######## design 1 ########
Fig. 1: design 1, gate families picked out
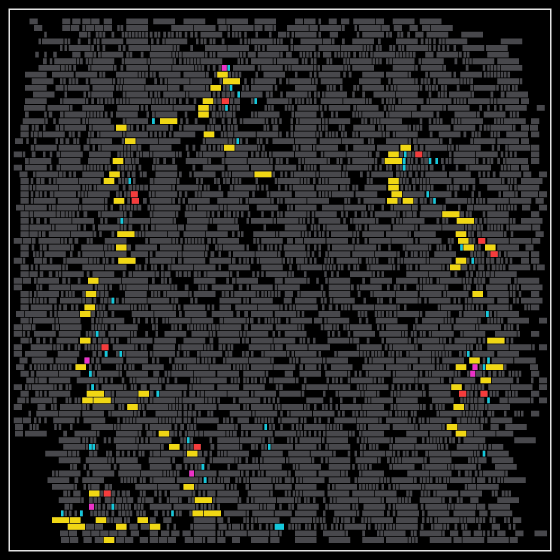
## src/rtl/pipe_seg_adder.sv

```systemverilog
// rtl/pipe_seg_adder.sv - segmented carry-pipelined adder, SEG bits per stage, valid/ready handshake
// Optional signed-overflow output: define PIPE_SEG_ADDER_OVF_EN.
module pipe_seg_adder #(
    parameter int WIDTH = 64,
    parameter int SEG   = 8
) (
    input  logic             clk,
    input  logic             rst_n,
    input  logic             in_valid,
    output logic             in_ready,
    input  logic [WIDTH-1:0] a,
    input  logic [WIDTH-1:0] b,
    input  logic             cin,
    output logic             out_valid,
    input  logic             out_ready,
    output logic [WIDTH-1:0] sum,
    output logic             cout
`ifdef PIPE_SEG_ADDER_OVF_EN
    ,
    output logic             ovf
`endif
);

    localparam int NSTG = WIDTH / SEG;

    logic adv;

    for (genvar k = 0; k < NSTG; k++) begin : gen_stg
        // Operand bits still to be added at this stage: segment k and above.
        localparam int UW = WIDTH - k * SEG;

        logic [UW-1:0]         a_in;
        logic [UW-1:0]         b_in;
        logic                  c_in;
        logic                  v_in;
        logic [SEG:0]          seg_sum;
        logic [(k+1)*SEG-1:0]  s_d;
        logic [(k+1)*SEG-1:0]  s_q;
        logic                  c_q;
        logic                  v_q;

        assign seg_sum = {1'b0, a_in[SEG-1:0]} + {1'b0, b_in[SEG-1:0]} + {{SEG{1'b0}}, c_in};

        if (k == 0) begin : gen_head
            assign a_in = a;
            assign b_in = b;
            assign c_in = cin;
            assign v_in = in_valid;
            assign s_d  = seg_sum[SEG-1:0];
        end else begin : gen_link
            assign a_in = gen_stg[k-1].gen_fwd.a_q;
            assign b_in = gen_stg[k-1].gen_fwd.b_q;
            assign c_in = gen_stg[k-1].c_q;
            assign v_in = gen_stg[k-1].v_q;
            assign s_d  = {seg_sum[SEG-1:0], gen_stg[k-1].s_q};
        end

        always_ff @(posedge clk or negedge rst_n) begin
            if (!rst_n) begin
                s_q <= '0;
                c_q <= 1'b0;
                v_q <= 1'b0;
            end else if (adv) begin
                s_q <= s_d;
                c_q <= seg_sum[SEG];
                v_q <= v_in;
            end
        end

        // Skew register: upper operand bits travel alongside their partial sum.
        if (k < NSTG - 1) begin : gen_fwd
            logic [UW-SEG-1:0] a_q;
            logic [UW-SEG-1:0] b_q;

            always_ff @(posedge clk or negedge rst_n) begin
                if (!rst_n) begin
                    a_q <= '0;
                    b_q <= '0;
                end else if (adv) begin
                    a_q <= a_in[UW-1:SEG];
                    b_q <= b_in[UW-1:SEG];
                end
            end
        end
    end

    // One global stall: every stage moves together, so bubbles are preserved.
    assign adv       = !gen_stg[NSTG-1].v_q || out_ready;
    assign in_ready  = adv;
    assign out_valid = gen_stg[NSTG-1].v_q;
    assign sum       = gen_stg[NSTG-1].s_q;
    assign cout      = gen_stg[NSTG-1].c_q;

`ifdef PIPE_SEG_ADDER_OVF_EN
    logic msb_carry;
    logic ovf_q;

    // Carry into the MSB recovered from the MSB operand bits and sum bit.
    assign msb_carry = gen_stg[NSTG-1].a_in[SEG-1] ^ gen_stg[NSTG-1].b_in[SEG-1]
                     ^ gen_stg[NSTG-1].seg_sum[SEG-1];

    always_ff @(posedge clk or negedge rst_n) begin
        if (!rst_n) begin
            ovf_q <= 1'b0;
        end else if (adv) begin
            ovf_q <= msb_carry ^ gen_stg[NSTG-1].seg_sum[SEG];
        end
    end

    assign ovf = ovf_q;
`endif

endmodule

```

## config.mk

```make
export PLATFORM = sky130hd
export DESIGN_NAME = pipe_seg_adder
export DESIGN_NICKNAME = d
export VERILOG_FILES = /design/src/rtl/pipe_seg_adder.sv
export SDC_FILE = /design/constraint.sdc
export NUM_CORES = 2
export LEC_CHECK = 0
export ABC_AREA = 1
export CORE_UTILIZATION = 64
export CTS_CLUSTER_DIAMETER = 120
export DETAILED_ROUTE_END_ITERATION = 8
export PLACE_DENSITY = 0.81
export SKIP_LAST_GASP = 1
export SLEW_MARGIN = 5
export SYNTH_ARGS = -nofsm -noshare
export SYNTH_HDL_FRONTEND = slang
export SYNTH_SLANG_ARGS = --single-unit
```

## constraint.sdc

```tcl
create_clock -name clk -period 4.1 [get_ports clk]
set_clock_uncertainty 0.05 [all_clocks]
set_input_delay 0.82 -clock clk [delete_from_list [all_inputs] [get_ports clk]]
set_output_delay 0.82 -clock clk [all_outputs]
set_load 0.02 [all_outputs]
```

==> flow_summary.json <==
{
  "io_buffers": 199,
  "powerComb_w": 0.00877,
  "drc_errors": 12,
  "powerDensity_mw_per_mm2": 797,
  "dieWidth_um": 221,
  "aoi_share_pct": 2.79,
  "clk_share_pct": 6.95,
  "final_util_pct": 75.6,
  "grt_util_met1_pct": 40.4,
  "clk_latency_ns": 0.61,
  "status": "complete, but fails checks",
  "cp_common_cell": "clkdlybuf4s50_1",
  "fmax_mhz": 314,
  "tool_warnings": 40,
  "fp.dieH_um": 221,
  "cpPeakStageDelay_ns": 0.57,
  "buffer_area_share_pct": 6.70,
  "regArea_mm2": 0.0188,
  "worst_hold_slack_ns": 0.256,
  "critical_path.endpoint": "in_ready",
  "grt_busiest_layer": "met2",
  "cp-end-kind": "output pin",
  "cp_data_arrival_time_ns": 2.31,
  "clk_pin_slew_ns": 0.06,
  "routabilityCongestion": 0.870,
  "layout_top_cells": "nand2_1 (2116), dfrtp_1 (752), clkdlybuf4s50_1 (198)",
  "start_kind": "input pin",
  "failed_checks": "design-rule violations",
  "synthTopCellsByCount": "nand2_1 (2116), dfrtp_1 (752), inv_1 (138), o21ai_0 (128), buf_2 (105)"
}
## Picture notes: Fig. 1
[red] XOR/XNOR gates | cells: 11
[magenta] AND and OR gates | cells: 6
[cyan] NOR gates | cells: 43 | where: all over the die
[yellow] adder and majority cells | cells: 72 | where: all over the die
most common cell after layout, fill and taps aside: nand2_1
Comb area share: 29.7%
final cell count without fillers: 4354


######## design 2 ########
Fig. 2: design 2, gate families picked out
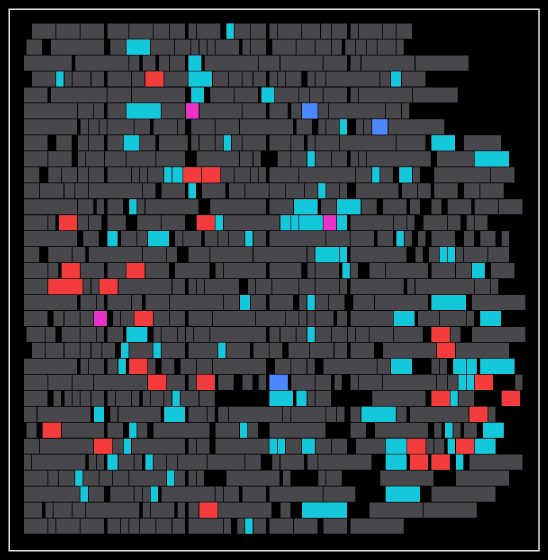
Fig. 3: design 2, M2 wires
Scale bar: 20 um.
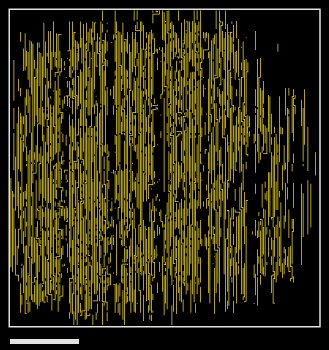
[src/rtl/qubit_shot_scheduler_pkg.sv]
// qrng_pkg: shared types and constants for the qubit shot scheduler.
// FSM states, synchroniser depth and PMOD pin levels.
package qrng_pkg;

    typedef enum logic [2:0] {
        S_IDLE,
        S_REQ,
        S_CAPT,
        S_REL,
        S_DONE,
        S_ERR
    } state_t;

    localparam int   SYNC_DEPTH = 2;
    localparam logic PIN_ACTIVE = 1'b0;
    localparam logic PIN_IDLE   = 1'b1;

endpackage

[src/rtl/qubit_shot_scheduler_if.sv]
// qubit_shot_scheduler_if: PMOD shot handshake between scheduler and MCU.
// master is the scheduler side, slave is the MCU side.
interface qubit_shot_scheduler_if;

    logic meas_req;
    logic meas_ack_n;
    logic meas_bit_n;

    modport master (
        output meas_req,
        input  meas_ack_n,
        input  meas_bit_n
    );

    modport slave (
        input  meas_req,
        output meas_ack_n,
        output meas_bit_n
    );

endinterface

[src/rtl/qubit_shot_scheduler_sync.sv]
// qubit_sync: N-flop synchroniser for asynchronous PMOD pins.
// Flops reset to RST_VAL so an idle pin reads inactive after reset.
module qubit_sync
    import qrng_pkg::*;
#(
    parameter int   N       = SYNC_DEPTH,
    parameter logic RST_VAL = PIN_IDLE
) (
    input  logic clk0,
    input  logic rst0,
    input  logic d,
    output logic q
);

    logic [N-1:0] ff;

    // shift the pin through the flop chain
    always_ff @(posedge clk0 or posedge rst0) begin
        if (rst0) begin
            ff <= {N{RST_VAL}};
        end else begin
            ff <= {ff[N-2:0], d};
        end
    end

    assign q = ff[N-1];

endmodule

[src/rtl/qubit_shot_scheduler.sv]
// qubit_shot_scheduler: shot sequencer over the PMOD req/ack link.
// Define QRNG_DEBIAS_EN for von Neumann debiased rnd_bit output.
module qubit_shot_scheduler
    import qrng_pkg::*;
#(
    parameter int CNT_W     = 16,
    parameter int NUM_SHOTS = 256,
    parameter int TO_CYCLES = 1024
) (
    input  logic                   clk0,
    input  logic                   rst0,
    input  logic                   start,
    qubit_shot_scheduler_if.master pmod,
    output logic                   busy,
    output logic                   done,
    output logic                   timeout_err,
    output logic [CNT_W-1:0]       count0,
    output logic [CNT_W-1:0]       count1,
    output logic                   rnd_bit,
    output logic                   rnd_valid,
    output logic [3:0]             led
);

    localparam int SH_W = $clog2(NUM_SHOTS + 1);
    localparam int TM_W = $clog2(TO_CYCLES + 1);

    localparam logic [SH_W-1:0]  SHOT_LAST = SH_W'(NUM_SHOTS - 1);
    localparam logic [TM_W-1:0]  TM_LAST   = TM_W'(TO_CYCLES - 1);
    localparam logic [CNT_W-1:0] CNT_MAX   = '1;

    state_t          state;
    state_t          state_nx;
    logic            ack_raw;
    logic            bit_raw;
    logic            ack_s;
    logic            bit_s;
    logic [TM_W-1:0] timer;
    logic [SH_W-1:0] shots;
    logic            run_start;
    logic            shot_end;
    logic            timed_out;

    qubit_sync #(
        .N       (SYNC_DEPTH),
        .RST_VAL (PIN_IDLE)
    ) u_ack_sync (
        .clk0 (clk0),
        .rst0 (rst0),
        .d    (pmod.meas_ack_n),
        .q    (ack_raw)
    );

    qubit_sync #(
        .N       (SYNC_DEPTH),
        .RST_VAL (PIN_IDLE)
    ) u_bit_sync (
        .clk0 (clk0),
        .rst0 (rst0),
        .d    (pmod.meas_bit_n),
        .q    (bit_raw)
    );

    assign ack_s = (ack_raw == PIN_ACTIVE);
    assign bit_s = (bit_raw == PIN_ACTIVE);

    // state register
    always_ff @(posedge clk0 or posedge rst0) begin
        if (rst0) begin
            state <= S_IDLE;
        end else begin
            state <= state_nx;
        end
    end

    // next-state logic; ack wins over a coincident timeout
    always_comb begin
        state_nx  = state;
        run_start = 1'b0;
        shot_end  = 1'b0;
        timed_out = (timer == TM_LAST);
        unique case (state)
            S_IDLE: begin
                if (start) begin
                    state_nx  = S_REQ;
                    run_start = 1'b1;
                end
            end
            S_REQ: begin
                if (ack_s) begin
                    state_nx = S_CAPT;
                end else if (timed_out) begin
                    state_nx = S_ERR;
                end
            end
            S_CAPT: begin
                state_nx = S_REL;
            end
            S_REL: begin
                if (!ack_s) begin
                    shot_end = 1'b1;
                    state_nx = (shots == SHOT_LAST) ? S_DONE : S_REQ;
                end else if (timed_out) begin
                    state_nx = S_ERR;
                end
            end
            S_DONE: begin
                state_nx = S_IDLE;
            end
            S_ERR: begin
                if (!ack_s && !start) begin
                    state_nx = S_IDLE;
                end
            end
            default: begin
                state_nx = S_IDLE;
            end
        endcase
    end

    assign pmod.meas_req = (state == S_REQ);
    assign busy          = (state != S_IDLE);
    assign done          = (state == S_DONE);
    assign led           = count1[3:0] - count0[3:0];

    // per-phase timer, restarted on every state change
    always_ff @(posedge clk0 or posedge rst0) begin
        if (rst0) begin
            timer <= '0;
        end else if (state_nx != state) begin
            timer <= '0;
        end else if (state == S_REQ || state == S_REL) begin
            timer <= timer + 1'b1;
        end
    end

    // shots completed in this run
    always_ff @(posedge clk0 or posedge rst0) begin
        if (rst0) begin
            shots <= '0;
        end else if (run_start) begin
            shots <= '0;
        end else if (shot_end) begin
            shots <= shots + 1'b1;
        end
    end

    // sticky timeout flag, cleared only by an accepted start
    always_ff @(posedge clk0 or posedge rst0) begin
        if (rst0) begin
            timeout_err <= 1'b0;
        end else if (run_start) begin
            timeout_err <= 1'b0;
        end else if (state_nx == S_ERR) begin
            timeout_err <= 1'b1;
        end
    end

    // saturating outcome tallies
    always_ff @(posedge clk0 or posedge rst0) begin
        if (rst0) begin
            count0 <= '0;
            count1 <= '0;
        end else if (run_start) begin
            count0 <= '0;
            count1 <= '0;
        end else if (state == S_CAPT) begin
            if (bit_s && count1 != CNT_MAX) begin
                count1 <= count1 + 1'b1;
            end
            if (!bit_s && count0 != CNT_MAX) begin
                count0 <= count0 + 1'b1;
            end
        end
    end

`ifdef QRNG_DEBIAS_EN
    logic pair_half;
    logic pair_first;

    // pair register: holds the first shot of each pair
    always_ff @(posedge clk0 or posedge rst0) begin
        if (rst0) begin
            pair_half  <= 1'b0;
            pair_first <= 1'b0;
        end else if (run_start) begin
            pair_half  <= 1'b0;
            pair_first <= 1'b0;
        end else if (state == S_CAPT) begin
            pair_half <= ~pair_half;
            if (!pair_half) begin
                pair_first <= bit_s;
            end
        end
    end

    // 01 gives 0, 10 gives 1, equal pairs are dropped
    always_comb begin
        rnd_valid = (state == S_CAPT) && pair_half && (pair_first != bit_s);
        rnd_bit   = rnd_valid & pair_first;
    end
`else
    assign rnd_valid = (state == S_CAPT);
    assign rnd_bit   = rnd_valid & bit_s;
`endif

endmodule

[src/flat_wrapper.sv]
// flat-port wrapper written by rule: the top's interface ports become plain ports
module qubit_shot_scheduler_flat import qrng_pkg::*;
#(
    parameter int CNT_W     = 16,
    parameter int NUM_SHOTS = 256,
    parameter int TO_CYCLES = 1024
)
  (clk0, rst0, start, busy, done, timeout_err, count0, count1, rnd_bit, rnd_valid, led, pmod_meas_req, pmod_meas_ack_n, pmod_meas_bit_n);
  qubit_shot_scheduler_if pmod_i ();
  input  logic clk0;
  input  logic rst0;
  input  logic start;
  output logic busy;
  output logic done;
  output logic timeout_err;
  output logic [CNT_W-1:0] count0;
  output logic [CNT_W-1:0] count1;
  output logic rnd_bit;
  output logic rnd_valid;
  output logic [3:0] led;
  output wire logic [$bits(pmod_i.meas_req)-1:0] pmod_meas_req;
  input wire logic [$bits(pmod_i.meas_ack_n)-1:0] pmod_meas_ack_n;
  input wire logic [$bits(pmod_i.meas_bit_n)-1:0] pmod_meas_bit_n;
  assign pmod_meas_req = pmod_i.meas_req;
  assign pmod_i.meas_ack_n = pmod_meas_ack_n;
  assign pmod_i.meas_bit_n = pmod_meas_bit_n;
  qubit_shot_scheduler #(.CNT_W(CNT_W), .NUM_SHOTS(NUM_SHOTS), .TO_CYCLES(TO_CYCLES)) u_core (.clk0(clk0), .rst0(rst0), .start(start), .pmod(pmod_i), .busy(busy), .done(done), .timeout_err(timeout_err), .count0(count0), .count1(count1), .rnd_bit(rnd_bit), .rnd_valid(rnd_valid), .led(led));
endmodule
[config.mk]
export PLATFORM = sky130hd
export DESIGN_NAME = qubit_shot_scheduler_flat
export DESIGN_NICKNAME = d
export VERILOG_FILES = /design/src/rtl/qubit_shot_scheduler_pkg.sv /design/src/rtl/qubit_shot_scheduler_if.sv /design/src/rtl/qubit_shot_scheduler_sync.sv /design/src/rtl/qubit_shot_scheduler.sv /design/src/flat_wrapper.sv
export SDC_FILE = /design/constraint.sdc
export NUM_CORES = 1
export LEC_CHECK = 0
export ABC_AREA = 1
export CAP_MARGIN = 20
export CORE_AREA = 2 2 88 90
export CTS_CLUSTER_DIAMETER = 30
export DETAILED_ROUTE_END_ITERATION = 8
export DIE_AREA = 0 0 90 92
export PLACE_DENSITY = 0.77
export REMOVE_ABC_BUFFERS = 1
export SETUP_SLACK_MARGIN = 0.4
export SLEW_MARGIN = 10
export SYNTH_ARGS = -nofsm -noshare
export SYNTH_HDL_FRONTEND = slang
export SYNTH_HIERARCHICAL = 1
export SYNTH_SLANG_ARGS = --single-unit
[constraint.sdc]
create_clock -name clk0 -period 1.8 [get_ports clk0]
set_input_delay 0.45 -clock clk0 [delete_from_list [all_inputs] [get_ports clk0]]
set_output_delay 0.45 -clock clk0 [all_outputs]
set_load 0.02 [all_outputs]
==> flow_summary.json <==
{
  "largestRegisters": "u_core/count0: 16 flops, u_core/count1: 16 flops, u_core/timer: 11 flops",
  "worstReg2RegEnd": "u_core/count0[14]",
  "buffer_area_share_pct": 28.0,
  "dieArea_mm2": 0.00828,
  "cts_tree": "yes",
  "edf_count": 0,
  "worst_pin_slew_ns": 0.720,
  "signal_buffers": 186,
  "p_sw_share_pct": 44.0,
  "clock_sinks": 60,
  "htreeDepth": 3,
  "synth_warnings": 6,
  "critical_path.endpoint": "u_core/count0[14]",
  "clock_buffers": 10,
  "p_sw_w": 0.00368,
  "hp-start": "u_core/u_bit_sync/ff[0]",
  "drc_errors": 1,
  "slew_headroom_pct": 51.6,
  "drv_cap": 0,
  "synth_area_mm2": 0.00358,
  "ys_top_logic_family": "simple AND/OR/NAND/NOR gates",
  "setup_viol": 47,
  "status": "complete, but fails checks",
  "ys_ff": 60,
  "synth.area.mux_share_pct": 0.279,
  "power_leader": "combinational cells",
  "p_leak_nw": 2.98,
  "ys_cells": 461,
  "nWellTaps": 102,
  "viasPerCell": 6.33,
  "routedWlPerCell_um": 23.7,
  "layout_setup_ws_ns": -0.384,
  "worstRegToRegCells": 15,
  "fp.dieH_um": 92,
  "aoi_share_pct": 7.05,
  "layout_top_cells": "buf_4 (89), buf_6 (74), nand2_1 (66)",
  "period_minus_slack_ns": 2.18,
  "failed_checks": "design-rule violations, negative setup slack",
  "syn-instance-count": 461,
  "ff_count": 60,
  "num-fill-cells": 335,
  "adder_share_pct": 3.35,
  "seqPwrFrac_pct": 21.2,
  "path_max_fanout": 9,
  "fin_area_mm2": 0.00638,
  "drtIter0Drc": 512,
  "use_met3_pct": 6.74,
  "postRouteAntennaNets": 0,
  "worst_hold_slack_ns": 0.366,
  "synth.avg_cell_area_um2": 7.78,
  "routabilityCongestion": 0.897,
  "grt_overflow": 0,
  "start_kind": "register",
  "cp_data_arrival_time_ns": 2.45
}
## Picture notes: Fig. 2
[blue] AND-OR and OR-AND gates | cells: 3
[magenta] AND and OR gates | cells: 3
[cyan] NOR gates | cells: 85 | where: all over the die
[red] XOR/XNOR gates | cells: 26
final cell count without fillers: 761
Comb area share: 38.8%
most common cell after layout, fill and taps aside: buf_4

## Picture notes: Fig. 3
longest straight run: 37.1 um
wire length on this layer: 8500 um
main direction: vertical
vias: 4819
routing usage on met2: 58.7%


######## design 3 ########
==> src/rtl/softmax_exp_sched_if.sv <==
// Element input stream and tagged result output stream of softmax_exp_sched.
// The slave view belongs to the scheduler; the master view belongs to its neighbours.
interface softmax_exp_sched_if #(
    parameter int IDX_W = 8
);
    logic             in_valid;
    logic             in_ready;
    logic [31:0]      in_data;

    logic             out_valid;
    logic             out_ready;
    logic [28:0]      out_m;
    logic [4:0]       out_j;
    logic [17:0]      out_r;
    logic [IDX_W-1:0] out_idx;
    logic             out_last;

    modport slave (
        input  in_valid, in_data, out_ready,
        output in_ready, out_valid, out_m, out_j, out_r, out_idx, out_last
    );

    modport master (
        output in_valid, in_data, out_ready,
        input  in_ready, out_valid, out_m, out_j, out_r, out_idx, out_last
    );
endinterface

==> src/rtl/softmax_exp_sched.sv <==
// Issues one softmax vector into the fixed-latency exp range-reduction datapath and
// collects tagged m/j/r results in a credit-protected FIFO.
module softmax_exp_sched #(
    parameter int LAT        = 4,
    parameter int FIFO_DEPTH = 8,
    parameter int IDX_W      = 8
) (
    input  logic               clk,
    input  logic               rst,
    input  logic               start,
    input  logic [IDX_W-1:0]   vec_len,
    output logic               busy,
    output logic               done,
    softmax_exp_sched_if.slave bus,
    output logic [31:0]        jmr_x,
    input  logic [28:0]        jmr_m,
    input  logic [4:0]         jmr_j,
    input  logic [17:0]        jmr_r
);

    localparam int CNT_W = $clog2(FIFO_DEPTH + 1);
    localparam int PTR_W = (FIFO_DEPTH > 1) ? $clog2(FIFO_DEPTH) : 1;

    localparam logic [IDX_W-1:0] IDX_ONE = IDX_W'(1);
    localparam logic [CNT_W-1:0] CNT_ONE = CNT_W'(1);
    localparam logic [PTR_W-1:0] PTR_ONE = PTR_W'(1);
    localparam logic [PTR_W-1:0] PTR_MAX = PTR_W'(FIFO_DEPTH - 1);
    localparam logic [CNT_W:0]   CREDITS = (CNT_W + 1)'(FIFO_DEPTH);

    typedef enum logic [1:0] {
        S_IDLE,
        S_RUN,
        S_DRAIN
    } state_t;

    typedef struct packed {
        logic             valid;
        logic [IDX_W-1:0] idx;
        logic             last;
    } tag_t;

    typedef struct packed {
        logic [28:0]      m;
        logic [4:0]       j;
        logic [17:0]      r;
        logic [IDX_W-1:0] idx;
        logic             last;
    } result_t;

    state_t           state;
    logic [IDX_W-1:0] len;
    logic [IDX_W-1:0] issue_cnt;

    tag_t             tag_pipe [LAT];

    result_t          fifo_mem [FIFO_DEPTH];
    result_t          head;
    logic [PTR_W-1:0] wr_ptr;
    logic [PTR_W-1:0] rd_ptr;

    logic [CNT_W-1:0] inflight;
    logic [CNT_W-1:0] occupancy;
    logic [CNT_W:0]   credit_used;

    logic             handshake;
    logic             push;
    logic             pop;

    function automatic logic [PTR_W-1:0] ptr_next(input logic [PTR_W-1:0] p);
        return (p == PTR_MAX) ? '0 : p + PTR_ONE;
    endfunction

    // Credits count results already promised to the FIFO, so a push can never find it full.
    assign credit_used  = {1'b0, inflight} + {1'b0, occupancy};
    assign bus.in_ready = (state == S_RUN) && (issue_cnt < len) && (credit_used < CREDITS);

    assign handshake = bus.in_valid && bus.in_ready;
    assign push      = tag_pipe[LAT-1].valid;
    assign pop       = bus.out_valid && bus.out_ready;

    assign busy = (state != S_IDLE);

    // NOTE: sequential state is assigned with <= so every register samples pre-edge values.
    always_ff @(posedge clk) begin
        if (rst) begin
            state     <= S_IDLE;
            len       <= '0;
            issue_cnt <= '0;
            done      <= 1'b0;
        end else begin
            done <= 1'b0;
            case (state)
                S_IDLE: begin
                    if (start) begin
                        if (vec_len == '0) begin
                            done <= 1'b1;
                        end else begin
                            len       <= vec_len;
                            issue_cnt <= '0;
                            state     <= S_RUN;
                        end
                    end
                end
                S_RUN: begin
                    if (handshake) begin
                        issue_cnt <= issue_cnt + IDX_ONE;
                        if (issue_cnt + IDX_ONE == len) begin
                            state <= S_DRAIN;
                        end
                    end
                end
                S_DRAIN: begin
                    if (pop && bus.out_last && (inflight == '0) && (occupancy == CNT_ONE)) begin
                        done  <= 1'b1;
                        state <= S_IDLE;
                    end
                end
                default: state <= S_IDLE;
            endcase
        end
    end

    // Operand register; it simply holds between handshakes since stale results carry no valid tag.
    always_ff @(posedge clk) begin
        if (rst) begin
            jmr_x <= '0;
        end else if (handshake) begin
            jmr_x <= bus.in_data;
        end
    end

    // Tag stage LAT-1 lines up with the datapath result present on jmr_* this cycle.
    always_ff @(posedge clk) begin
        if (rst) begin
            for (int i = 0; i < LAT; i++) begin
                tag_pipe[i] <= '0;
            end
        end else begin
            tag_pipe[0].valid <= handshake;
            tag_pipe[0].idx   <= issue_cnt;
            tag_pipe[0].last  <= (issue_cnt == len - IDX_ONE);
            for (int i = 1; i < LAT; i++) begin
                tag_pipe[i] <= tag_pipe[i-1];
            end
        end
    end

    always_ff @(posedge clk) begin
        if (rst) begin
            inflight  <= '0;
            occupancy <= '0;
            wr_ptr    <= '0;
            rd_ptr    <= '0;
        end else begin
            case ({handshake, push})
                2'b10:   inflight <= inflight + CNT_ONE;
                2'b01:   inflight <= inflight - CNT_ONE;
                default: inflight <= inflight;
            endcase
            case ({push, pop})
                2'b10:   occupancy <= occupancy + CNT_ONE;
                2'b01:   occupancy <= occupancy - CNT_ONE;
                default: occupancy <= occupancy;
            endcase
            if (push) begin
                wr_ptr <= ptr_next(wr_ptr);
            end
            if (pop) begin
                rd_ptr <= ptr_next(rd_ptr);
            end
        end
    end

    // NOTE: the storage array is deliberately left out of reset; occupancy alone decides validity.
    always_ff @(posedge clk) begin
        if (push) begin
            fifo_mem[wr_ptr].m    <= jmr_m;
            fifo_mem[wr_ptr].j    <= jmr_j;
            fifo_mem[wr_ptr].r    <= jmr_r;
            fifo_mem[wr_ptr].idx  <= tag_pipe[LAT-1].idx;
            fifo_mem[wr_ptr].last <= tag_pipe[LAT-1].last;
        end
    end

    assign head          = fifo_mem[rd_ptr];
    assign bus.out_valid = (occupancy != '0);
    assign bus.out_m     = head.m;
    assign bus.out_j     = head.j;
    assign bus.out_r     = head.r;
    assign bus.out_idx   = head.idx;
    assign bus.out_last  = head.last;

endmodule

==> src/flat_wrapper.sv <==
// flat-port wrapper written by rule: the top's interface ports become plain ports
module softmax_exp_sched_flat 
#(
    parameter int LAT        = 4,
    parameter int FIFO_DEPTH = 8,
    parameter int IDX_W      = 8
)
  (clk, rst, start, vec_len, busy, done, jmr_x, jmr_m, jmr_j, jmr_r, bus_in_valid, bus_in_data, bus_out_ready, bus_in_ready, bus_out_valid, bus_out_m, bus_out_j, bus_out_r, bus_out_idx, bus_out_last);
  softmax_exp_sched_if #(.IDX_W(IDX_W)) bus_i ();
  input  logic clk;
  input  logic rst;
  input  logic start;
  input  logic [IDX_W-1:0] vec_len;
  output logic busy;
  output logic done;
  output logic [31:0] jmr_x;
  input  logic [28:0] jmr_m;
  input  logic [4:0] jmr_j;
  input  logic [17:0] jmr_r;
  input wire logic [$bits(bus_i.in_valid)-1:0] bus_in_valid;
  input wire logic [$bits(bus_i.in_data)-1:0] bus_in_data;
  input wire logic [$bits(bus_i.out_ready)-1:0] bus_out_ready;
  output wire logic [$bits(bus_i.in_ready)-1:0] bus_in_ready;
  output wire logic [$bits(bus_i.out_valid)-1:0] bus_out_valid;
  output wire logic [$bits(bus_i.out_m)-1:0] bus_out_m;
  output wire logic [$bits(bus_i.out_j)-1:0] bus_out_j;
  output wire logic [$bits(bus_i.out_r)-1:0] bus_out_r;
  output wire logic [$bits(bus_i.out_idx)-1:0] bus_out_idx;
  output wire logic [$bits(bus_i.out_last)-1:0] bus_out_last;
  assign bus_i.in_valid = bus_in_valid;
  assign bus_i.in_data = bus_in_data;
  assign bus_i.out_ready = bus_out_ready;
  assign bus_in_ready = bus_i.in_ready;
  assign bus_out_valid = bus_i.out_valid;
  assign bus_out_m = bus_i.out_m;
  assign bus_out_j = bus_i.out_j;
  assign bus_out_r = bus_i.out_r;
  assign bus_out_idx = bus_i.out_idx;
  assign bus_out_last = bus_i.out_last;
  softmax_exp_sched #(.LAT(LAT), .FIFO_DEPTH(FIFO_DEPTH), .IDX_W(IDX_W)) u_core (.clk(clk), .rst(rst), .start(start), .vec_len(vec_len), .busy(busy), .done(done), .bus(bus_i), .jmr_x(jmr_x), .jmr_m(jmr_m), .jmr_j(jmr_j), .jmr_r(jmr_r));
endmodule
==> config.mk <==
export PLATFORM = sky130hd
export DESIGN_NAME = softmax_exp_sched_flat
export DESIGN_NICKNAME = d
export VERILOG_FILES = /design/src/rtl/softmax_exp_sched_if.sv /design/src/rtl/softmax_exp_sched.sv /design/src/flat_wrapper.sv
export SDC_FILE = /design/constraint.sdc
export NUM_CORES = 1
export LEC_CHECK = 0
export CAP_MARGIN = 20
export CORE_UTILIZATION = 42
export CTS_CLUSTER_SIZE = 16
export DETAILED_ROUTE_END_ITERATION = 16
export PLACE_DENSITY = 0.64
export SETUP_SLACK_MARGIN = 0.15
export SLEW_MARGIN = 5
export SYNTH_ARGS = -nofsm -noshare
export SYNTH_HDL_FRONTEND = slang
export SYNTH_SLANG_ARGS = --single-unit
==> constraint.sdc <==
create_clock -name clk -period 7.59 [get_ports clk]
set_input_delay 1.518 -clock clk [delete_from_list [all_inputs] [get_ports clk]]
set_output_delay 1.518 -clock clk [all_outputs]
set_load 0.01 [all_outputs]
Fig. 4: design 3, M2 wires
Scale bar: 50 um.
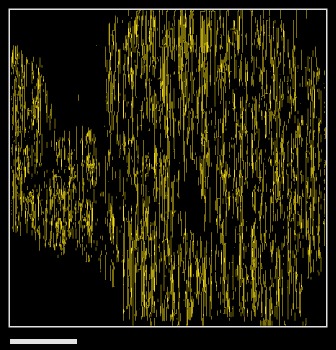
share of all routed wire: 48%
longest straight run: 104 um
main direction: vertical
routing usage on met2: 27.7%
final wirelength: 45.7 mm
vias: 11400

==> flow_summary.json <==
{
  "clk_latency_ns": 0.61,
  "status": "finished, final reports clean",
  "vdd_drop_max_v": 0.000181,
  "clock_sinks": 596,
  "slew_headroom_pct": 40.7,
  "ff_count": 596,
  "syn-instance-count": 1215,
  "powerComb_w": 0.00105,
  "pg_clk_w": 0.00298,
  "hp-start": "u_core.tag_pipe[0][2]",
  "period_minus_slack_ns": 5.11,
  "signal_buffers": 210,
  "p_sw_w": 0.00170,
  "ys_ff": 596,
  "required_ns": 6.07
}
Fig. 5: design 3, register map, names as in the netlist
Scale bar: 50 um. Other sequential cells in the stronger grey, the rest of the logic in the fainter grey.
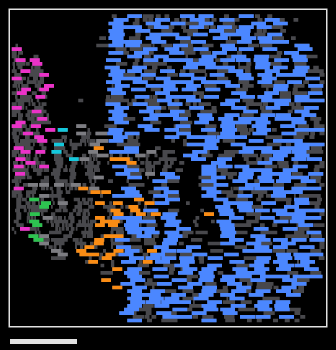
[magenta] u_core.jmr_x | flops: 32
[blue] u_core.fifo_mem | flops: 488
[green] u_core.len | flops: 8
[orange] u_core.tag_pipe | flops: 40
[cyan] u_core.occupancy | flops: 4 | where: west
not coloured: 24
Core Util, Final: 51.8%
Flop+latch power: 0.00364 W
sequential share of cell area: 61.4%
Reg area: 0.0168 mm^2


######## design 4 ########
Fig. 6: design 4, gate families picked out
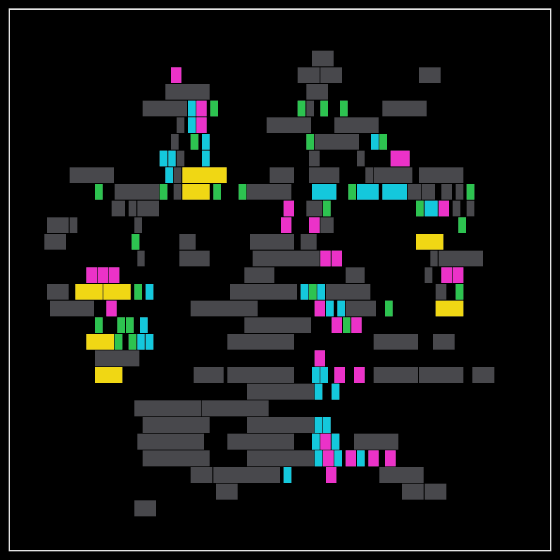
<file path="src/rtl/mac_pkg.sv">
`default_nettype none
// +----------------------------------------------------------------------+
// | mac_pkg: state encoding and default sizes shared by the MAC feeder.  |
// | Rev 1.0                                                              |
// +----------------------------------------------------------------------+
package mac_pkg;

  typedef enum logic [1:0] {
    IDLE  = 2'd0,
    FEED  = 2'd1,
    DRAIN = 2'd2,
    DONE  = 2'd3
  } feed_state_e;

  localparam int unsigned MAC_DATA_W  = 2;
  localparam int unsigned MAC_VEC_LEN = 4;

endpackage
`default_nettype wire

</file>
<file path="src/rtl/operand_fifo.sv">
`default_nettype none
// +----------------------------------------------------------------------+
// | operand_fifo: synchronous FIFO, registered full/empty, flush input.  |
// | Rev 1.0                                                              |
// +----------------------------------------------------------------------+
module operand_fifo #(
  parameter int unsigned WIDTH = 4,
  parameter int unsigned DEPTH = 4
) (
  input  logic             clk,
  input  logic             rst_n,
  input  logic             flush,
  input  logic             push,
  input  logic [WIDTH-1:0] wr_data,
  input  logic             pop,
  output logic [WIDTH-1:0] rd_data,
  output logic             full,
  output logic             empty
);

  localparam int unsigned PTR_W = (DEPTH > 1) ? $clog2(DEPTH) : 1;
  localparam int unsigned CNT_W = $clog2(DEPTH + 1);

  logic [WIDTH-1:0] mem_q [DEPTH];
  logic [PTR_W-1:0] wr_ptr_q, wr_ptr_d;
  logic [PTR_W-1:0] rd_ptr_q, rd_ptr_d;
  logic [CNT_W-1:0] count_q, count_d;
  logic             full_q, full_d;
  logic             empty_q, empty_d;
  logic             do_push, do_pop;

  // A full FIFO refuses pushes even when a pop happens in the same cycle.
  always_comb begin
    do_push  = push && !full_q && !flush;
    do_pop   = pop && !empty_q && !flush;
    wr_ptr_d = wr_ptr_q;
    rd_ptr_d = rd_ptr_q;
    count_d  = count_q;
    if (flush) begin
      wr_ptr_d = '0;
      rd_ptr_d = '0;
      count_d  = '0;
    end else begin
      if (do_push) wr_ptr_d = wr_ptr_q + PTR_W'(1);
      if (do_pop)  rd_ptr_d = rd_ptr_q + PTR_W'(1);
      case ({do_push, do_pop})
        2'b10:   count_d = count_q + CNT_W'(1);
        2'b01:   count_d = count_q - CNT_W'(1);
        default: count_d = count_q;
      endcase
    end
    full_d  = (count_d == CNT_W'(DEPTH));
    empty_d = (count_d == '0);
  end

  always_ff @(posedge clk) begin
    if (!rst_n) begin
      wr_ptr_q <= '0;
      rd_ptr_q <= '0;
      count_q  <= '0;
      full_q   <= 1'b0;
      empty_q  <= 1'b1;
    end else begin
      wr_ptr_q <= wr_ptr_d;
      rd_ptr_q <= rd_ptr_d;
      count_q  <= count_d;
      full_q   <= full_d;
      empty_q  <= empty_d;
    end
  end

  always_ff @(posedge clk) begin
    if (rst_n && do_push) mem_q[wr_ptr_q] <= wr_data;
  end

  assign rd_data = mem_q[rd_ptr_q];
  assign full    = full_q;
  assign empty   = empty_q;

endmodule
`default_nettype wire

</file>
<file path="src/rtl/mac_operand_feeder.sv">
`default_nettype none
// +----------------------------------------------------------------------+
// | mac_operand_feeder: buffers operand pairs and streams VEC_LEN-long   |
// | dot products into the MAC, flagging each finished result. Rev 1.0    |
// +----------------------------------------------------------------------+
module mac_operand_feeder
  import mac_pkg::*;
#(
  parameter int unsigned DATA_W  = MAC_DATA_W,
  parameter int unsigned DEPTH   = 4,
  parameter int unsigned VEC_LEN = MAC_VEC_LEN,
  parameter int unsigned MAC_LAT = 1
) (
  input  logic              clk,
  input  logic              rst_n,
  input  logic              in_valid,
  output logic              in_ready,
  input  logic [DATA_W-1:0] in_a,
  input  logic [DATA_W-1:0] in_b,
  input  logic              abort,
  output logic [DATA_W-1:0] mac_a,
  output logic [DATA_W-1:0] mac_b,
  output logic              mac_e,
  output logic              result_valid,
  output logic              busy
);

  localparam int unsigned ISSUE_W = $clog2(VEC_LEN + 1);
  localparam int unsigned DRAIN_W = (MAC_LAT > 1) ? $clog2(MAC_LAT) : 1;

  feed_state_e         state_q, state_d;
  logic [ISSUE_W-1:0]  issue_cnt_q, issue_cnt_d;
  logic [DRAIN_W-1:0]  drain_cnt_q, drain_cnt_d;
  logic [DATA_W-1:0]   mac_a_q, mac_a_d;
  logic [DATA_W-1:0]   mac_b_q, mac_b_d;
  logic                mac_e_q, mac_e_d;
  logic                result_valid_q, result_valid_d;

  logic                fifo_push, fifo_pop, fifo_full, fifo_empty;
  logic [2*DATA_W-1:0] fifo_rd;

  // Abort flushes the FIFO and beats any push in the same cycle.
  assign fifo_push = in_valid && !abort;

  operand_fifo #(
    .WIDTH (2 * DATA_W),
    .DEPTH (DEPTH)
  ) u_fifo (
    .clk     (clk),
    .rst_n   (rst_n),
    .flush   (abort),
    .push    (fifo_push),
    .wr_data ({in_a, in_b}),
    .pop     (fifo_pop),
    .rd_data (fifo_rd),
    .full    (fifo_full),
    .empty   (fifo_empty)
  );

  always_comb begin
    state_d     = state_q;
    issue_cnt_d = issue_cnt_q;
    drain_cnt_d = drain_cnt_q;
    mac_a_d     = '0;
    mac_b_d     = '0;
    fifo_pop    = 1'b0;
    if (abort) begin
      state_d     = IDLE;
      issue_cnt_d = '0;
      drain_cnt_d = '0;
    end else begin
      case (state_q)
        IDLE: begin
          issue_cnt_d = '0;
          drain_cnt_d = '0;
          if (!fifo_empty) state_d = FEED;
        end
        FEED: begin
          // An empty FIFO leaves zero operands on the MAC: a harmless bubble.
          if (!fifo_empty) begin
            fifo_pop           = 1'b1;
            {mac_a_d, mac_b_d} = fifo_rd;
            issue_cnt_d        = issue_cnt_q + ISSUE_W'(1);
            if (issue_cnt_d == ISSUE_W'(VEC_LEN)) begin
              state_d     = DRAIN;
              drain_cnt_d = '0;
            end
          end
        end
        DRAIN: begin
          if (drain_cnt_q == DRAIN_W'(MAC_LAT - 1)) begin
            state_d     = DONE;
            drain_cnt_d = '0;
          end else begin
            drain_cnt_d = drain_cnt_q + DRAIN_W'(1);
          end
        end
        DONE:    state_d = IDLE;
        default: state_d = IDLE;
      endcase
    end
    mac_e_d        = (state_d == IDLE);
    result_valid_d = (state_d == DONE);
  end

  always_ff @(posedge clk) begin
    if (!rst_n) begin
      state_q        <= IDLE;
      issue_cnt_q    <= '0;
      drain_cnt_q    <= '0;
      mac_a_q        <= '0;
      mac_b_q        <= '0;
      mac_e_q        <= 1'b1;
      result_valid_q <= 1'b0;
    end else begin
      state_q        <= state_d;
      issue_cnt_q    <= issue_cnt_d;
      drain_cnt_q    <= drain_cnt_d;
      mac_a_q        <= mac_a_d;
      mac_b_q        <= mac_b_d;
      mac_e_q        <= mac_e_d;
      result_valid_q <= result_valid_d;
    end
  end

  assign in_ready     = !fifo_full;
  assign mac_a        = mac_a_q;
  assign mac_b        = mac_b_q;
  assign mac_e        = mac_e_q;
  assign result_valid = result_valid_q;
  assign busy         = (state_q != IDLE);

endmodule
`default_nettype wire

</file>
<file path="config.mk">
export PLATFORM = sky130hd
export DESIGN_NAME = mac_operand_feeder
export DESIGN_NICKNAME = d
export VERILOG_FILES = /design/src/rtl/mac_pkg.sv /design/src/rtl/operand_fifo.sv /design/src/rtl/mac_operand_feeder.sv
export SDC_FILE = /design/constraint.sdc
export NUM_CORES = 1
export LEC_CHECK = 0
export ABC_AREA = 1
export CAP_MARGIN = 5
export CELL_PAD_IN_SITES_DETAIL_PLACEMENT = 0
export CELL_PAD_IN_SITES_GLOBAL_PLACEMENT = 1
export CORE_MARGIN = 5
export CORE_UTILIZATION = 25
export CTS_BUF_LIST = sky130_fd_sc_hd__clkbuf_8
export DETAILED_ROUTE_END_ITERATION = 8
export GPL_TIMING_DRIVEN = 0
export PLACE_DENSITY = 0.46
export SETUP_SLACK_MARGIN = 0.05
export SYNTH_ARGS = -nofsm -noshare
export SYNTH_HDL_FRONTEND = slang
export SYNTH_SLANG_ARGS = --single-unit
export TNS_END_PERCENT = 5
</file>
<file path="constraint.sdc">
create_clock -name clk -period 2.44 [get_ports clk]
set_input_delay 0.366 -clock clk [delete_from_list [all_inputs] [get_ports clk]]
set_output_delay 0.366 -clock clk [all_outputs]
set_load 0.01 [all_outputs]
</file>
==> flow_summary.json <==
{
  "io_buffers": 15,
  "fin_area_mm2": 0.00186,
  "nets": 197,
  "fp_nets": 175,
  "cp_common_cell": "nand2_1",
  "grt_overflow": 0,
  "clock_buffers": 5,
  "powerDensity_mw_per_mm2": 603,
  "cts_tree": "yes",
  "synth_warnings": 0,
  "num_antenna_cells": 0,
  "drv_cap": 0,
  "drive_gt1_share_pct": 12.6,
  "dieArea_mm2": 0.00777,
  "grt_max_degree": 14,
  "grt_util_met1_pct": 10.3,
  "routedWlPerCell_um": 11.3,
  "synth_area_mm2": 0.00153,
  "logic_gate_count": 95,
  "postCtsSetupBuffers": 0,
  "ctsRootBufferMaster": "clkbuf_8",
  "grt_use_total_pct": 8.00,
  "synthArstFlopShare_pct": 0,
  "grt_pass1_vias": 1023,
  "num_rows": 28,
  "vdd_drop_max_v": 0.000212,
  "status": "finished, final reports clean",
  "synth.avg_cell_area_um2": 9.61,
  "ys_cells": 159,
  "yosys.area.top_type_share_pct": 31.4,
  "largestRegisters": "u_fifo.mem_q: 16 flops, issue_cnt_q: 3 flops, u_fifo.count_q: 3 flops",
  "critPathLaunch": "abort",
  "combPwrFrac_pct": 4.9,
  "ys_dominant_reg_cell": "dfxtp_1",
  "cts_hold_buf": 0,
  "hold_viol_final": 0,
  "clock_path_buffers": 2,
  "hpwl_mm": 2.23,
  "ys_area_mm2": 0.00153,
  "required_ns": 2.63,
  "clk_latency_ns": 0.29,
  "hp-class": "register to register",
  "slew_violations": 0,
  "simple_gate_share_pct": 18.8,
  "pg_clk_w": 0.000429,
  "p_sw_share_pct": 23.5,
  "start_kind": "input pin",
  "aoi_share_pct": 9.42,
  "ff_count": 36,
  "post_cts_resized": 0,
  "area_leaders": "edfxtp_1 (31%), dfxtp_1 (26%), nor2_1 (6.9%), ha_1 (5.7%), inv_1 (5.4%)",
  "cts_made_buffers": 5,
  "most_common_cell": "nor2_1",
  "adder_share_pct": 7.04,
  "signal_buffers": 16,
  "cpPeakStageDelay_ns": 0.55,
  "r2r_start": "state_q[1]",
  "fp.dieH_um": 88.2,
  "ys_types": 24,
  "cp-end-kind": "register",
  "worstReg2RegEnd": "u_fifo.empty",
  "dr_wl_met2_mm": 1.35,
  "logic_area_um2": 538
}
Notes on Fig. 6 above:
[green] inverters | cells: 27
[yellow] adder and majority cells | cells: 8
[magenta] inverting AOI/OAI gates | cells: 28
[cyan] NOR gates | cells: 32
Comb area share: 28.9%
final cell count without fillers: 257


######## design 5 ########
[config.mk]
export PLATFORM = sky130hd
export DESIGN_NAME = i2c_arbiter
export DESIGN_NICKNAME = d
export VERILOG_FILES = /design/src/rtl/i2c_arbiter.sv
export SDC_FILE = /design/constraint.sdc
export NUM_CORES = 1
export LEC_CHECK = 0
export CORE_AREA = 8 8 97 99
export CTS_CLUSTER_SIZE = 14
export DETAILED_ROUTE_END_ITERATION = 8
export DIE_AREA = 0 0 105 107
export PLACE_DENSITY = 0.92
export SYNTH_ARGS = -nofsm -noshare
export SYNTH_HDL_FRONTEND = slang
export SYNTH_SLANG_ARGS = --single-unit
export TNS_END_PERCENT = 100
[constraint.sdc]
create_clock -name clk -period 4.7 [get_ports clk]
set_input_delay 0.705 -clock clk [delete_from_list [all_inputs] [get_ports clk]]
set_output_delay 0.705 -clock clk [all_outputs]
set_load 0.05 [all_outputs]
[src/rtl/i2c_arbiter.sv]
// rtl/i2c_arbiter.sv - round-robin arbiter sharing one i2c_controller between N_CLIENTS requesters
module i2c_arbiter #(
  parameter int N_CLIENTS      = 4,
  parameter int TIMEOUT_CYCLES = 100_000,
  parameter int GW             = $clog2(N_CLIENTS)
) (
  input  logic                    clk,
  input  logic                    rst,
  input  logic [N_CLIENTS-1:0]    c_valid,
  output logic [N_CLIENTS-1:0]    c_ready,
  input  logic [N_CLIENTS-1:0]    c_mode,
  input  logic [7*N_CLIENTS-1:0]  c_addr,
  input  logic [12*N_CLIENTS-1:0] c_data,
  output logic [N_CLIENTS-1:0]    c_done,
  output logic                    c_err,
  output logic [11:0]             c_rdata,
  output logic                    busy,
  output logic [GW-1:0]           grant_id,
  output logic                    m_valid,
  input  logic                    m_ready,
  output logic                    m_mode,
  output logic [6:0]              m_addr,
  output logic [11:0]             m_data,
  input  logic                    m_o_valid,
  input  logic [11:0]             m_o_data
);

  localparam int CW = $clog2(TIMEOUT_CYCLES);

  typedef enum logic [2:0] {IDLE, ISSUE, WAIT_BUSY, WAIT_DONE, DONE} state_t;

  state_t                 state;
  logic [CW-1:0]          cnt;
  logic [GW-1:0]          winner;
  logic [GW-1:0]          cand;
  logic                   found;
  logic                   sel_mode;
  logic [6:0]             sel_addr;
  logic [11:0]            sel_data;
  logic                   timeout;
  logic [N_CLIENTS-1:0]   grant_onehot;

  // Search starts just past the last grant so the previous winner ranks last.
  always_comb begin
    winner = '0;
    found  = 1'b0;
    cand   = '0;
    for (int k = 1; k <= N_CLIENTS; k++) begin
      cand = GW'((int'(grant_id) + k) % N_CLIENTS);
      if (!found && c_valid[cand]) begin
        winner = cand;
        found  = 1'b1;
      end
    end
  end

  always_comb begin
    sel_mode = 1'b0;
    sel_addr = '0;
    sel_data = '0;
    for (int i = 0; i < N_CLIENTS; i++) begin
      if (winner == GW'(i)) begin
        sel_mode = c_mode[i];
        sel_addr = c_addr[7*i +: 7];
        sel_data = c_data[12*i +: 12];
      end
    end
  end

  always_comb begin
    c_ready = '0;
    if (state == IDLE && found) c_ready[winner] = 1'b1;
  end

  assign timeout      = (cnt == CW'(TIMEOUT_CYCLES - 1));
  assign grant_onehot = N_CLIENTS'(1) << grant_id;

  always_ff @(posedge clk or negedge rst) begin
    if (!rst) begin
      state    <= IDLE;
      cnt      <= '0;
      busy     <= 1'b0;
      m_valid  <= 1'b0;
      m_mode   <= 1'b0;
      m_addr   <= '0;
      m_data   <= '0;
      c_done   <= '0;
      c_err    <= 1'b0;
      c_rdata  <= '0;
      grant_id <= GW'(N_CLIENTS - 1);
    end else if ((state == ISSUE || state == WAIT_BUSY || state == WAIT_DONE) && timeout) begin
      m_valid <= 1'b0;
      c_err   <= 1'b1;
      c_done  <= grant_onehot;
      state   <= DONE;
    end else begin
      case (state)
        IDLE: begin
          if (found) begin
            m_mode   <= sel_mode;
            m_addr   <= sel_addr;
            m_data   <= sel_data;
            grant_id <= winner;
            busy     <= 1'b1;
            cnt      <= '0;
            m_valid  <= 1'b1;
            state    <= ISSUE;
          end
        end
        ISSUE: begin
          cnt <= cnt + 1'b1;
          if (m_ready) begin
            m_valid <= 1'b0;
            state   <= WAIT_BUSY;
          end
        end
        WAIT_BUSY: begin
          cnt <= cnt + 1'b1;
          if (!m_ready) state <= WAIT_DONE;
        end
        WAIT_DONE: begin
          cnt <= cnt + 1'b1;
          if (m_ready) begin
            c_done <= grant_onehot;
            state  <= DONE;
          end
        end
        DONE: begin
          // A timed-out read never captures the controller's stale output.
          if (m_mode && m_o_valid && !c_err) c_rdata <= m_o_data;
          c_done <= '0;
          c_err  <= 1'b0;
          busy   <= 1'b0;
          state  <= IDLE;
        end
        default: state <= IDLE;
      endcase
    end
  end

endmodule

==> flow_summary.json <==
{
  "synth_top_cell_by_area": "dfrtp_1",
  "postCtsSetupBuffers": 0,
  "fmax_mhz": 241,
  "layout_setup_ws_ns": 0.543,
  "grt_use_total_pct": 18.9,
  "aoi_share_pct": 10.9,
  "rsz0062_at_grt": "no",
  "critical_path_class": "register to output pin",
  "status": "finished, final reports clean",
  "fp_nets": 448,
  "dominant-cell-class": "logic gates",
  "antenna_found_initial": 0,
  "yosys.area.top_type_share_pct": 39.8,
  "period_minus_slack_ns": 4.16,
  "ys_types": 56,
  "adder_share_pct": 1.69,
  "signal_buffers": 150,
  "worstRegToRegCells": 9,
  "most_common_cell": "dfrtp_1",
  "place_ws_ns": 0.781,
  "fin_crit_sh_pct": 88.4,
  "worst_hold_slack_ns": 0.251,
  "logic_area_mm2": 0.00202,
  "area_leaders": "dfrtp_1 (40%), mux2i_1 (13%), mux2_2 (4.9%), mux2_4 (3.6%), nand2_1 (3.4%)",
  "path_cells": "inv_1 > ha_1 > a222oi_1 > or4_4 > a31oi_4 > buf_4 > nand2_2 > nor2_1 > buf_12",
  "slew_headroom_pct": 21.5
}
Fig. 7: design 5, gate families picked out
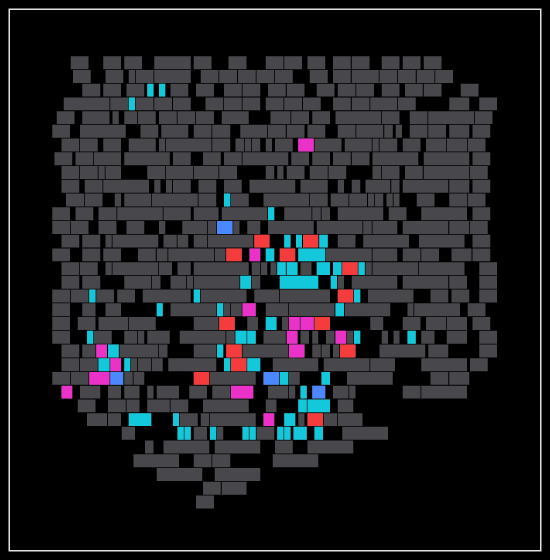
[red] XOR/XNOR gates | cells: 13 | where: centre
[cyan] NOR gates | cells: 53
[magenta] AND and OR gates | cells: 14
[blue] AND-OR and OR-AND gates | cells: 4
final cell count without fillers: 592
Comb area share: 37.3%

Fig. 8: design 5, routing congestion map
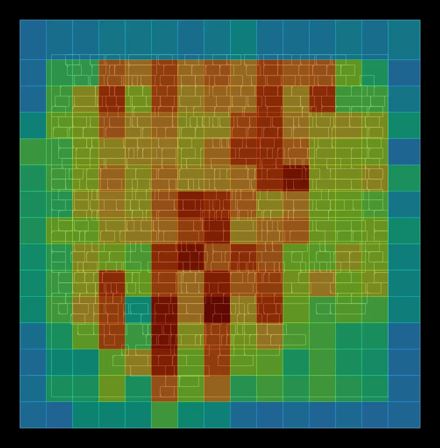
met1 Usage GRT: 20.3%
wire per inst: 18.0 um
grt met3 use: 5.64%
Core Util, Final: 68.2%

Fig. 9: design 5, the metal 3 layer
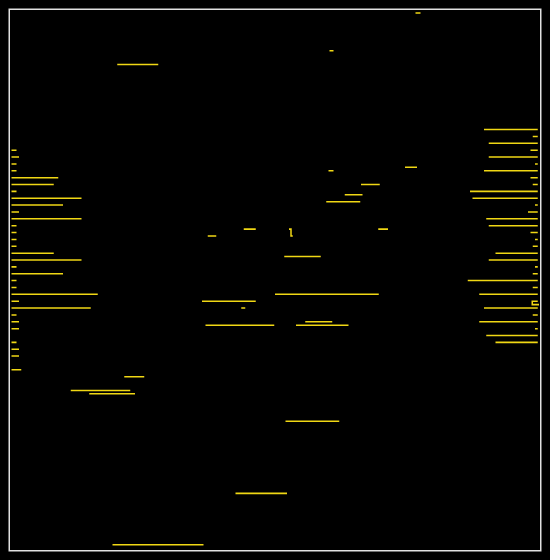
wire length on this layer: 476 um
share of all routed wire: 4.5%
main direction: horizontal
vias: 3163
final wirelength: 10.7 mm


######## design 6 ########
## src/rtl/mul4_eval_pkg.sv

```systemverilog
// Shared types, constants and helpers for the 2x16-bit vector-multiplier fitness harness.
package mul4_eval_pkg;

  localparam int LIMB_W = 16;
  localparam int PROD_W = 64;
  localparam int OPND_W = 2 * LIMB_W;

  // Fibonacci taps 64,63,61,60 expressed as a mask over bits [63:0].
  localparam logic [PROD_W-1:0] LFSR_TAPS = 64'hD800_0000_0000_0000;

  typedef enum logic [2:0] {
    IDLE,
    LOAD,
    MULT,
    SCORE,
    DONE
  } state_t;

  function automatic logic [6:0] popcount64(input logic [PROD_W-1:0] v);
    logic [6:0] c;
    c = '0;
    for (int i = 0; i < PROD_W; i++) begin
      c = c + {6'b0, v[i]};
    end
    return c;
  endfunction

  function automatic logic [PROD_W-1:0] lfsr_step(input logic [PROD_W-1:0] s);
    return {s[PROD_W-2:0], ^(s & LFSR_TAPS)};
  endfunction

endpackage

```

## src/rtl/mul4_seq_multiplier.sv

```systemverilog
// 32x32 shift-add multiplier: one partial-product step per clock, 32 steps per operation.
import mul4_eval_pkg::*;

// Handshake: start is a one-cycle load strobe (operands captured, product cleared);
// done is high during the final step, so product is valid from the next cycle on
// and holds until the next start.
module mul4_seq_multiplier (
  input  logic              clk,
  input  logic              rst_n,
  input  logic              start,
  input  logic [OPND_W-1:0] a,
  input  logic [OPND_W-1:0] b,
  output logic              done,
  output logic [PROD_W-1:0] product
);

  logic [PROD_W-1:0] mcand;
  logic [OPND_W-1:0] mplier;
  logic [4:0]        bit_cnt;
  logic              running;

  always_ff @(posedge clk or negedge rst_n) begin
    if (!rst_n) begin
      mcand   <= '0;
      mplier  <= '0;
      product <= '0;
      bit_cnt <= '0;
      running <= 1'b0;
    end else if (start) begin
      mcand   <= {{(PROD_W-OPND_W){1'b0}}, a};
      mplier  <= b;
      product <= '0;
      bit_cnt <= '0;
      running <= 1'b1;
    end else if (running) begin
      if (mplier[0]) begin
        product <= product + mcand;
      end
      mcand   <= mcand << 1;
      mplier  <= mplier >> 1;
      bit_cnt <= bit_cnt + 5'd1;
      if (bit_cnt == 5'd31) begin
        running <= 1'b0;
      end
    end
  end

  assign done = running && (bit_cnt == 5'd31);

endmodule

```

## src/rtl/mul4_fitness_evaluator.sv

```systemverilog
// Fitness harness: drives LFSR operands into a combinational candidate multiplier and
// scores its 64-bit result bit-by-bit against a sequential golden product.
import mul4_eval_pkg::*;

module mul4_fitness_evaluator #(
  parameter int          N_VECTORS = 16,
  parameter logic [63:0] SEED      = 64'hACE1_0F0F_1234_5678,
  parameter int          FIT_W     = $clog2(64*N_VECTORS+1),
  parameter int          CNT_W     = $clog2(N_VECTORS+1)
) (
  input  logic             clk,
  input  logic             rst_n,
  input  logic             start,
  input  logic [63:0]      seed_i,
  output logic             busy,
  output logic             done,
  output logic [15:0]      drive_a1,
  output logic [15:0]      drive_a0,
  output logic [15:0]      drive_b1,
  output logic [15:0]      drive_b0,
  input  logic [15:0]      cand_y3,
  input  logic [15:0]      cand_y2,
  input  logic [15:0]      cand_y1,
  input  logic [15:0]      cand_y0,
  output logic [FIT_W-1:0] fitness,
  output logic [CNT_W-1:0] exact_count
);

  state_t            state, state_next;
  logic [PROD_W-1:0] lfsr;
  logic [CNT_W-1:0]  vec_idx;
  logic              mul_start;
  logic              mul_done;
  logic [PROD_W-1:0] ref_prod;
  logic [PROD_W-1:0] cand_y;
  logic [PROD_W-1:0] diff;
  logic [6:0]        err_bits;
  logic              last_vec;

  // Operands go to the multiplier in the same cycle they are latched onto the drive ports.
  mul4_seq_multiplier u_mult (
    .clk     (clk),
    .rst_n   (rst_n),
    .start   (mul_start),
    .a       (lfsr[63:32]),
    .b       (lfsr[31:0]),
    .done    (mul_done),
    .product (ref_prod)
  );

  assign cand_y   = {cand_y3, cand_y2, cand_y1, cand_y0};
  assign diff     = cand_y ^ ref_prod;
  assign err_bits = popcount64(diff);
  assign last_vec = (vec_idx == CNT_W'(N_VECTORS - 1));

  assign busy = (state == LOAD) || (state == MULT) || (state == SCORE);
  assign done = (state == DONE);

  always_comb begin
    state_next = state;
    mul_start  = 1'b0;
    case (state)
      IDLE:    if (start) state_next = LOAD;
      LOAD: begin
        mul_start  = 1'b1;
        state_next = MULT;
      end
      MULT:    if (mul_done) state_next = SCORE;
      SCORE:   state_next = last_vec ? DONE : LOAD;
      DONE:    state_next = IDLE;
      default: state_next = IDLE;
    endcase
  end

  always_ff @(posedge clk or negedge rst_n) begin
    if (!rst_n) begin
      state       <= IDLE;
      lfsr        <= '0;
      vec_idx     <= '0;
      fitness     <= '0;
      exact_count <= '0;
      drive_a1    <= '0;
      drive_a0    <= '0;
      drive_b1    <= '0;
      drive_b0    <= '0;
    end else begin
      state <= state_next;
      case (state)
        IDLE: begin
          if (start) begin
            lfsr        <= (seed_i != '0) ? seed_i : SEED;
            fitness     <= '0;
            exact_count <= '0;
            vec_idx     <= '0;
          end
        end
        LOAD: begin
          drive_a1 <= lfsr[63:48];
          drive_a0 <= lfsr[47:32];
          drive_b1 <= lfsr[31:16];
          drive_b0 <= lfsr[15:0];
        end
        // Stepping only here gives each vector fresh bits without disturbing the drives.
        MULT: lfsr <= lfsr_step(lfsr);
        SCORE: begin
          fitness <= fitness + FIT_W'(7'd64 - err_bits);
          if (diff == '0) begin
            exact_count <= exact_count + CNT_W'(1);
          end
          if (!last_vec) begin
            vec_idx <= vec_idx + CNT_W'(1);
          end
        end
        default: ;
      endcase
    end
  end

endmodule
```

## config.mk

```make
export PLATFORM = sky130hd
export DESIGN_NAME = mul4_fitness_evaluator
export DESIGN_NICKNAME = d
export VERILOG_FILES = /design/src/rtl/mul4_eval_pkg.sv /design/src/rtl/mul4_seq_multiplier.sv /design/src/rtl/mul4_fitness_evaluator.sv
export SDC_FILE = /design/constraint.sdc
export NUM_CORES = 1
export LEC_CHECK = 0
export ABC_AREA = 1
export CAP_MARGIN = 40
export CORE_AREA = 2 2 258 260
export DETAILED_ROUTE_END_ITERATION = 8
export DIE_AREA = 0 0 260 262
export GPL_ROUTABILITY_DRIVEN = 0
export PLACE_DENSITY_LB_ADDON = 0.2
export REMOVE_ABC_BUFFERS = 1
export SYNTH_ARGS = -nofsm -noshare
export SYNTH_HDL_FRONTEND = slang
export SYNTH_HIERARCHICAL = 1
export SYNTH_SLANG_ARGS = --single-unit
```

## constraint.sdc

```tcl
create_clock -name clk -period 13.4 [get_ports clk]
set_input_delay 2.01 -clock clk [delete_from_list [all_inputs] [get_ports clk]]
set_output_delay 2.01 -clock clk [all_outputs]
set_load 0.02 [all_outputs]
```

Fig. 10: design 6, M2 wires
Scale bar: 100 um.
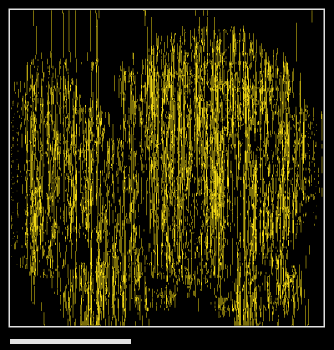
wire length on this layer: 33.9 mm
nets with wire on the layer: 2920
routing usage on met2: 36.1%
vias: 20900
final wirelength: 74.7 mm

Fig. 11: design 6, the metal 3 layer
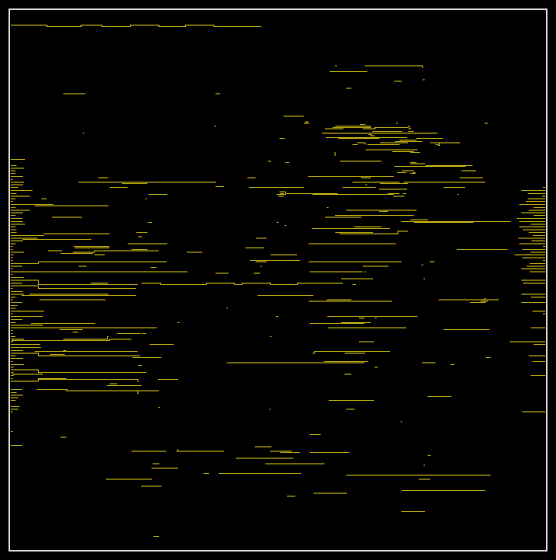
wire length on this layer: 4560 um
nets with wire on the layer: 276
main direction: horizontal
share of all routed wire: 6.1%
grt met3 use: 3.67%

==> flow_summary.json <==
{
  "status": "finished, final reports clean",
  "hp-start": "drive_b0[3]",
  "io_buffers": 212,
  "hp-class": "register to register",
  "yosys.area.top_type_share_pct": 34.1,
  "place_ws_ns": 3.48,
  "required_ns": 13.85,
  "top_layer": "met5",
  "num-fill-cells": 6760,
  "clock_path_buffers": 3,
  "comb_area_share_pct": 44.2,
  "synth_top_cell_by_area": "dfrtp_1",
  "ios": 213,
  "syn-instance-count": 3354,
  "r2r_start": "u_mult/product[29]",
  "final_cells": 4442,
  "m1WireLength_mm": 34.4,
  "path_max_fanout": 7,
  "path_delay_family": "adder cells",
  "synth.area.mux_share_pct": 0,
  "num_antenna_cells": 2,
  "hold_depth": 2,
  "edf_count": 0,
  "setup_viol": 0,
  "ys_dominant_reg_cell": "dfrtp_1",
  "antenna_found_initial": 4,
  "largestRegisters": "lfsr: 64 flops, u_mult/mcand: 64 flops, u_mult/product: 64 flops",
  "slew_violations": 0,
  "cp_data_arrival_time_ns": 9.83,
  "dieWidth_um": 260,
  "worst_pin_slew_ns": 1.03,
  "clk_share_pct": 5.00,
  "worst_hold_slack_ns": 0.471,
  "start_kind": "input pin",
  "postRouteAntennaNets": 0,
  "critical_path_class": "input pin to register",
  "cts_tree": "yes",
  "hpwl_mm": 57.9,
  "nets": 3882,
  "clk_pin_slew_ns": 0.06,
  "cpPeakStageDelay_ns": 0.58,
  "synth_seq_share_pct": 34.1,
  "critical_path.endpoint": "fitness[9]",
  "seq_area_share_pct": 28.7,
  "xor_share_pct": 1.61
}

######## design 7 ########
Fig. 12: design 7, the metal 3 layer
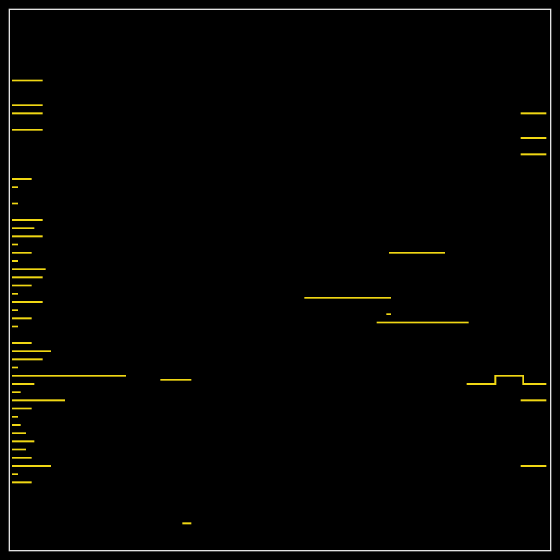
Fig. 13: design 7, routing congestion map
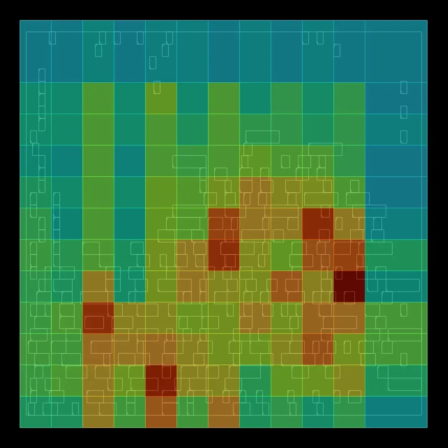
### config.mk
export PLATFORM = sky130hd
export DESIGN_NAME = pipeline_hazard_ctrl
export DESIGN_NICKNAME = d
export VERILOG_FILES = /design/src/rtl/pipeline_hazard_ctrl.sv
export SDC_FILE = /design/constraint.sdc
export NUM_CORES = 1
export LEC_CHECK = 0
export CAP_MARGIN = 20
export CELL_PAD_IN_SITES_DETAIL_PLACEMENT = 2
export CELL_PAD_IN_SITES_GLOBAL_PLACEMENT = 2
export CORE_UTILIZATION = 22
export CTS_CLUSTER_SIZE = 16
export DETAILED_ROUTE_END_ITERATION = 8
export PLACE_DENSITY = 0.88
export SYNTH_ARGS = -nofsm -noshare
export SYNTH_HDL_FRONTEND = slang
export SYNTH_SLANG_ARGS = --single-unit
### constraint.sdc
create_clock -name clk -period 2.44 [get_ports clk]
set_input_delay 0.488 -clock clk [delete_from_list [all_inputs] [get_ports clk]]
set_output_delay 0.488 -clock clk [all_outputs]
set_load 0.005 [all_outputs]
### src/rtl/pipeline_hazard_ctrl.sv
// Hazard controller for the 5-stage RV32I pipeline: load-use bubbles, EX branch flushes, MEM freeze with timeout HALT.
// Outputs are a same-cycle Mealy decode (zero latency); optional perf counters built only with HAZARD_PERF_CNT_EN.
module pipeline_hazard_ctrl #(
  parameter int unsigned MEM_TIMEOUT = 64
) (
  input  logic        clk,
  input  logic        reset,
  input  logic [4:0]  IF_ID_Rs1,
  input  logic [4:0]  IF_ID_Rs2,
  input  logic        IF_ID_Rs1_used,
  input  logic        IF_ID_Rs2_used,
  input  logic        ID_EX_MemRead,
  input  logic [4:0]  ID_EX_Rd,
  input  logic        EX_Branch_Taken,
  input  logic        EX_MEM_MemRead,
  input  logic        EX_MEM_MemWrite,
  input  logic        DMem_Ready,
  output logic        PCWrite,
  output logic        IF_ID_Stall,
  output logic        IF_ID_Flush,
  output logic        Control_Sig_Stall,
  output logic        Pipe_Freeze,
  output logic        Mem_Timeout,
  output logic [31:0] Stall_Count,
  output logic [31:0] Flush_Count
);

  localparam logic [1:0] ST_RUN      = 2'd0;
  localparam logic [1:0] ST_MEM_WAIT = 2'd1;
  localparam logic [1:0] ST_HALT     = 2'd2;

  // wait_cnt reaches this value on the MEM_TIMEOUT-th consecutive freeze cycle
  localparam logic [15:0] WAIT_LAST = 16'(MEM_TIMEOUT - 1);

  logic [1:0]  state;
  logic [1:0]  state_nxt;
  logic [15:0] wait_cnt;
  logic [15:0] wait_cnt_nxt;

  logic mem_pend;
  logic freeze_req;
  logic rs1_hit;
  logic rs2_hit;
  logic load_use;

  assign mem_pend   = EX_MEM_MemRead | EX_MEM_MemWrite;
  assign freeze_req = mem_pend & ~DMem_Ready;
  assign rs1_hit    = IF_ID_Rs1_used & (IF_ID_Rs1 == ID_EX_Rd);
  assign rs2_hit    = IF_ID_Rs2_used & (IF_ID_Rs2 == ID_EX_Rd);
  assign load_use   = ID_EX_MemRead & (ID_EX_Rd != 5'd0) & (rs1_hit | rs2_hit);

  // Freeze outranks the branch so a taken branch stays parked in EX until memory completes.
  always_comb begin
    PCWrite           = 1'b1;
    IF_ID_Stall       = 1'b0;
    IF_ID_Flush       = 1'b0;
    Control_Sig_Stall = 1'b0;
    Pipe_Freeze       = 1'b0;
    Mem_Timeout       = 1'b0;
    if (reset) begin
      PCWrite           = 1'b0;
      IF_ID_Flush       = 1'b1;
      Control_Sig_Stall = 1'b1;
    end else if (state == ST_HALT) begin
      PCWrite     = 1'b0;
      IF_ID_Stall = 1'b1;
      Pipe_Freeze = 1'b1;
      Mem_Timeout = 1'b1;
    end else if (freeze_req) begin
      PCWrite     = 1'b0;
      IF_ID_Stall = 1'b1;
      Pipe_Freeze = 1'b1;
    end else if (EX_Branch_Taken) begin
      IF_ID_Flush       = 1'b1;
      Control_Sig_Stall = 1'b1;
    end else if (load_use) begin
      PCWrite           = 1'b0;
      IF_ID_Stall       = 1'b1;
      Control_Sig_Stall = 1'b1;
    end
  end

  always_comb begin
    state_nxt    = state;
    wait_cnt_nxt = wait_cnt;
    case (state)
      ST_RUN: begin
        if (freeze_req) begin
          state_nxt    = ST_MEM_WAIT;
          wait_cnt_nxt = 16'd1;
        end
      end
      ST_MEM_WAIT: begin
        // A dropped request is treated as completion.
        if (DMem_Ready || !mem_pend) begin
          state_nxt    = ST_RUN;
          wait_cnt_nxt = 16'd0;
        end else if (wait_cnt == WAIT_LAST) begin
          state_nxt = ST_HALT;
        end else begin
          wait_cnt_nxt = wait_cnt + 16'd1;
        end
      end
      ST_HALT: begin
        state_nxt = ST_HALT;
      end
      default: begin
        state_nxt    = ST_RUN;
        wait_cnt_nxt = 16'd0;
      end
    endcase
  end

  always_ff @(posedge clk) begin
    if (reset) begin
      state    <= ST_RUN;
      wait_cnt <= 16'd0;
    end else begin
      state    <= state_nxt;
      wait_cnt <= wait_cnt_nxt;
    end
  end

`ifdef HAZARD_PERF_CNT_EN
  logic [31:0] stall_cnt;
  logic [31:0] flush_cnt;
  logic        stall_inc;
  logic        flush_inc;

  assign stall_inc = IF_ID_Stall & (state != ST_HALT);
  assign flush_inc = IF_ID_Flush;

  always_ff @(posedge clk) begin
    if (reset) begin
      stall_cnt <= 32'd0;
      flush_cnt <= 32'd0;
    end else begin
      if (stall_inc && (stall_cnt != 32'hFFFF_FFFF)) stall_cnt <= stall_cnt + 32'd1;
      if (flush_inc && (flush_cnt != 32'hFFFF_FFFF)) flush_cnt <= flush_cnt + 32'd1;
    end
  end

  assign Stall_Count = stall_cnt;
  assign Flush_Count = flush_cnt;
`else
  assign Stall_Count = 32'd0;
  assign Flush_Count = 32'd0;
`endif

endmodule
==> flow_summary.json <==
{
  "status": "finished, final reports clean",
  "simple_gate_share_pct": 23.2,
  "cpPeakStageDelay_ns": 0.50,
  "adder_share_pct": 0.742,
  "postCtsSetupBuffers": 2,
  "logic_gate_count": 188,
  "area_leaders": "buf_4 (28%), dfxtp_1 (21%), xor2_1 (4.2%), or4_1 (3.1%), nand3_1 (2.7%)",
  "final_cells": 353,
  "nNonClkInverters": 5,
  "drtIter0Drc": 49,
  "synth_warnings": 0,
  "signal_buffers": 40,
  "clk_pin_slew_ns": 0.07,
  "layout_top_cells": "conb_1 (64), dfxtp_1 (18), clkdlybuf4s50_1 (13)",
  "syn-instance-count": 217,
  "worstReg2RegEnd": "wait_cnt[8]",
  "dieWidth_um": 89.6,
  "dr_wl_met2_mm": 2.73,
  "slew_violations": 0,
  "finClkSkew_ns": 0.00428,
  "start_kind": "input pin",
  "ys_types": 46,
  "grt_pass1_wl_mm": 7.69,
  "rsz0062_at_grt": "yes",
  "synthTopCellsByCount": "buf_4 (64), dfxtp_1 (18), nand2_1 (12), nor2_1 (11)"
}
About Fig. 12:
longest straight run: 18.6 um
share of all routed wire: 4.5%
nets with wire on the layer: 47
wire length on this layer: 215 um
grt met3 use: 2.03%
final wirelength: 4.78 mm
vias: 1551

About Fig. 13:
wire per inst: 13.5 um
all-layer global routing usage: 12.2%
grt peak-use layer: met2
met1 Usage GRT: 13.1%
Core Util, Final: 27.1%


######## design 8 ########
$ cat src/rtl/fifo_pkg.sv
`timescale 1ns/1ps
`default_nettype none
// ============================================================================
//  Module      : fifo_pkg
//  Description : Shared helpers for both pointer domains of the async FIFO.
//                - bin2gray / gray2bin conversions on a wide pointer word.
//                  Callers zero-extend their pointer into the word and
//                  size-cast the result back to their own width.
//                - fifo_depth(): FIFO depth implied by a pointer width that
//                  includes the wrap bit.
//  Revision    : 1.0  initial release
// ============================================================================
package fifo_pkg;

    // Widest pointer the helpers support. Narrower pointers are carried in
    // the low bits with zeros above them.
    localparam int c_ptr_max_w = 32;

    typedef logic [c_ptr_max_w-1:0] ptr_word_t;

    // Binary to reflected Gray code.
    function automatic ptr_word_t bin2gray(input ptr_word_t bin);
        return bin ^ (bin >> 1);
    endfunction

    // Gray to binary: each binary bit is the XOR of all Gray bits at or above
    // it. Doubling shift distances build that prefix XOR in log2 steps. The
    // zero-extension above the caller's width leaves the result unaffected.
    function automatic ptr_word_t gray2bin(input ptr_word_t gray);
        ptr_word_t bin;
        bin = gray;
        for (int s = 1; s < c_ptr_max_w; s = s * 2) begin
            bin = bin ^ (bin >> s);
        end
        return bin;
    endfunction

    // The top pointer bit is the wrap bit, so only pwidth-1 bits address RAM.
    function automatic int fifo_depth(input int pwidth);
        return 1 << (pwidth - 1);
    endfunction

endpackage : fifo_pkg
`default_nettype wire

$ cat src/rtl/gray_sync.sv
`timescale 1ns/1ps
`default_nettype none
// ============================================================================
//  Module      : gray_sync
//  Description : Multi-flop synchroniser for a Gray-coded pointer crossing
//                into the clk domain. It is a plain flop chain with no logic
//                between stages. Because the source changes at most one bit
//                per source clock, the captured word is always either the old
//                or the new pointer value.
//  Ports       : clk    in   1      destination-domain clock
//                rst_n  in   1      async active-low reset, clears all stages
//                d      in   width  Gray pointer from the other clock domain
//                q      out  width  synchronised pointer (last stage)
//  Revision    : 1.0  initial release
// ============================================================================
module gray_sync #(
    parameter int width       = 4,
    parameter int SYNC_STAGES = 2
) (
    input  logic             clk,
    input  logic             rst_n,
    input  logic [width-1:0] d,
    output logic [width-1:0] q
);

    logic [width-1:0] r_stage [SYNC_STAGES];

    always_ff @(posedge clk or negedge rst_n) begin
        if (!rst_n) begin
            for (int i = 0; i < SYNC_STAGES; i++) begin
                r_stage[i] <= '0;
            end
        end else begin
            r_stage[0] <= d;
            for (int i = 1; i < SYNC_STAGES; i++) begin
                r_stage[i] <= r_stage[i-1];
            end
        end
    end

    assign q = r_stage[SYNC_STAGES-1];

endmodule : gray_sync
`default_nettype wire

$ cat src/rtl/write_pointer.sv
`timescale 1ns/1ps
`default_nettype none
// ============================================================================
//  Module      : write_pointer
//  Description : Write-domain pointer and flag controller of the async FIFO.
//                It owns the binary write pointer (RAM address) and the Gray
//                write pointer exported to the read domain. It synchronises
//                the read domain's Gray pointer into w_clk and derives
//                registered full, almost_full and fill level from it. It also
//                keeps a sticky overflow flag.
//  Ports       : w_clk        in   1       write-domain clock
//                w_rst        in   1       async active-low reset
//                w_en         in   1       write request from producer
//                g_rptr       in   pwidth  Gray read pointer (async to w_clk)
//                w_ack        out  1       w_en & ~full, RAM write enable
//                b_wptr       out  pwidth  binary write pointer
//                g_wptr       out  pwidth  registered Gray write pointer
//                full         out  1       registered full flag
//                almost_full  out  1       registered, level >= AF_LEVEL
//                w_level      out  pwidth  registered fill level, 0..depth
//                overflow     out  1       sticky write-while-full flag
//  Revision    : 1.0  initial release
// ============================================================================
module write_pointer
    import fifo_pkg::*;
#(
    parameter int pwidth      = 4,
    parameter int AF_LEVEL    = 6,
    parameter int SYNC_STAGES = 2
) (
    input  logic              w_clk,
    input  logic              w_rst,
    input  logic              w_en,
    input  logic [pwidth-1:0] g_rptr,
    output logic              w_ack,
    output logic [pwidth-1:0] b_wptr,
    output logic [pwidth-1:0] g_wptr,
    output logic              full,
    output logic              almost_full,
    output logic [pwidth-1:0] w_level,
    output logic              overflow
);

    localparam int                c_depth    = fifo_depth(pwidth);
    // AF_LEVEL never exceeds c_depth, and c_depth fits in pwidth bits.
    localparam logic [pwidth-1:0] c_af_level = pwidth'(AF_LEVEL);

    // ------------------------------------------------------------------
    // Read pointer brought into the write domain
    // ------------------------------------------------------------------
    logic [pwidth-1:0] w_rq;      // synchronised Gray read pointer
    logic [pwidth-1:0] w_rbin;    // same pointer in binary

    gray_sync #(
        .width       (pwidth),
        .SYNC_STAGES (SYNC_STAGES)
    ) u_rptr_sync (
        .clk   (w_clk),
        .rst_n (w_rst),
        .d     (g_rptr),
        .q     (w_rq)
    );

    assign w_rbin = pwidth'(gray2bin(ptr_word_t'(w_rq)));

    // ------------------------------------------------------------------
    // Next-state pointer and flag terms
    // ------------------------------------------------------------------
    logic [pwidth-1:0] w_b_next;
    logic [pwidth-1:0] w_g_next;
    logic [pwidth-1:0] w_full_gray;   // Gray value of the write pointer at full
    logic [pwidth-1:0] w_level_next;
    logic              w_full_next;
    logic              w_af_next;

    // full is registered from the post-write pointer, so it is already
    // asserted on the cycle after the last free slot is taken. That lets
    // w_ack use it directly and no write past full is ever accepted.
    assign w_ack = w_en & ~full;

    // The natural modulo-2**pwidth wrap is what the wrap bit relies on.
    assign w_b_next = b_wptr + {{(pwidth-1){1'b0}}, w_ack};
    assign w_g_next = pwidth'(bin2gray(ptr_word_t'(w_b_next)));

    // The write pointer is a full lap ahead of the read pointer when the
    // binary values differ only in the wrap bit. In Gray code that is the
    // top two bits inverted with the rest equal.
    assign w_full_gray = {~w_rq[pwidth-1:pwidth-2], w_rq[pwidth-3:0]};
    assign w_full_next = (w_g_next == w_full_gray);

    // The modulo subtract gives the occupancy even when either pointer has
    // wrapped. The level lags read releases by the synchroniser depth, so
    // it may overstate the occupancy but never understate it.
    assign w_level_next = w_b_next - w_rbin;
    assign w_af_next    = (w_level_next >= c_af_level);

    // ------------------------------------------------------------------
    // Pointer and flag registers
    // ------------------------------------------------------------------
    always_ff @(posedge w_clk or negedge w_rst) begin
        if (!w_rst) begin
            b_wptr      <= '0;
            g_wptr      <= '0;
            full        <= 1'b0;
            almost_full <= 1'b0;
            w_level     <= '0;
            overflow    <= 1'b0;
        end else begin
            b_wptr      <= w_b_next;
            g_wptr      <= w_g_next;
            full        <= w_full_next;
            almost_full <= w_af_next;
            w_level     <= w_level_next;
            // Sticky record of a request refused because the FIFO was full.
            overflow    <= overflow | (w_en & full);
        end
    end

endmodule : write_pointer
`default_nettype wire
$ cat config.mk
export PLATFORM = sky130hd
export DESIGN_NAME = write_pointer
export DESIGN_NICKNAME = d
export VERILOG_FILES = /design/src/rtl/fifo_pkg.sv /design/src/rtl/gray_sync.sv /design/src/rtl/write_pointer.sv
export SDC_FILE = /design/constraint.sdc
export NUM_CORES = 1
export LEC_CHECK = 0
export ABC_AREA = 1
export ABC_CLOCK_PERIOD_IN_PS = 2750
export CORE_MARGIN = 10
export CORE_UTILIZATION = 35
export CTS_CLUSTER_DIAMETER = 100
export CTS_CLUSTER_SIZE = 16
export DETAILED_ROUTE_END_ITERATION = 8
export HOLD_SLACK_MARGIN = 0.15
export SYNTH_ARGS = -nofsm -noshare
export SYNTH_HDL_FRONTEND = slang
export SYNTH_SLANG_ARGS = --single-unit
$ cat constraint.sdc
create_clock -name w_clk -period 2.75 [get_ports w_clk]
set_clock_uncertainty 0.2 [all_clocks]
set_input_delay 0.4125 -clock w_clk [delete_from_list [all_inputs] [get_ports w_clk]]
set_output_delay 0.4125 -clock w_clk [all_outputs]
set_load 0.1 [all_outputs]
Fig. 14: design 8, M2 wires
Scale bar: 20 um.
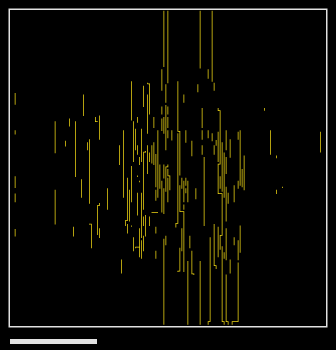
main direction: vertical
longest straight run: 20.6 um
routing usage on met2: 11.8%
final wirelength: 1.77 mm

==> flow_summary.json <==
{
  "fmax_mhz": 424,
  "simple_gate_share_pct": 18.4,
  "io_buffers": 22,
  "grt_busiest_layer": "met2",
  "layout_top_cells": "nand2_1 (22), dfrtp_1 (21), buf_4 (17)",
  "hpwl_mm": 1.44,
  "cts_made_buffers": 3,
  "num-fill-cells": 230,
  "edf_count": 0,
  "status": "finished, final reports clean",
  "drv_cap": 0,
  "ys_cells": 94,
  "first_pass_iters": 4,
  "grt_util_met1_pct": 7.80,
  "layout_setup_ws_ns": 0.390,
  "ctsRootBufferMaster": "clkbuf_4",
  "final_util_pct": 50.6,
  "critPathLaunch": "w_en",
  "synthArstFlopShare_pct": 100,
  "cpPeakStageDelay_ns": 0.55,
  "synth_area_um2": 957,
  "cp_common_cell": "inv_1",
  "ys_dominant_reg_cell": "dfrtp_1",
  "clock_path_buffers": 2,
  "tns_ns": 0,
  "path_delay_family": "adder cells",
  "slew_headroom_pct": 81.5,
  "grt_use_total_pct": 7.06,
  "antenna_found_initial": 0,
  "use_met3_pct": 2.18,
  "grt_pass1_vias": 701
}

######## design 9 ########
[src/rtl/nibble_serial_add_ctrl.sv]
// Serial wide adder: time-multiplexes an external WIDTH-bit adder, one slice per clock, LSB first.
// Optional macro ACCUMULATE_EN: operand A is taken from the previous result (running-sum accumulator).
module nibble_serial_add_ctrl #(
    parameter int WIDTH   = 4,
    parameter int NIBBLES = 4,
    localparam int TOTAL  = WIDTH * NIBBLES
) (
    input  logic             Clock,
    input  logic             Resetn,
    input  logic             in_valid,
    output logic             in_ready,
    input  logic [TOTAL-1:0] op_a,
    input  logic [TOTAL-1:0] op_b,
    input  logic             cin,
    output logic [WIDTH-1:0] add_a,
    output logic [WIDTH-1:0] add_b,
    output logic             add_cin,
    input  logic [WIDTH-1:0] add_s,
    input  logic             add_cout,
    output logic             out_valid,
    input  logic             out_ready,
    output logic [TOTAL-1:0] result,
    output logic             cout_out
);

    localparam int IDX_W = (NIBBLES > 1) ? $clog2(NIBBLES) : 1;
    localparam logic [IDX_W-1:0] LAST_IDX = IDX_W'(NIBBLES - 1);

    typedef enum logic [1:0] {
        IDLE = 2'd0,
        RUN  = 2'd1,
        DONE = 2'd2
    } state_e;

    state_e             state_q, state_d;
    logic [TOTAL-1:0]   a_q, a_d;
    logic [TOTAL-1:0]   b_q, b_d;
    logic [TOTAL-1:0]   result_q, result_d;
    logic [IDX_W-1:0]   idx_q, idx_d;
    logic               carry_q, carry_d;
    logic               cout_q, cout_d;
    logic               in_ready_q, in_ready_d;
    logic               out_valid_q, out_valid_d;
    logic [TOTAL-1:0]   a_load;

`ifdef ACCUMULATE_EN
    logic [TOTAL-1:0]   unused_op_a;
    assign unused_op_a = op_a;
    assign a_load      = result_q;
`else
    assign a_load      = op_a;
`endif

    always_comb begin
        // NOTE: every _d gets a default first, so no path leaves it unassigned and no latch is inferred.
        state_d     = state_q;
        a_d         = a_q;
        b_d         = b_q;
        result_d    = result_q;
        idx_d       = idx_q;
        carry_d     = carry_q;
        cout_d      = cout_q;
        in_ready_d  = in_ready_q;
        out_valid_d = out_valid_q;

        unique case (state_q)
            IDLE: begin
                if (in_valid && in_ready_q) begin
                    a_d        = a_load;
                    b_d        = op_b;
                    carry_d    = cin;
                    idx_d      = '0;
                    in_ready_d = 1'b0;
                    state_d    = RUN;
                end
            end
            RUN: begin
                result_d[int'(idx_q)*WIDTH +: WIDTH] = add_s;
                carry_d = add_cout;
                idx_d   = idx_q + IDX_W'(1);
                if (idx_q == LAST_IDX) begin
                    cout_d      = add_cout;
                    out_valid_d = 1'b1;
                    idx_d       = '0;
                    state_d     = DONE;
                end
            end
            DONE: begin
                if (out_ready) begin
                    out_valid_d = 1'b0;
                    in_ready_d  = 1'b1;
                    state_d     = IDLE;
                end
            end
            default: begin
                state_d = IDLE;
            end
        endcase
    end

    // NOTE: sequential state uses non-blocking assignments so all flops update together on the edge.
    always_ff @(posedge Clock or negedge Resetn) begin
        if (!Resetn) begin
            state_q     <= IDLE;
            a_q         <= '0;
            b_q         <= '0;
            result_q    <= '0;
            idx_q       <= '0;
            carry_q     <= 1'b0;
            cout_q      <= 1'b0;
            in_ready_q  <= 1'b1;
            out_valid_q <= 1'b0;
        end else begin
            state_q     <= state_d;
            a_q         <= a_d;
            b_q         <= b_d;
            result_q    <= result_d;
            idx_q       <= idx_d;
            carry_q     <= carry_d;
            cout_q      <= cout_d;
            in_ready_q  <= in_ready_d;
            out_valid_q <= out_valid_d;
        end
    end

    // Adder inputs are gated to zero outside RUN so the external adder stays quiet.
    always_comb begin
        add_a   = '0;
        add_b   = '0;
        add_cin = 1'b0;
        if (state_q == RUN) begin
            add_a   = a_q[int'(idx_q)*WIDTH +: WIDTH];
            add_b   = b_q[int'(idx_q)*WIDTH +: WIDTH];
            add_cin = carry_q;
        end
    end

    assign in_ready  = in_ready_q;
    assign out_valid = out_valid_q;
    assign result    = result_q;
    assign cout_out  = cout_q;

endmodule
[config.mk]
export PLATFORM = sky130hd
export DESIGN_NAME = nibble_serial_add_ctrl
export DESIGN_NICKNAME = d
export VERILOG_FILES = /design/src/rtl/nibble_serial_add_ctrl.sv
export SDC_FILE = /design/constraint.sdc
export NUM_CORES = 1
export LEC_CHECK = 0
export CAP_MARGIN = 25
export CORE_AREA = 2 2 80 82
export CTS_BUF_LIST = sky130_fd_sc_hd__clkbuf_8
export DETAILED_ROUTE_END_ITERATION = 8
export DIE_AREA = 0 0 82 84
export GPL_TIMING_DRIVEN = 0
export PLACE_DENSITY_LB_ADDON = 0.05
export SLEW_MARGIN = 20
export SYNTH_ARGS = -nofsm -noshare
export SYNTH_HDL_FRONTEND = slang
export SYNTH_SLANG_ARGS = --single-unit
[constraint.sdc]
create_clock -name Clock -period 1.8 [get_ports Clock]
set_clock_uncertainty 0.1 [all_clocks]
set_input_delay 0.18 -clock Clock [delete_from_list [all_inputs] [get_ports Clock]]
set_output_delay 0.18 -clock Clock [all_outputs]
set_load 0.1 [all_outputs]
Fig. 15: design 9, the metal 3 layer
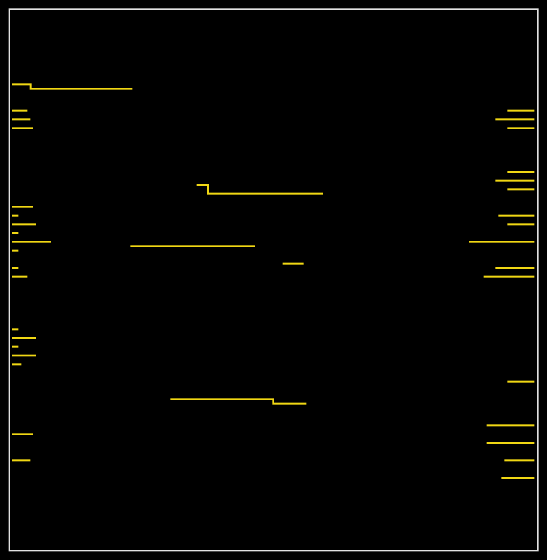
share of all routed wire: 3.6%
wire length on this layer: 210 um
nets with wire on the layer: 36
longest straight run: 19.1 um
main direction: horizontal
grt met3 use: 3.57%
final wirelength: 5.75 mm
vias: 1730

==> flow_summary.json <==
{
  "m1WireLength_mm": 2.55,
  "clk_pin_slew_ns": 0.10,
  "p_sw_w": 0.000456,
  "failed_checks": "negative setup slack",
  "mostFrequentLayoutCell": "dfrtp_1",
  "status": "complete, but fails checks",
  "nNonClkInverters": 6,
  "htreeDepth": 2,
  "synth.area.mux_share_pct": 25.0,
  "layout_setup_ws_ns": -0.180,
  "ys_ff": 56,
  "required_ns": 1.52,
  "synth.avg_cell_area_um2": 15.3,
  "ctsRootBufferMaster": "clkbuf_8",
  "synth_top_cell_by_area": "dfrtp_1",
  "logic_gate_count": 102,
  "cpPeakStageDelay_ns": 0.50,
  "grt_max_degree": 57,
  "synth_area_mm2": 0.00263,
  "clkPwrFrac_pct": 39.0,
  "p_leak_nw": 1.75,
  "comb_area_share_pct": 32.1,
  "seqPwrFrac_pct": 55.0,
  "setup_viol": 12,
  "routedWlPerCell_um": 16.9,
  "ys_top_logic_family": "multiplexers",
  "nWellTaps": 77,
  "area_leaders": "dfrtp_1 (52%), mux2_4 (15%), mux4_2 (6.0%), a22o_1 (4.7%), mux2_2 (2.6%)",
  "hpwl_mm": 3.86,
  "start_kind": "register",
  "adder_share_pct": 2.38,
  "powerDensity_mw_per_mm2": 592,
  "grt_util_met1_pct": 23.3,
  "grt_use_total_pct": 18.2,
  "fmax_mhz": 505,
  "cp_common_cell": "buf_12",
  "path_cells": "buf_12 > mux4_2 > and2_4 > buf_12",
  "signal_buffers": 92,
  "edf_count": 0,
  "clock_path_buffers": 2,
  "rsz0062_at_grt": "yes",
  "seq-power_w": 0.00126,
  "p_sw_share_pct": 19.9,
  "cp-end-kind": "output pin",
  "wl_met3_um": 209,
  "fin_area_mm2": 0.00387,
  "xor_share_pct": 0,
  "drc_errors": 0,
  "coreArea_mm2": 0.00610,
  "tns_ns": -1.34,
  "ys_types": 35,
  "placed_cell_area_mm2": 0.00344,
  "power_w": 0.00229,
  "post_cts_resized": 156
}
Fig. 16: design 9, M2 wires
Scale bar: 20 um.
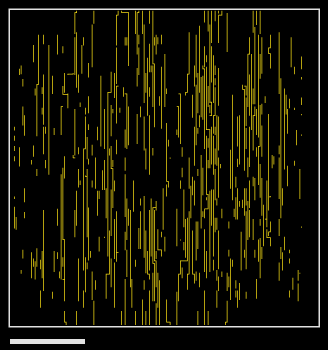
main direction: vertical
longest straight run: 43.6 um
wire length on this layer: 2940 um
nets with wire on the layer: 283
share of all routed wire: 51%
routing usage on met2: 31.3%


######## design 10 ########
<file path="src/rtl/retro_catc_pkg.sv">
// Shared types for the CATC memory-stall slice.
//   catc_stall_state_t : access FSM states (idle, request issued, waiting for ack)
//   LatBits            : width of the capture-to-completion latency counter
package retro_catc_pkg;

    typedef enum logic [1:0] {
        CATC_IDLE  = 2'd0,
        CATC_ISSUE = 2'd1,
        CATC_WAIT  = 2'd2
    } catc_stall_state_t;

    localparam int LatBits = 16;

endpackage

</file>
<file path="src/rtl/retro_sat_counter.sv">
// Saturating up-counter with synchronous clear.
//   Clk, Reset : clock and synchronous active-high reset
//   Clear      : zero the count (takes priority over Inc)
//   Inc        : add one unless already all-ones
//   Count      : current value
module retro_sat_counter #(
    parameter int Width = 8
) (
    input  logic             Clk,
    input  logic             Reset,
    input  logic             Clear,
    input  logic             Inc,
    output logic [Width-1:0] Count
);

    // Hold at all-ones once reached so statistics never wrap.
    always_ff @(posedge Clk) begin
        if (Reset) begin
            Count <= '0;
        end else if (Clear) begin
            Count <= '0;
        end else if (Inc && (Count != {Width{1'b1}})) begin
            Count <= Count + 1'b1;
        end
    end

endmodule

</file>
<file path="src/rtl/retro_catc_mem_stall.sv">
// Upstream stall generator for the CATC clock-enable controller.
// Captures a core access on a core tick, runs a valid/ready + ack handshake
// with slow memory and holds Delay high until the access completes.
//   Clk, Reset             : clock, synchronous active-high reset
//   CoreCe/CoreReq/CoreWe  : core tick, access request, write select
//   CoreAddr/CoreWData     : access address and write data
//   CoreRData              : last completed read data
//   Delay                  : high while an access is outstanding
//   MemReq/MemReady        : memory request handshake
//   MemWe/MemAddr/MemWData : latched access sent to memory
//   MemAck/MemRData        : completion strobe and read data
//   ClearStats             : clears StallCycles, MaxLatency, Timeout, ProtoErr
//   StallCycles            : saturating count of stalled cycles
//   MaxLatency             : worst capture-to-completion latency
//   Timeout/ProtoErr       : sticky error flags
module retro_catc_mem_stall
    import retro_catc_pkg::*;
#(
    parameter int                   AddrBits    = 16,
    parameter int                   DataBits    = 8,
    parameter int                   TimeoutCyc  = 4096,
    parameter logic [DataBits-1:0]  OpenBusData = 8'hFF,
    parameter int                   StatBits    = 24
) (
    input  logic                Clk,
    input  logic                Reset,
    input  logic                CoreCe,
    input  logic                CoreReq,
    input  logic                CoreWe,
    input  logic [AddrBits-1:0] CoreAddr,
    input  logic [DataBits-1:0] CoreWData,
    output logic [DataBits-1:0] CoreRData,
    output logic                Delay,
    output logic                MemReq,
    input  logic                MemReady,
    output logic                MemWe,
    output logic [AddrBits-1:0] MemAddr,
    output logic [DataBits-1:0] MemWData,
    input  logic                MemAck,
    input  logic [DataBits-1:0] MemRData,
    input  logic                ClearStats,
    output logic [StatBits-1:0] StallCycles,
    output logic [15:0]         MaxLatency,
    output logic                Timeout,
    output logic                ProtoErr
);

    localparam int WaitBits = (TimeoutCyc > 2) ? $clog2(TimeoutCyc) : 1;
    localparam logic [WaitBits-1:0] WaitLast = WaitBits'(TimeoutCyc - 1);

    catc_stall_state_t state, nextState;
    logic                capture, complete, timeoutHit, protoHit;
    logic                latClear, latInc;
    logic                ackMask;
    logic [WaitBits-1:0] waitCnt;
    logic [LatBits-1:0]  lat;

    assign Delay  = (state != CATC_IDLE);
    assign MemReq = (state == CATC_ISSUE);

    // A tick request outside IDLE is illegal under CATC gating; an ack with
    // no access outstanding is stray unless it belongs to an access that a
    // reset cut short (ackMask covers that window until the next capture).
    assign protoHit = (CoreCe && CoreReq && (state != CATC_IDLE)) ||
                      (MemAck && (state == CATC_IDLE) && !ackMask);

    always_ff @(posedge Clk) begin
        if (Reset) begin
            state <= CATC_IDLE;
        end else begin
            state <= nextState;
        end
    end

    // Next state plus one-cycle event strobes; an ack on the last WAIT cycle
    // beats the timeout.
    always_comb begin
        nextState  = state;
        capture    = 1'b0;
        complete   = 1'b0;
        timeoutHit = 1'b0;
        case (state)
            CATC_IDLE: begin
                if (CoreCe && CoreReq) begin
                    capture   = 1'b1;
                    nextState = CATC_ISSUE;
                end
            end
            CATC_ISSUE: begin
                if (MemReady && MemAck) begin
                    complete  = 1'b1;
                    nextState = CATC_IDLE;
                end else if (MemReady) begin
                    nextState = CATC_WAIT;
                end
            end
            CATC_WAIT: begin
                if (MemAck) begin
                    complete  = 1'b1;
                    nextState = CATC_IDLE;
                end else if (waitCnt == WaitLast) begin
                    timeoutHit = 1'b1;
                    nextState  = CATC_IDLE;
                end
            end
            default: nextState = CATC_IDLE;
        endcase
    end

    // Counts WAIT cycles; held at zero elsewhere so it restarts on every entry.
    always_ff @(posedge Clk) begin
        if (Reset || (state != CATC_WAIT)) begin
            waitCnt <= '0;
        end else begin
            waitCnt <= waitCnt + 1'b1;
        end
    end

    // Latency reads 1 in the first stalled cycle; it is zeroed when an access
    // ends so a capture on the very next cycle starts from a clean count.
    assign latInc   = capture || (state != CATC_IDLE);
    assign latClear = ((state == CATC_IDLE) && !capture) || complete || timeoutHit;

    retro_sat_counter #(.Width(LatBits)) latCounter (
        .Clk   (Clk),
        .Reset (Reset),
        .Clear (latClear),
        .Inc   (latInc),
        .Count (lat)
    );

    retro_sat_counter #(.Width(StatBits)) stallCounter (
        .Clk   (Clk),
        .Reset (Reset),
        .Clear (ClearStats),
        .Inc   (Delay),
        .Count (StallCycles)
    );

    // Access latches, returned read data and sticky statistics. A timeout is
    // a forced completion, so it also feeds the worst-case latency.
    always_ff @(posedge Clk) begin
        if (Reset) begin
            MemWe      <= 1'b0;
            MemAddr    <= '0;
            MemWData   <= '0;
            CoreRData  <= '0;
            MaxLatency <= '0;
            Timeout    <= 1'b0;
            ProtoErr   <= 1'b0;
            ackMask    <= 1'b1;
        end else begin
            if (capture) begin
                MemWe    <= CoreWe;
                MemAddr  <= CoreAddr;
                MemWData <= CoreWData;
                ackMask  <= 1'b0;
            end
            if (complete && !MemWe) begin
                CoreRData <= MemRData;
            end else if (timeoutHit && !MemWe) begin
                CoreRData <= OpenBusData;
            end
            if (ClearStats) begin
                MaxLatency <= '0;
                Timeout    <= 1'b0;
                ProtoErr   <= 1'b0;
            end else begin
                if ((complete || timeoutHit) && (lat > MaxLatency)) begin
                    MaxLatency <= lat;
                end
                if (timeoutHit) begin
                    Timeout <= 1'b1;
                end
                if (protoHit) begin
                    ProtoErr <= 1'b1;
                end
            end
        end
    end

endmodule

</file>
<file path="config.mk">
export PLATFORM = sky130hd
export DESIGN_NAME = retro_catc_mem_stall
export DESIGN_NICKNAME = d
export VERILOG_FILES = /design/src/rtl/retro_catc_pkg.sv /design/src/rtl/retro_sat_counter.sv /design/src/rtl/retro_catc_mem_stall.sv
export SDC_FILE = /design/constraint.sdc
export NUM_CORES = 1
export LEC_CHECK = 0
export ABC_AREA = 1
export CELL_PAD_IN_SITES_DETAIL_PLACEMENT = 0
export CELL_PAD_IN_SITES_GLOBAL_PLACEMENT = 1
export CORE_MARGIN = 2
export CORE_UTILIZATION = 36
export DETAILED_ROUTE_END_ITERATION = 8
export HOLD_SLACK_MARGIN = 0.08
export PLACE_DENSITY = 0.86
export SLEW_MARGIN = 20
export SYNTH_ARGS = -nofsm -noshare
export SYNTH_HDL_FRONTEND = slang
export SYNTH_SLANG_ARGS = --single-unit
</file>
<file path="constraint.sdc">
create_clock -name Clk -period 2.1 [get_ports Clk]
set_clock_uncertainty 0.15 [all_clocks]
set_input_delay 0.315 -clock Clk [delete_from_list [all_inputs] [get_ports Clk]]
set_output_delay 0.315 -clock Clk [all_outputs]
set_load 0.005 [all_outputs]
</file>
==> flow_summary.json <==
{
  "status": "finished, final reports clean",
  "hp-class": "register to register",
  "dr_wl_met2_mm": 6.47,
  "signal_buffers": 145,
  "ff_count": 106,
  "ys_cells": 777,
  "path_buffers": 3,
  "ys_ff": 106,
  "critPathLaunch": "state[0]",
  "combPwrFrac_pct": 18.1,
  "layout_top_cells": "nand2_1 (180), nor2_1 (130), clkdlybuf4s50_1 (116)",
  "hpwl_mm": 10.3,
  "final_util_pct": 49.5,
  "buffer_area_share_pct": 19.8,
  "clk_share_pct": 4.00,
  "path_delay_family": "buffers and inverters",
  "postCtsSetupBuffers": 1,
  "dieWidth_um": 126,
  "num_rows": 44,
  "syn_to_final_growth_pct": 34.4,
  "synth_top_cell_by_area": "dfxtp_1",
  "drtIter0Drc": 311,
  "layout_setup_ws_ns": 0.0870,
  "hp-start": "waitCnt[0]",
  "ys_area_mm2": 0.00535,
  "globalRouteMet2Util_pct": 28.4,
  "ys_types": 33,
  "post_cts_resized": 1,
  "clock_sinks": 106,
  "routabilityCongestion": 0.859,
  "synthArstFlopShare_pct": 0,
  "io_buffers": 116,
  "cts_made_buffers": 9,
  "postRouteAntennaNets": 0,
  "slew_headroom_pct": 50.2,
  "clkPwrFrac_pct": 36.2,
  "p_sw_w": 0.00138,
  "dieArea_mm2": 0.0159,
  "grt_pass1_vias": 4888,
  "worst-r2r-setup-slack_ns": 0.14,
  "grt_max_degree": 35,
  "top_layer": "met4",
  "logic_gate_count": 567,
  "cts_hold_buf": 0,
  "power_leader": "registers",
  "worst_hold_slack_ns": 0.296,
  "seq-power_w": 0.00213,
  "adder_share_pct": 5.14,
  "crit_slowest_cell": "clkdlybuf4s50_1",
  "synth_seq_share_pct": 39.7,
  "vdd_drop_max_v": 0.000443,
  "min_to": "waitCnt[0]",
  "wl_met3_um": 989,
  "drc_errors": 0,
  "initCoreUtil_pct": 36.8,
  "synthTopCellsByCount": "nand2_1 (181), nor2_1 (134), dfxtp_1 (106), inv_1 (73), a21oi_1 (69)",
  "logic_area_mm2": 0.00283,
  "fin_area_mm2": 0.00719,
  "regArea_mm2": 0.00213,
  "most_common_cell": "nand2_1",
  "dominant-cell-class": "logic gates",
  "path_cells": "inv_1 > ha_2 > inv_2 > clkdlybuf4s50_1",
  "slew_violations": 0
}
Fig. 17: design 10, routing congestion map
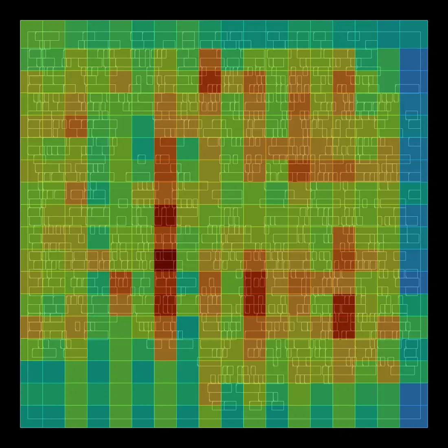
grt met3 use: 6.12%
met1 Usage GRT: 24.0%
grt peak-use layer: met2
wire per inst: 13.0 um

Fig. 18: design 10, the metal 3 layer
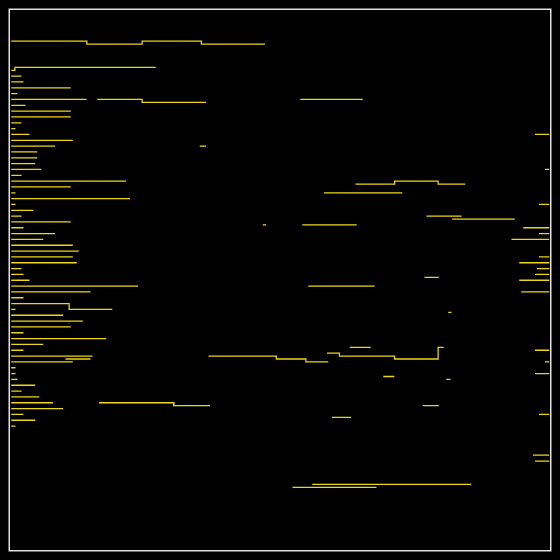
longest straight run: 36.8 um
nets with wire on the layer: 94
main direction: horizontal
wire length on this layer: 989 um
share of all routed wire: 6.9%
vias: 5172
final wirelength: 14.3 mm


######## design 11 ########
Fig. 19: design 11, register map, names as in the netlist
Scale bar: 20 um. Other sequential cells in the stronger grey, the rest of the logic in the fainter grey.
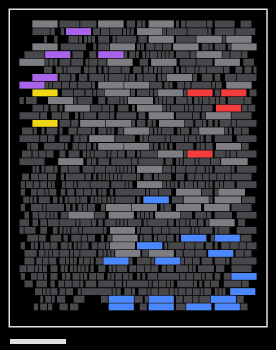
Fig. 20: design 11, M2 wires
Scale bar: 20 um.
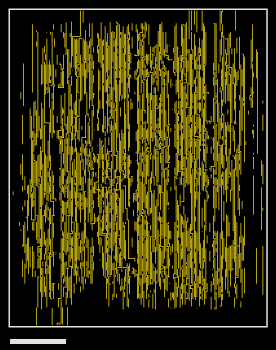
## src/rtl/seg_scan_ctrl.sv

```systemverilog
// Signed 16-bit to 4-digit BCD converter (saturating at 9999) with a
// multiplexed 7-segment digit scanner that only ever shows committed results.
module seg_scan_ctrl #(
  parameter int SCAN_DIV = 50000,
  parameter bit BLANK_LZ = 1'b1
) (
  input  logic       clk,
  input  logic       rst_n,
  input  logic       start,
  input  logic [7:0] data_inH,
  input  logic [7:0] data_inL,
  output logic       busy,
  output logic       done,
  output logic [3:0] num_C3,
  output logic [3:0] num_C2,
  output logic [3:0] num_C1,
  output logic [3:0] num_C0,
  output logic       sign,
  output logic       ovf,
  output logic [3:0] digit_sel,
  output logic [3:0] digit_val,
  output logic       digit_blank
);

  localparam int DIV_W = (SCAN_DIV > 2) ? $clog2(SCAN_DIV) : 1;

  typedef enum logic [1:0] {IDLE, CONV, DONE} state_t;

  state_t      state, state_nxt;
  logic        accept, commit;
  logic [15:0] value;
  logic [16:0] abs_value;
  logic        sat;
  logic [15:0] mag_init;
  logic [15:0] mag, bcd, bcd_adj;
  logic [4:0]  step;
  logic        sign_w, ovf_w;
  logic [15:0] num;

  logic [DIV_W-1:0] div, div_nxt;
  logic [1:0]       idx, idx_nxt;
  logic [15:0]      num_nxt;
  logic [3:0]       val_nxt;
  logic             blank_nxt;

  // 17-bit magnitude so that -32768 does not wrap before saturation
  always_comb begin
    value     = {data_inH, data_inL};
    abs_value = value[15] ? (17'h10000 - {1'b0, value}) : {1'b0, value};
    sat       = (abs_value > 17'd9999);
    mag_init  = sat ? 16'd9999 : abs_value[15:0];
  end

  always_comb begin
    bcd_adj = bcd;
    for (int i = 0; i < 4; i++) begin
      if (bcd[4*i +: 4] >= 4'd5) bcd_adj[4*i +: 4] = bcd[4*i +: 4] + 4'd3;
    end
  end

  always_ff @(posedge clk or negedge rst_n) begin
    if (!rst_n) state <= IDLE;
    else        state <= state_nxt;
  end

  always_comb begin
    state_nxt = state;
    accept    = 1'b0;
    commit    = 1'b0;
    busy      = (state != IDLE);
    done      = (state == DONE);
    case (state)
      IDLE: begin
        if (start) begin
          accept    = 1'b1;
          state_nxt = CONV;
        end
      end
      CONV: begin
        if (step == 5'd16) begin
          commit    = 1'b1;
          state_nxt = DONE;
        end
      end
      DONE:    state_nxt = IDLE;
      default: state_nxt = IDLE;
    endcase
  end

  always_ff @(posedge clk or negedge rst_n) begin
    if (!rst_n) begin
      mag    <= '0;
      bcd    <= '0;
      step   <= '0;
      sign_w <= 1'b0;
      ovf_w  <= 1'b0;
      num    <= '0;
      sign   <= 1'b0;
      ovf    <= 1'b0;
    end else begin
      if (accept) begin
        mag    <= mag_init;
        sign_w <= value[15];
        ovf_w  <= sat;
        bcd    <= '0;
        step   <= '0;
      end else if (state == CONV && step != 5'd16) begin
        bcd  <= {bcd_adj[14:0], mag[15]};
        mag  <= {mag[14:0], 1'b0};
        step <= step + 5'd1;
      end
      if (commit) begin
        num  <= bcd;
        sign <= sign_w;
        ovf  <= ovf_w;
      end
    end
  end

  assign num_C3 = num[15:12];
  assign num_C2 = num[11:8];
  assign num_C1 = num[7:4];
  assign num_C0 = num[3:0];

  // Scan outputs are built from next-cycle index and committed value so a
  // commit landing on a scan advance never shows a stale digit.
  always_comb begin
    num_nxt = commit ? bcd : num;
    div_nxt = div + DIV_W'(1);
    idx_nxt = idx;
    if (div == DIV_W'(SCAN_DIV - 1)) begin
      div_nxt = '0;
      idx_nxt = idx + 2'd1;
    end
    val_nxt   = num_nxt[3:0];
    blank_nxt = 1'b0;
    case (idx_nxt)
      2'd0: begin
        val_nxt   = num_nxt[3:0];
        blank_nxt = 1'b0;
      end
      2'd1: begin
        val_nxt   = num_nxt[7:4];
        blank_nxt = (num_nxt[15:4] == 12'd0);
      end
      2'd2: begin
        val_nxt   = num_nxt[11:8];
        blank_nxt = (num_nxt[15:8] == 8'd0);
      end
      default: begin
        val_nxt   = num_nxt[15:12];
        blank_nxt = (num_nxt[15:12] == 4'd0);
      end
    endcase
    if (!BLANK_LZ) blank_nxt = 1'b0;
  end

  always_ff @(posedge clk or negedge rst_n) begin
    if (!rst_n) begin
      div         <= '0;
      idx         <= '0;
      digit_sel   <= 4'b1110;
      digit_val   <= '0;
      digit_blank <= 1'b0;
    end else begin
      div         <= div_nxt;
      idx         <= idx_nxt;
      digit_sel   <= ~(4'b0001 << idx_nxt);
      digit_val   <= val_nxt;
      digit_blank <= blank_nxt;
    end
  end

endmodule

```

## config.mk

```make
export PLATFORM = sky130hd
export DESIGN_NAME = seg_scan_ctrl
export DESIGN_NICKNAME = d
export VERILOG_FILES = /design/src/rtl/seg_scan_ctrl.sv
export SDC_FILE = /design/constraint.sdc
export NUM_CORES = 1
export LEC_CHECK = 0
export ABC_AREA = 1
export CORE_ASPECT_RATIO = 1.25
export CORE_MARGIN = 3
export CORE_UTILIZATION = 53
export CTS_BUF_LIST = sky130_fd_sc_hd__clkbuf_4 sky130_fd_sc_hd__clkbuf_8
export CTS_CLUSTER_DIAMETER = 120
export DETAILED_ROUTE_END_ITERATION = 8
export PLACE_DENSITY_LB_ADDON = 0.15
export SYNTH_ARGS = -nofsm -noshare
export SYNTH_HDL_FRONTEND = slang
export SYNTH_SLANG_ARGS = --single-unit
```

## constraint.sdc

```tcl
create_clock -name clk -period 1.55 [get_ports clk]
set_input_delay 0.31 -clock clk [delete_from_list [all_inputs] [get_ports clk]]
set_output_delay 0.31 -clock clk [all_outputs]
set_load 0.05 [all_outputs]
```

==> flow_summary.json <==
{
  "clk_pin_slew_ns": 0.10,
  "signal_buffers": 193,
  "worstRegToRegCells": 8,
  "first_pass_iters": 6,
  "layout_setup_ws_ns": -0.503,
  "routabilityCongestion": 0.868,
  "ys_types": 41,
  "fmax_mhz": 487,
  "failed_checks": "negative setup slack",
  "min_to": "mag[0]",
  "ys_ff": 86,
  "antenna_found_initial": 0,
  "drtIter0Drc": 591,
  "hp-start": "data_inL[0]",
  "grt_util_met1_pct": 31.2,
  "synth_warnings": 0,
  "worst-r2r-setup-slack_ns": -0.50,
  "logic_area_mm2": 0.00294,
  "viasPerCell": 5.96,
  "worstReg2RegEnd": "digit_blank",
  "cts_made_buffers": 9,
  "top_layer": "met4",
  "grt_overflow": 0,
  "coreArea_mm2": 0.00875,
  "critical_path_class": "register to register",
  "status": "complete, but fails checks",
  "setup_viol": 72,
  "vdd_drop_max_v": 0.00156,
  "syn_to_final_growth_pct": 62.2,
  "nets": 836,
  "cp-end-kind": "register",
  "clock_path_buffers": 2,
  "synthArstFlopShare_pct": 100,
  "start_kind": "register",
  "dieWidth_um": 91.1,
  "layout_top_cells": "nand2_1 (119), buf_4 (115), dfrtp_1 (83)",
  "finClkSkew_ns": 0.0164,
  "rsz0062_at_grt": "yes",
  "p_int_w": 0.00744,
  "path_cells": "nor2_4 > nand3_4 > buf_4 > o21ai_2 > nand2_1 > nor3_2 > nand4_1 > nand3_2",
  "io_buffers": 47,
  "simple_gate_share_pct": 29.6,
  "grt_pass1_wl_mm": 22.6,
  "ys_cells": 615,
  "ys_dominant_reg_cell": "dfrtp_1",
  "postRouteAntennaNets": 0,
  "slew_violations": 0,
  "slew_headroom_pct": 70.9
}
About Fig. 19:
[purple] step | flops: 5 | where: north-west
[blue] div | flops: 16
[yellow] state | flops: 2
[red] digit_val | flops: 4
not coloured: 59
Reg area: 0.00216 mm^2
sequential share of cell area: 27.7%
Flop+latch power: 0.00373 W
Core Util, Final: 89.0%

About Fig. 20:
share of all routed wire: 51%
main direction: vertical
vias: 5536
final wirelength: 18.6 mm
routing usage on met2: 49.2%


######## design 12 ########
Fig. 21: design 12, M2 wires
Scale bar: 20 um.
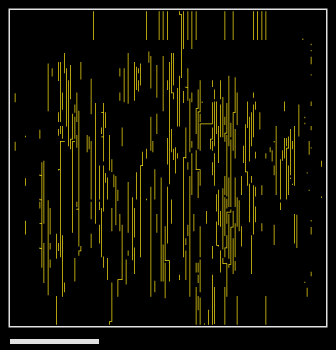
Fig. 22: design 12, gate families picked out
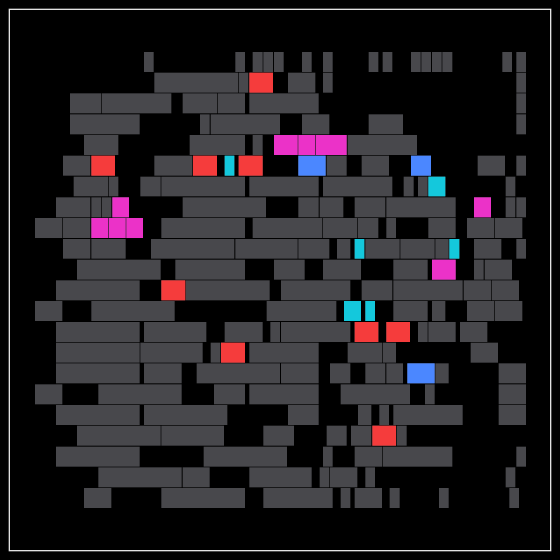
[config.mk]
export PLATFORM = sky130hd
export DESIGN_NAME = bp_update_sched
export DESIGN_NICKNAME = d
export VERILOG_FILES = /design/src/rtl/bp_update_sched.sv
export SDC_FILE = /design/constraint.sdc
export NUM_CORES = 1
export LEC_CHECK = 0
export CORE_MARGIN = 3
export CORE_UTILIZATION = 51
export DETAILED_ROUTE_END_ITERATION = 8
export PLACE_DENSITY = 0.84
export SLEW_MARGIN = 30
export SYNTH_ARGS = -nofsm -noshare
export SYNTH_HDL_FRONTEND = slang
export SYNTH_SLANG_ARGS = --single-unit
[constraint.sdc]
create_clock -name clk -period 3 [get_ports clk]
set_input_delay 0.45 -clock clk [delete_from_list [all_inputs] [get_ports clk]]
set_output_delay 0.45 -clock clk [all_outputs]
set_load 0.01 [all_outputs]
[src/rtl/bp_update_sched.sv]
// bp_update_sched: 2-bit branch predictor table scheduler.
// Serialises lookups, queued updates and table init onto one table port.
//
// Ports:
//   clk, reset (async, active-low)
//   lookup_valid/lookup_index/lookup_ready : lookup request handshake
//   pred_valid/prediction                  : prediction response
//   upd_valid/upd_index/branch_outcome/upd_ready : resolved-branch update
//   tbl_en/tbl_we/tbl_addr/tbl_wdata/tbl_rdata   : external table port
//   init_done                              : table initialisation complete
//   lookup_cnt/upd_cnt                     : statistics counters
//
// Optional feature macro: BP_STATS_EN (statistics counters).
module bp_update_sched #(
  parameter int IDX_W  = 4,
  parameter int QDEPTH = 4
) (
  input  logic             clk,
  input  logic             reset,
  input  logic             lookup_valid,
  input  logic [IDX_W-1:0] lookup_index,
  output logic             lookup_ready,
  output logic             pred_valid,
  output logic             prediction,
  input  logic             upd_valid,
  input  logic [IDX_W-1:0] upd_index,
  input  logic             branch_outcome,
  output logic             upd_ready,
  output logic             tbl_en,
  output logic             tbl_we,
  output logic [IDX_W-1:0] tbl_addr,
  output logic [1:0]       tbl_wdata,
  input  logic [1:0]       tbl_rdata,
  output logic             init_done,
  output logic [15:0]      lookup_cnt,
  output logic [15:0]      upd_cnt
);

  localparam int PW = (QDEPTH > 1) ? $clog2(QDEPTH) : 1;
  localparam int CW = PW + 1;
  localparam logic [IDX_W-1:0] LAST_ADDR = {IDX_W{1'b1}};
  localparam logic [CW-1:0] FULL_CNT = CW'(QDEPTH);

  typedef enum logic [1:0] {
    INIT,
    IDLE,
    UPD_RD,
    UPD_WR
  } state_t;

  state_t           r_state;
  logic [IDX_W-1:0] r_init_addr;
  logic             r_init_done;
  logic             r_pred_valid;

  // Update queue entries hold {index, outcome}.
  logic [IDX_W:0]   r_q_mem [QDEPTH];
  logic [PW-1:0]    r_wp;
  logic [PW-1:0]    r_rp;
  logic [CW-1:0]    r_cnt;

  // Update currently being applied (popped on entry to UPD_RD).
  logic [IDX_W-1:0] r_cur_idx;
  logic             r_cur_out;

  logic             w_full;
  logic             w_empty;
  logic             w_idle;
  logic             w_push;
  logic             w_pop;
  logic             w_lk_acc;
  logic [1:0]       w_next_ctr;

  logic             w_en;
  logic             w_we;
  logic [IDX_W-1:0] w_addr;
  logic [1:0]       w_wdata;

  assign w_full  = (r_cnt == FULL_CNT);
  assign w_empty = (r_cnt == '0);
  assign w_idle  = (r_state == IDLE);

  assign lookup_ready = w_idle & ~w_full;
  assign w_lk_acc     = lookup_ready & lookup_valid;

  // Occupancy is registered, so a pop in a full cycle never frees a slot
  // for an enqueue in that same cycle.
  assign upd_ready = ~w_full;
  assign w_push    = upd_valid & ~w_full;

  // Full queue beats lookups; otherwise lookups beat draining.
  assign w_pop = w_idle & (w_full | (~lookup_valid & ~w_empty));

  // Saturating 2-bit counter step.
  always_comb begin
    w_next_ctr = tbl_rdata;
    if (r_cur_out) begin
      if (tbl_rdata != 2'b11) begin
        w_next_ctr = tbl_rdata + 2'd1;
      end
    end else begin
      if (tbl_rdata != 2'b00) begin
        w_next_ctr = tbl_rdata - 2'd1;
      end
    end
  end

  // Single table port: the state owns the port each cycle.
  always_comb begin
    w_en    = 1'b0;
    w_we    = 1'b0;
    w_addr  = '0;
    w_wdata = '0;
    case (r_state)
      INIT: begin
        w_en    = 1'b1;
        w_we    = 1'b1;
        w_addr  = r_init_addr;
        w_wdata = 2'b01;
      end
      IDLE: begin
        if (w_lk_acc) begin
          w_en   = 1'b1;
          w_addr = lookup_index;
        end
      end
      UPD_RD: begin
        w_en   = 1'b1;
        w_addr = r_cur_idx;
      end
      UPD_WR: begin
        w_en    = 1'b1;
        w_we    = 1'b1;
        w_addr  = r_cur_idx;
        w_wdata = w_next_ctr;
      end
      default: begin
        w_en = 1'b0;
      end
    endcase
  end

  // Strobes are held off while reset is asserted.
  assign tbl_en    = w_en & reset;
  assign tbl_we    = w_we & reset;
  assign tbl_addr  = w_addr;
  assign tbl_wdata = w_wdata;

  assign pred_valid = r_pred_valid;
  assign prediction = r_pred_valid & tbl_rdata[1];
  assign init_done  = r_init_done;

  always_ff @(posedge clk) begin
    if (w_push) begin
      r_q_mem[r_wp] <= {upd_index, branch_outcome};
    end
  end

  always_ff @(posedge clk or negedge reset) begin
    if (!reset) begin
      r_state      <= INIT;
      r_init_addr  <= '0;
      r_init_done  <= 1'b0;
      r_pred_valid <= 1'b0;
      r_wp         <= '0;
      r_rp         <= '0;
      r_cnt        <= '0;
      r_cur_idx    <= '0;
      r_cur_out    <= 1'b0;
    end else begin
      r_pred_valid <= w_lk_acc;
      case (r_state)
        INIT: begin
          r_init_addr <= r_init_addr + 1'b1;
          if (r_init_addr == LAST_ADDR) begin
            r_state     <= IDLE;
            r_init_done <= 1'b1;
          end
        end
        IDLE: begin
          if (w_pop) begin
            r_state <= UPD_RD;
          end
        end
        UPD_RD: begin
          r_state <= UPD_WR;
        end
        UPD_WR: begin
          r_state <= IDLE;
        end
        default: begin
          r_state <= INIT;
        end
      endcase
      if (w_push) begin
        r_wp <= r_wp + 1'b1;
      end
      if (w_pop) begin
        r_rp      <= r_rp + 1'b1;
        r_cur_idx <= r_q_mem[r_rp][IDX_W:1];
        r_cur_out <= r_q_mem[r_rp][0];
      end
      case ({w_push, w_pop})
        2'b10:   r_cnt <= r_cnt + 1'b1;
        2'b01:   r_cnt <= r_cnt - 1'b1;
        default: r_cnt <= r_cnt;
      endcase
    end
  end

`ifdef BP_STATS_EN
  logic [15:0] r_lk_cnt;
  logic [15:0] r_upd_cnt;

  always_ff @(posedge clk or negedge reset) begin
    if (!reset) begin
      r_lk_cnt  <= '0;
      r_upd_cnt <= '0;
    end else begin
      if (w_lk_acc && (r_lk_cnt != 16'hFFFF)) begin
        r_lk_cnt <= r_lk_cnt + 16'd1;
      end
      if ((r_state == UPD_WR) && (r_upd_cnt != 16'hFFFF)) begin
        r_upd_cnt <= r_upd_cnt + 16'd1;
      end
    end
  end

  assign lookup_cnt = r_lk_cnt;
  assign upd_cnt    = r_upd_cnt;
`else
  assign lookup_cnt = '0;
  assign upd_cnt    = '0;
`endif

endmodule

==> flow_summary.json <==
{
  "setup_viol": 0,
  "dieArea_mm2": 0.00500,
  "power_leader": "combinational cells",
  "ys_top_logic_family": "buffers and inverters",
  "hpwl_mm": 2.66,
  "layout_top_cells": "conb_1 (32), clkdlybuf4s50_1 (27), dfrtp_1 (20), edfxtp_1 (20), ha_1 (11)",
  "xor_share_pct": 3.69,
  "grt_use_total_pct": 14.3,
  "nNonClkInverters": 10,
  "cpPeakStageDelay_ns": 0.51,
  "worstReg2RegEnd": "r_cnt[2]",
  "fin_area_mm2": 0.00243,
  "p_sw_share_pct": 33.9,
  "initCoreUtil_pct": 55.4,
  "synth_top_cell_by_area": "edfxtp_1",
  "post_cts_resized": 0,
  "first_pass_iters": 4,
  "largestRegisters": "r_q_mem: 20 flops, r_cur_idx: 4 flops, r_init_addr: 4 flops",
  "fp.dieH_um": 70.7,
  "status": "finished, final reports clean",
  "nWellTaps": 48,
  "required_ns": 2.55,
  "synth_warnings": 0,
  "num-fill-cells": 300,
  "cp_data_arrival_time_ns": 2.32,
  "final_util_pct": 63.1,
  "worst-r2r-setup-slack_ns": 0.77,
  "clk_latency_ns": 0.28,
  "seq-power_w": 0.000953,
  "regArea_mm2": 0.00110,
  "top_layer": "met4",
  "place_ws_ns": 0.563,
  "adder_share_pct": 8.32
}
About Fig. 21:
longest straight run: 30.3 um
main direction: vertical
routing usage on met2: 23.6%
final wirelength: 3.39 mm
vias: 1201

About Fig. 22:
[blue] AND-OR and OR-AND gates | cells: 3
[red] XOR/XNOR gates | cells: 9
[magenta] AND and OR gates | cells: 9
[cyan] NOR gates | cells: 6
most common cell after layout, fill and taps aside: conb_1
final cell count without fillers: 243
Comb area share: 34.4%



==> screenshots <==
The metal 3 layer.
(a)
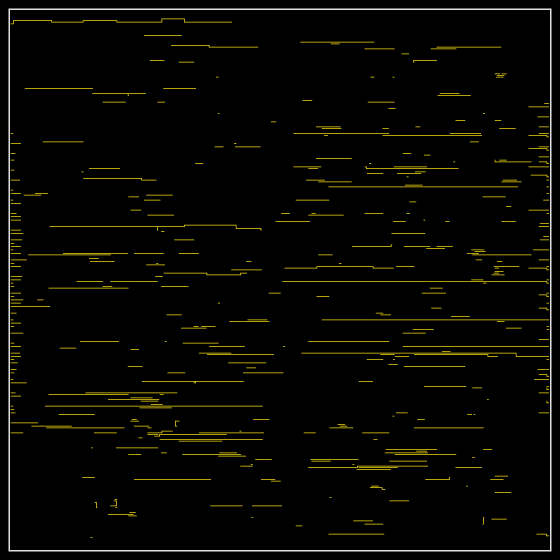
(b)
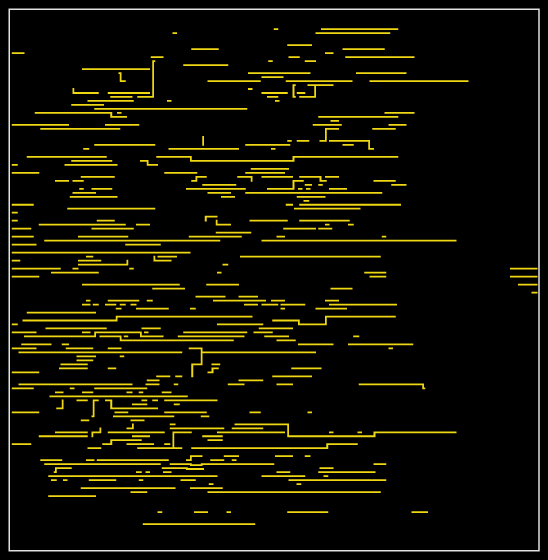
(c)
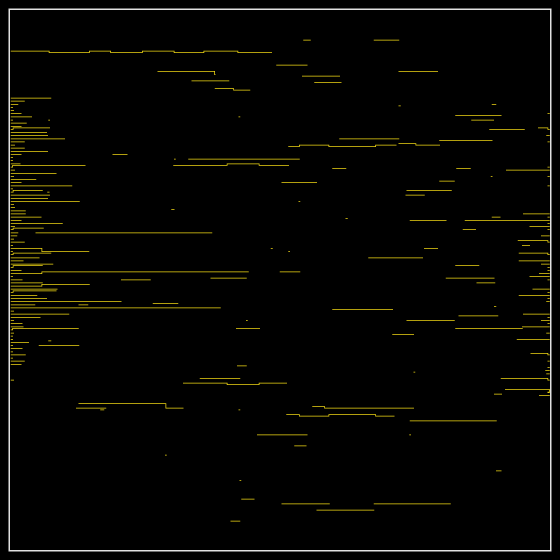
(d)
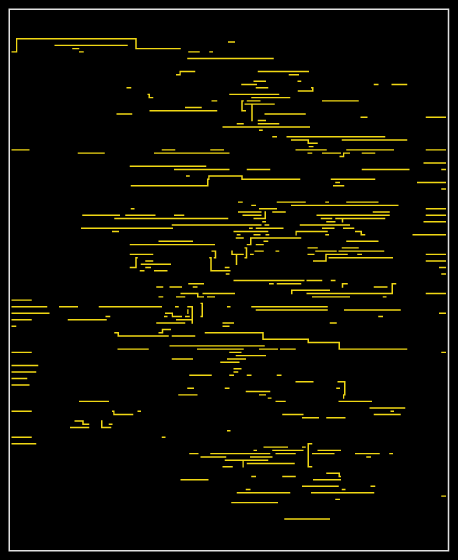
(e)
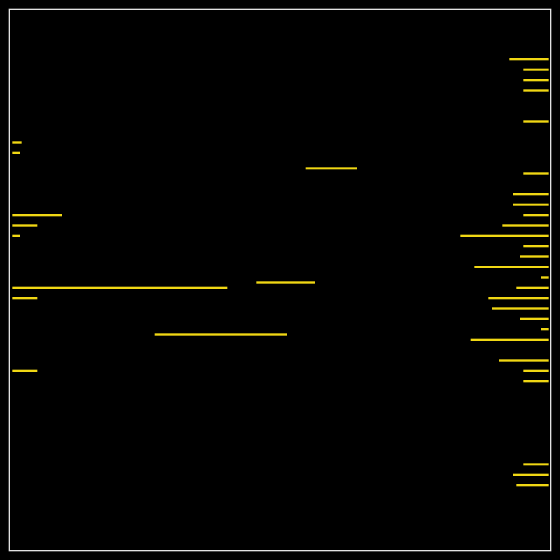
(a) comes from design 1.
(e) comes from design 12.
(d) comes from design 11.
(b) comes from design 2.
(c) comes from design 3.

Key to (b):
wire length on this layer: 1830 um
main direction: horizontal
share of all routed wire: 10%


==> notes/layouts.md <==
Pictures saved along the way, in no particular order.

Routing congestion map.
picture 1
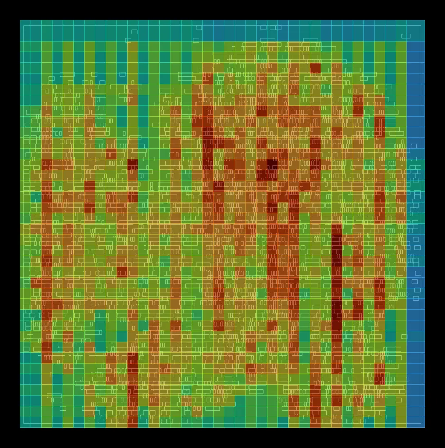
picture 2
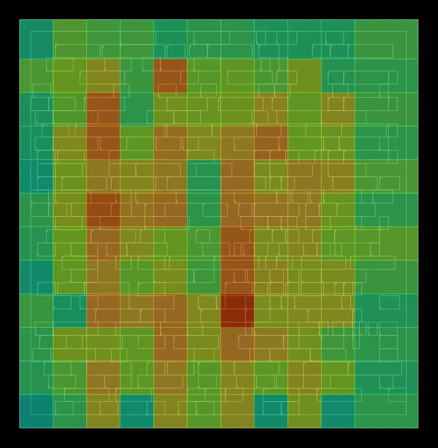
picture 3
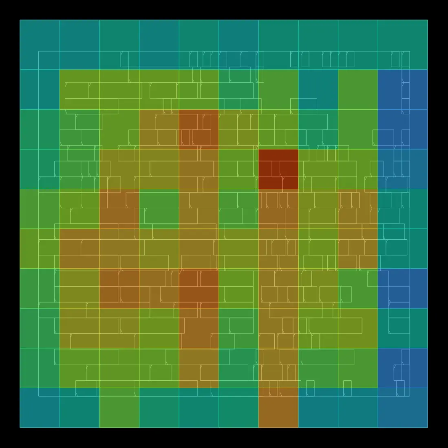
picture 4
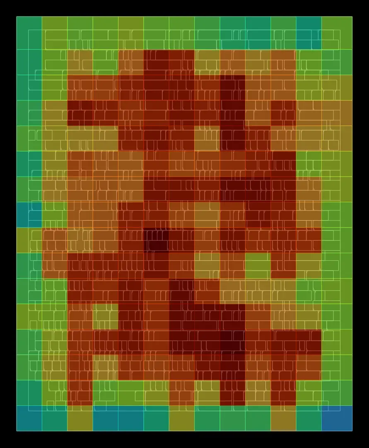
picture 5
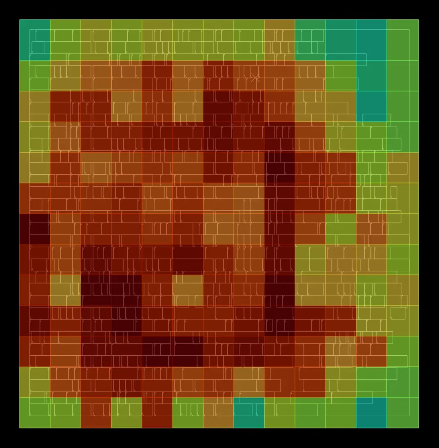
picture 6
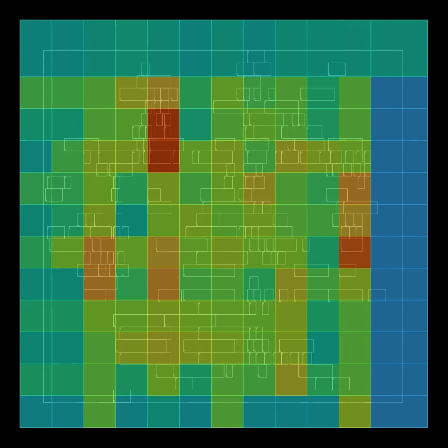
picture 4: design 11
picture 2: design 9
picture 3: design 12
picture 6: design 4
picture 1: design 6
picture 5: design 2

Power is estimated from default activity; no workload was simulated.
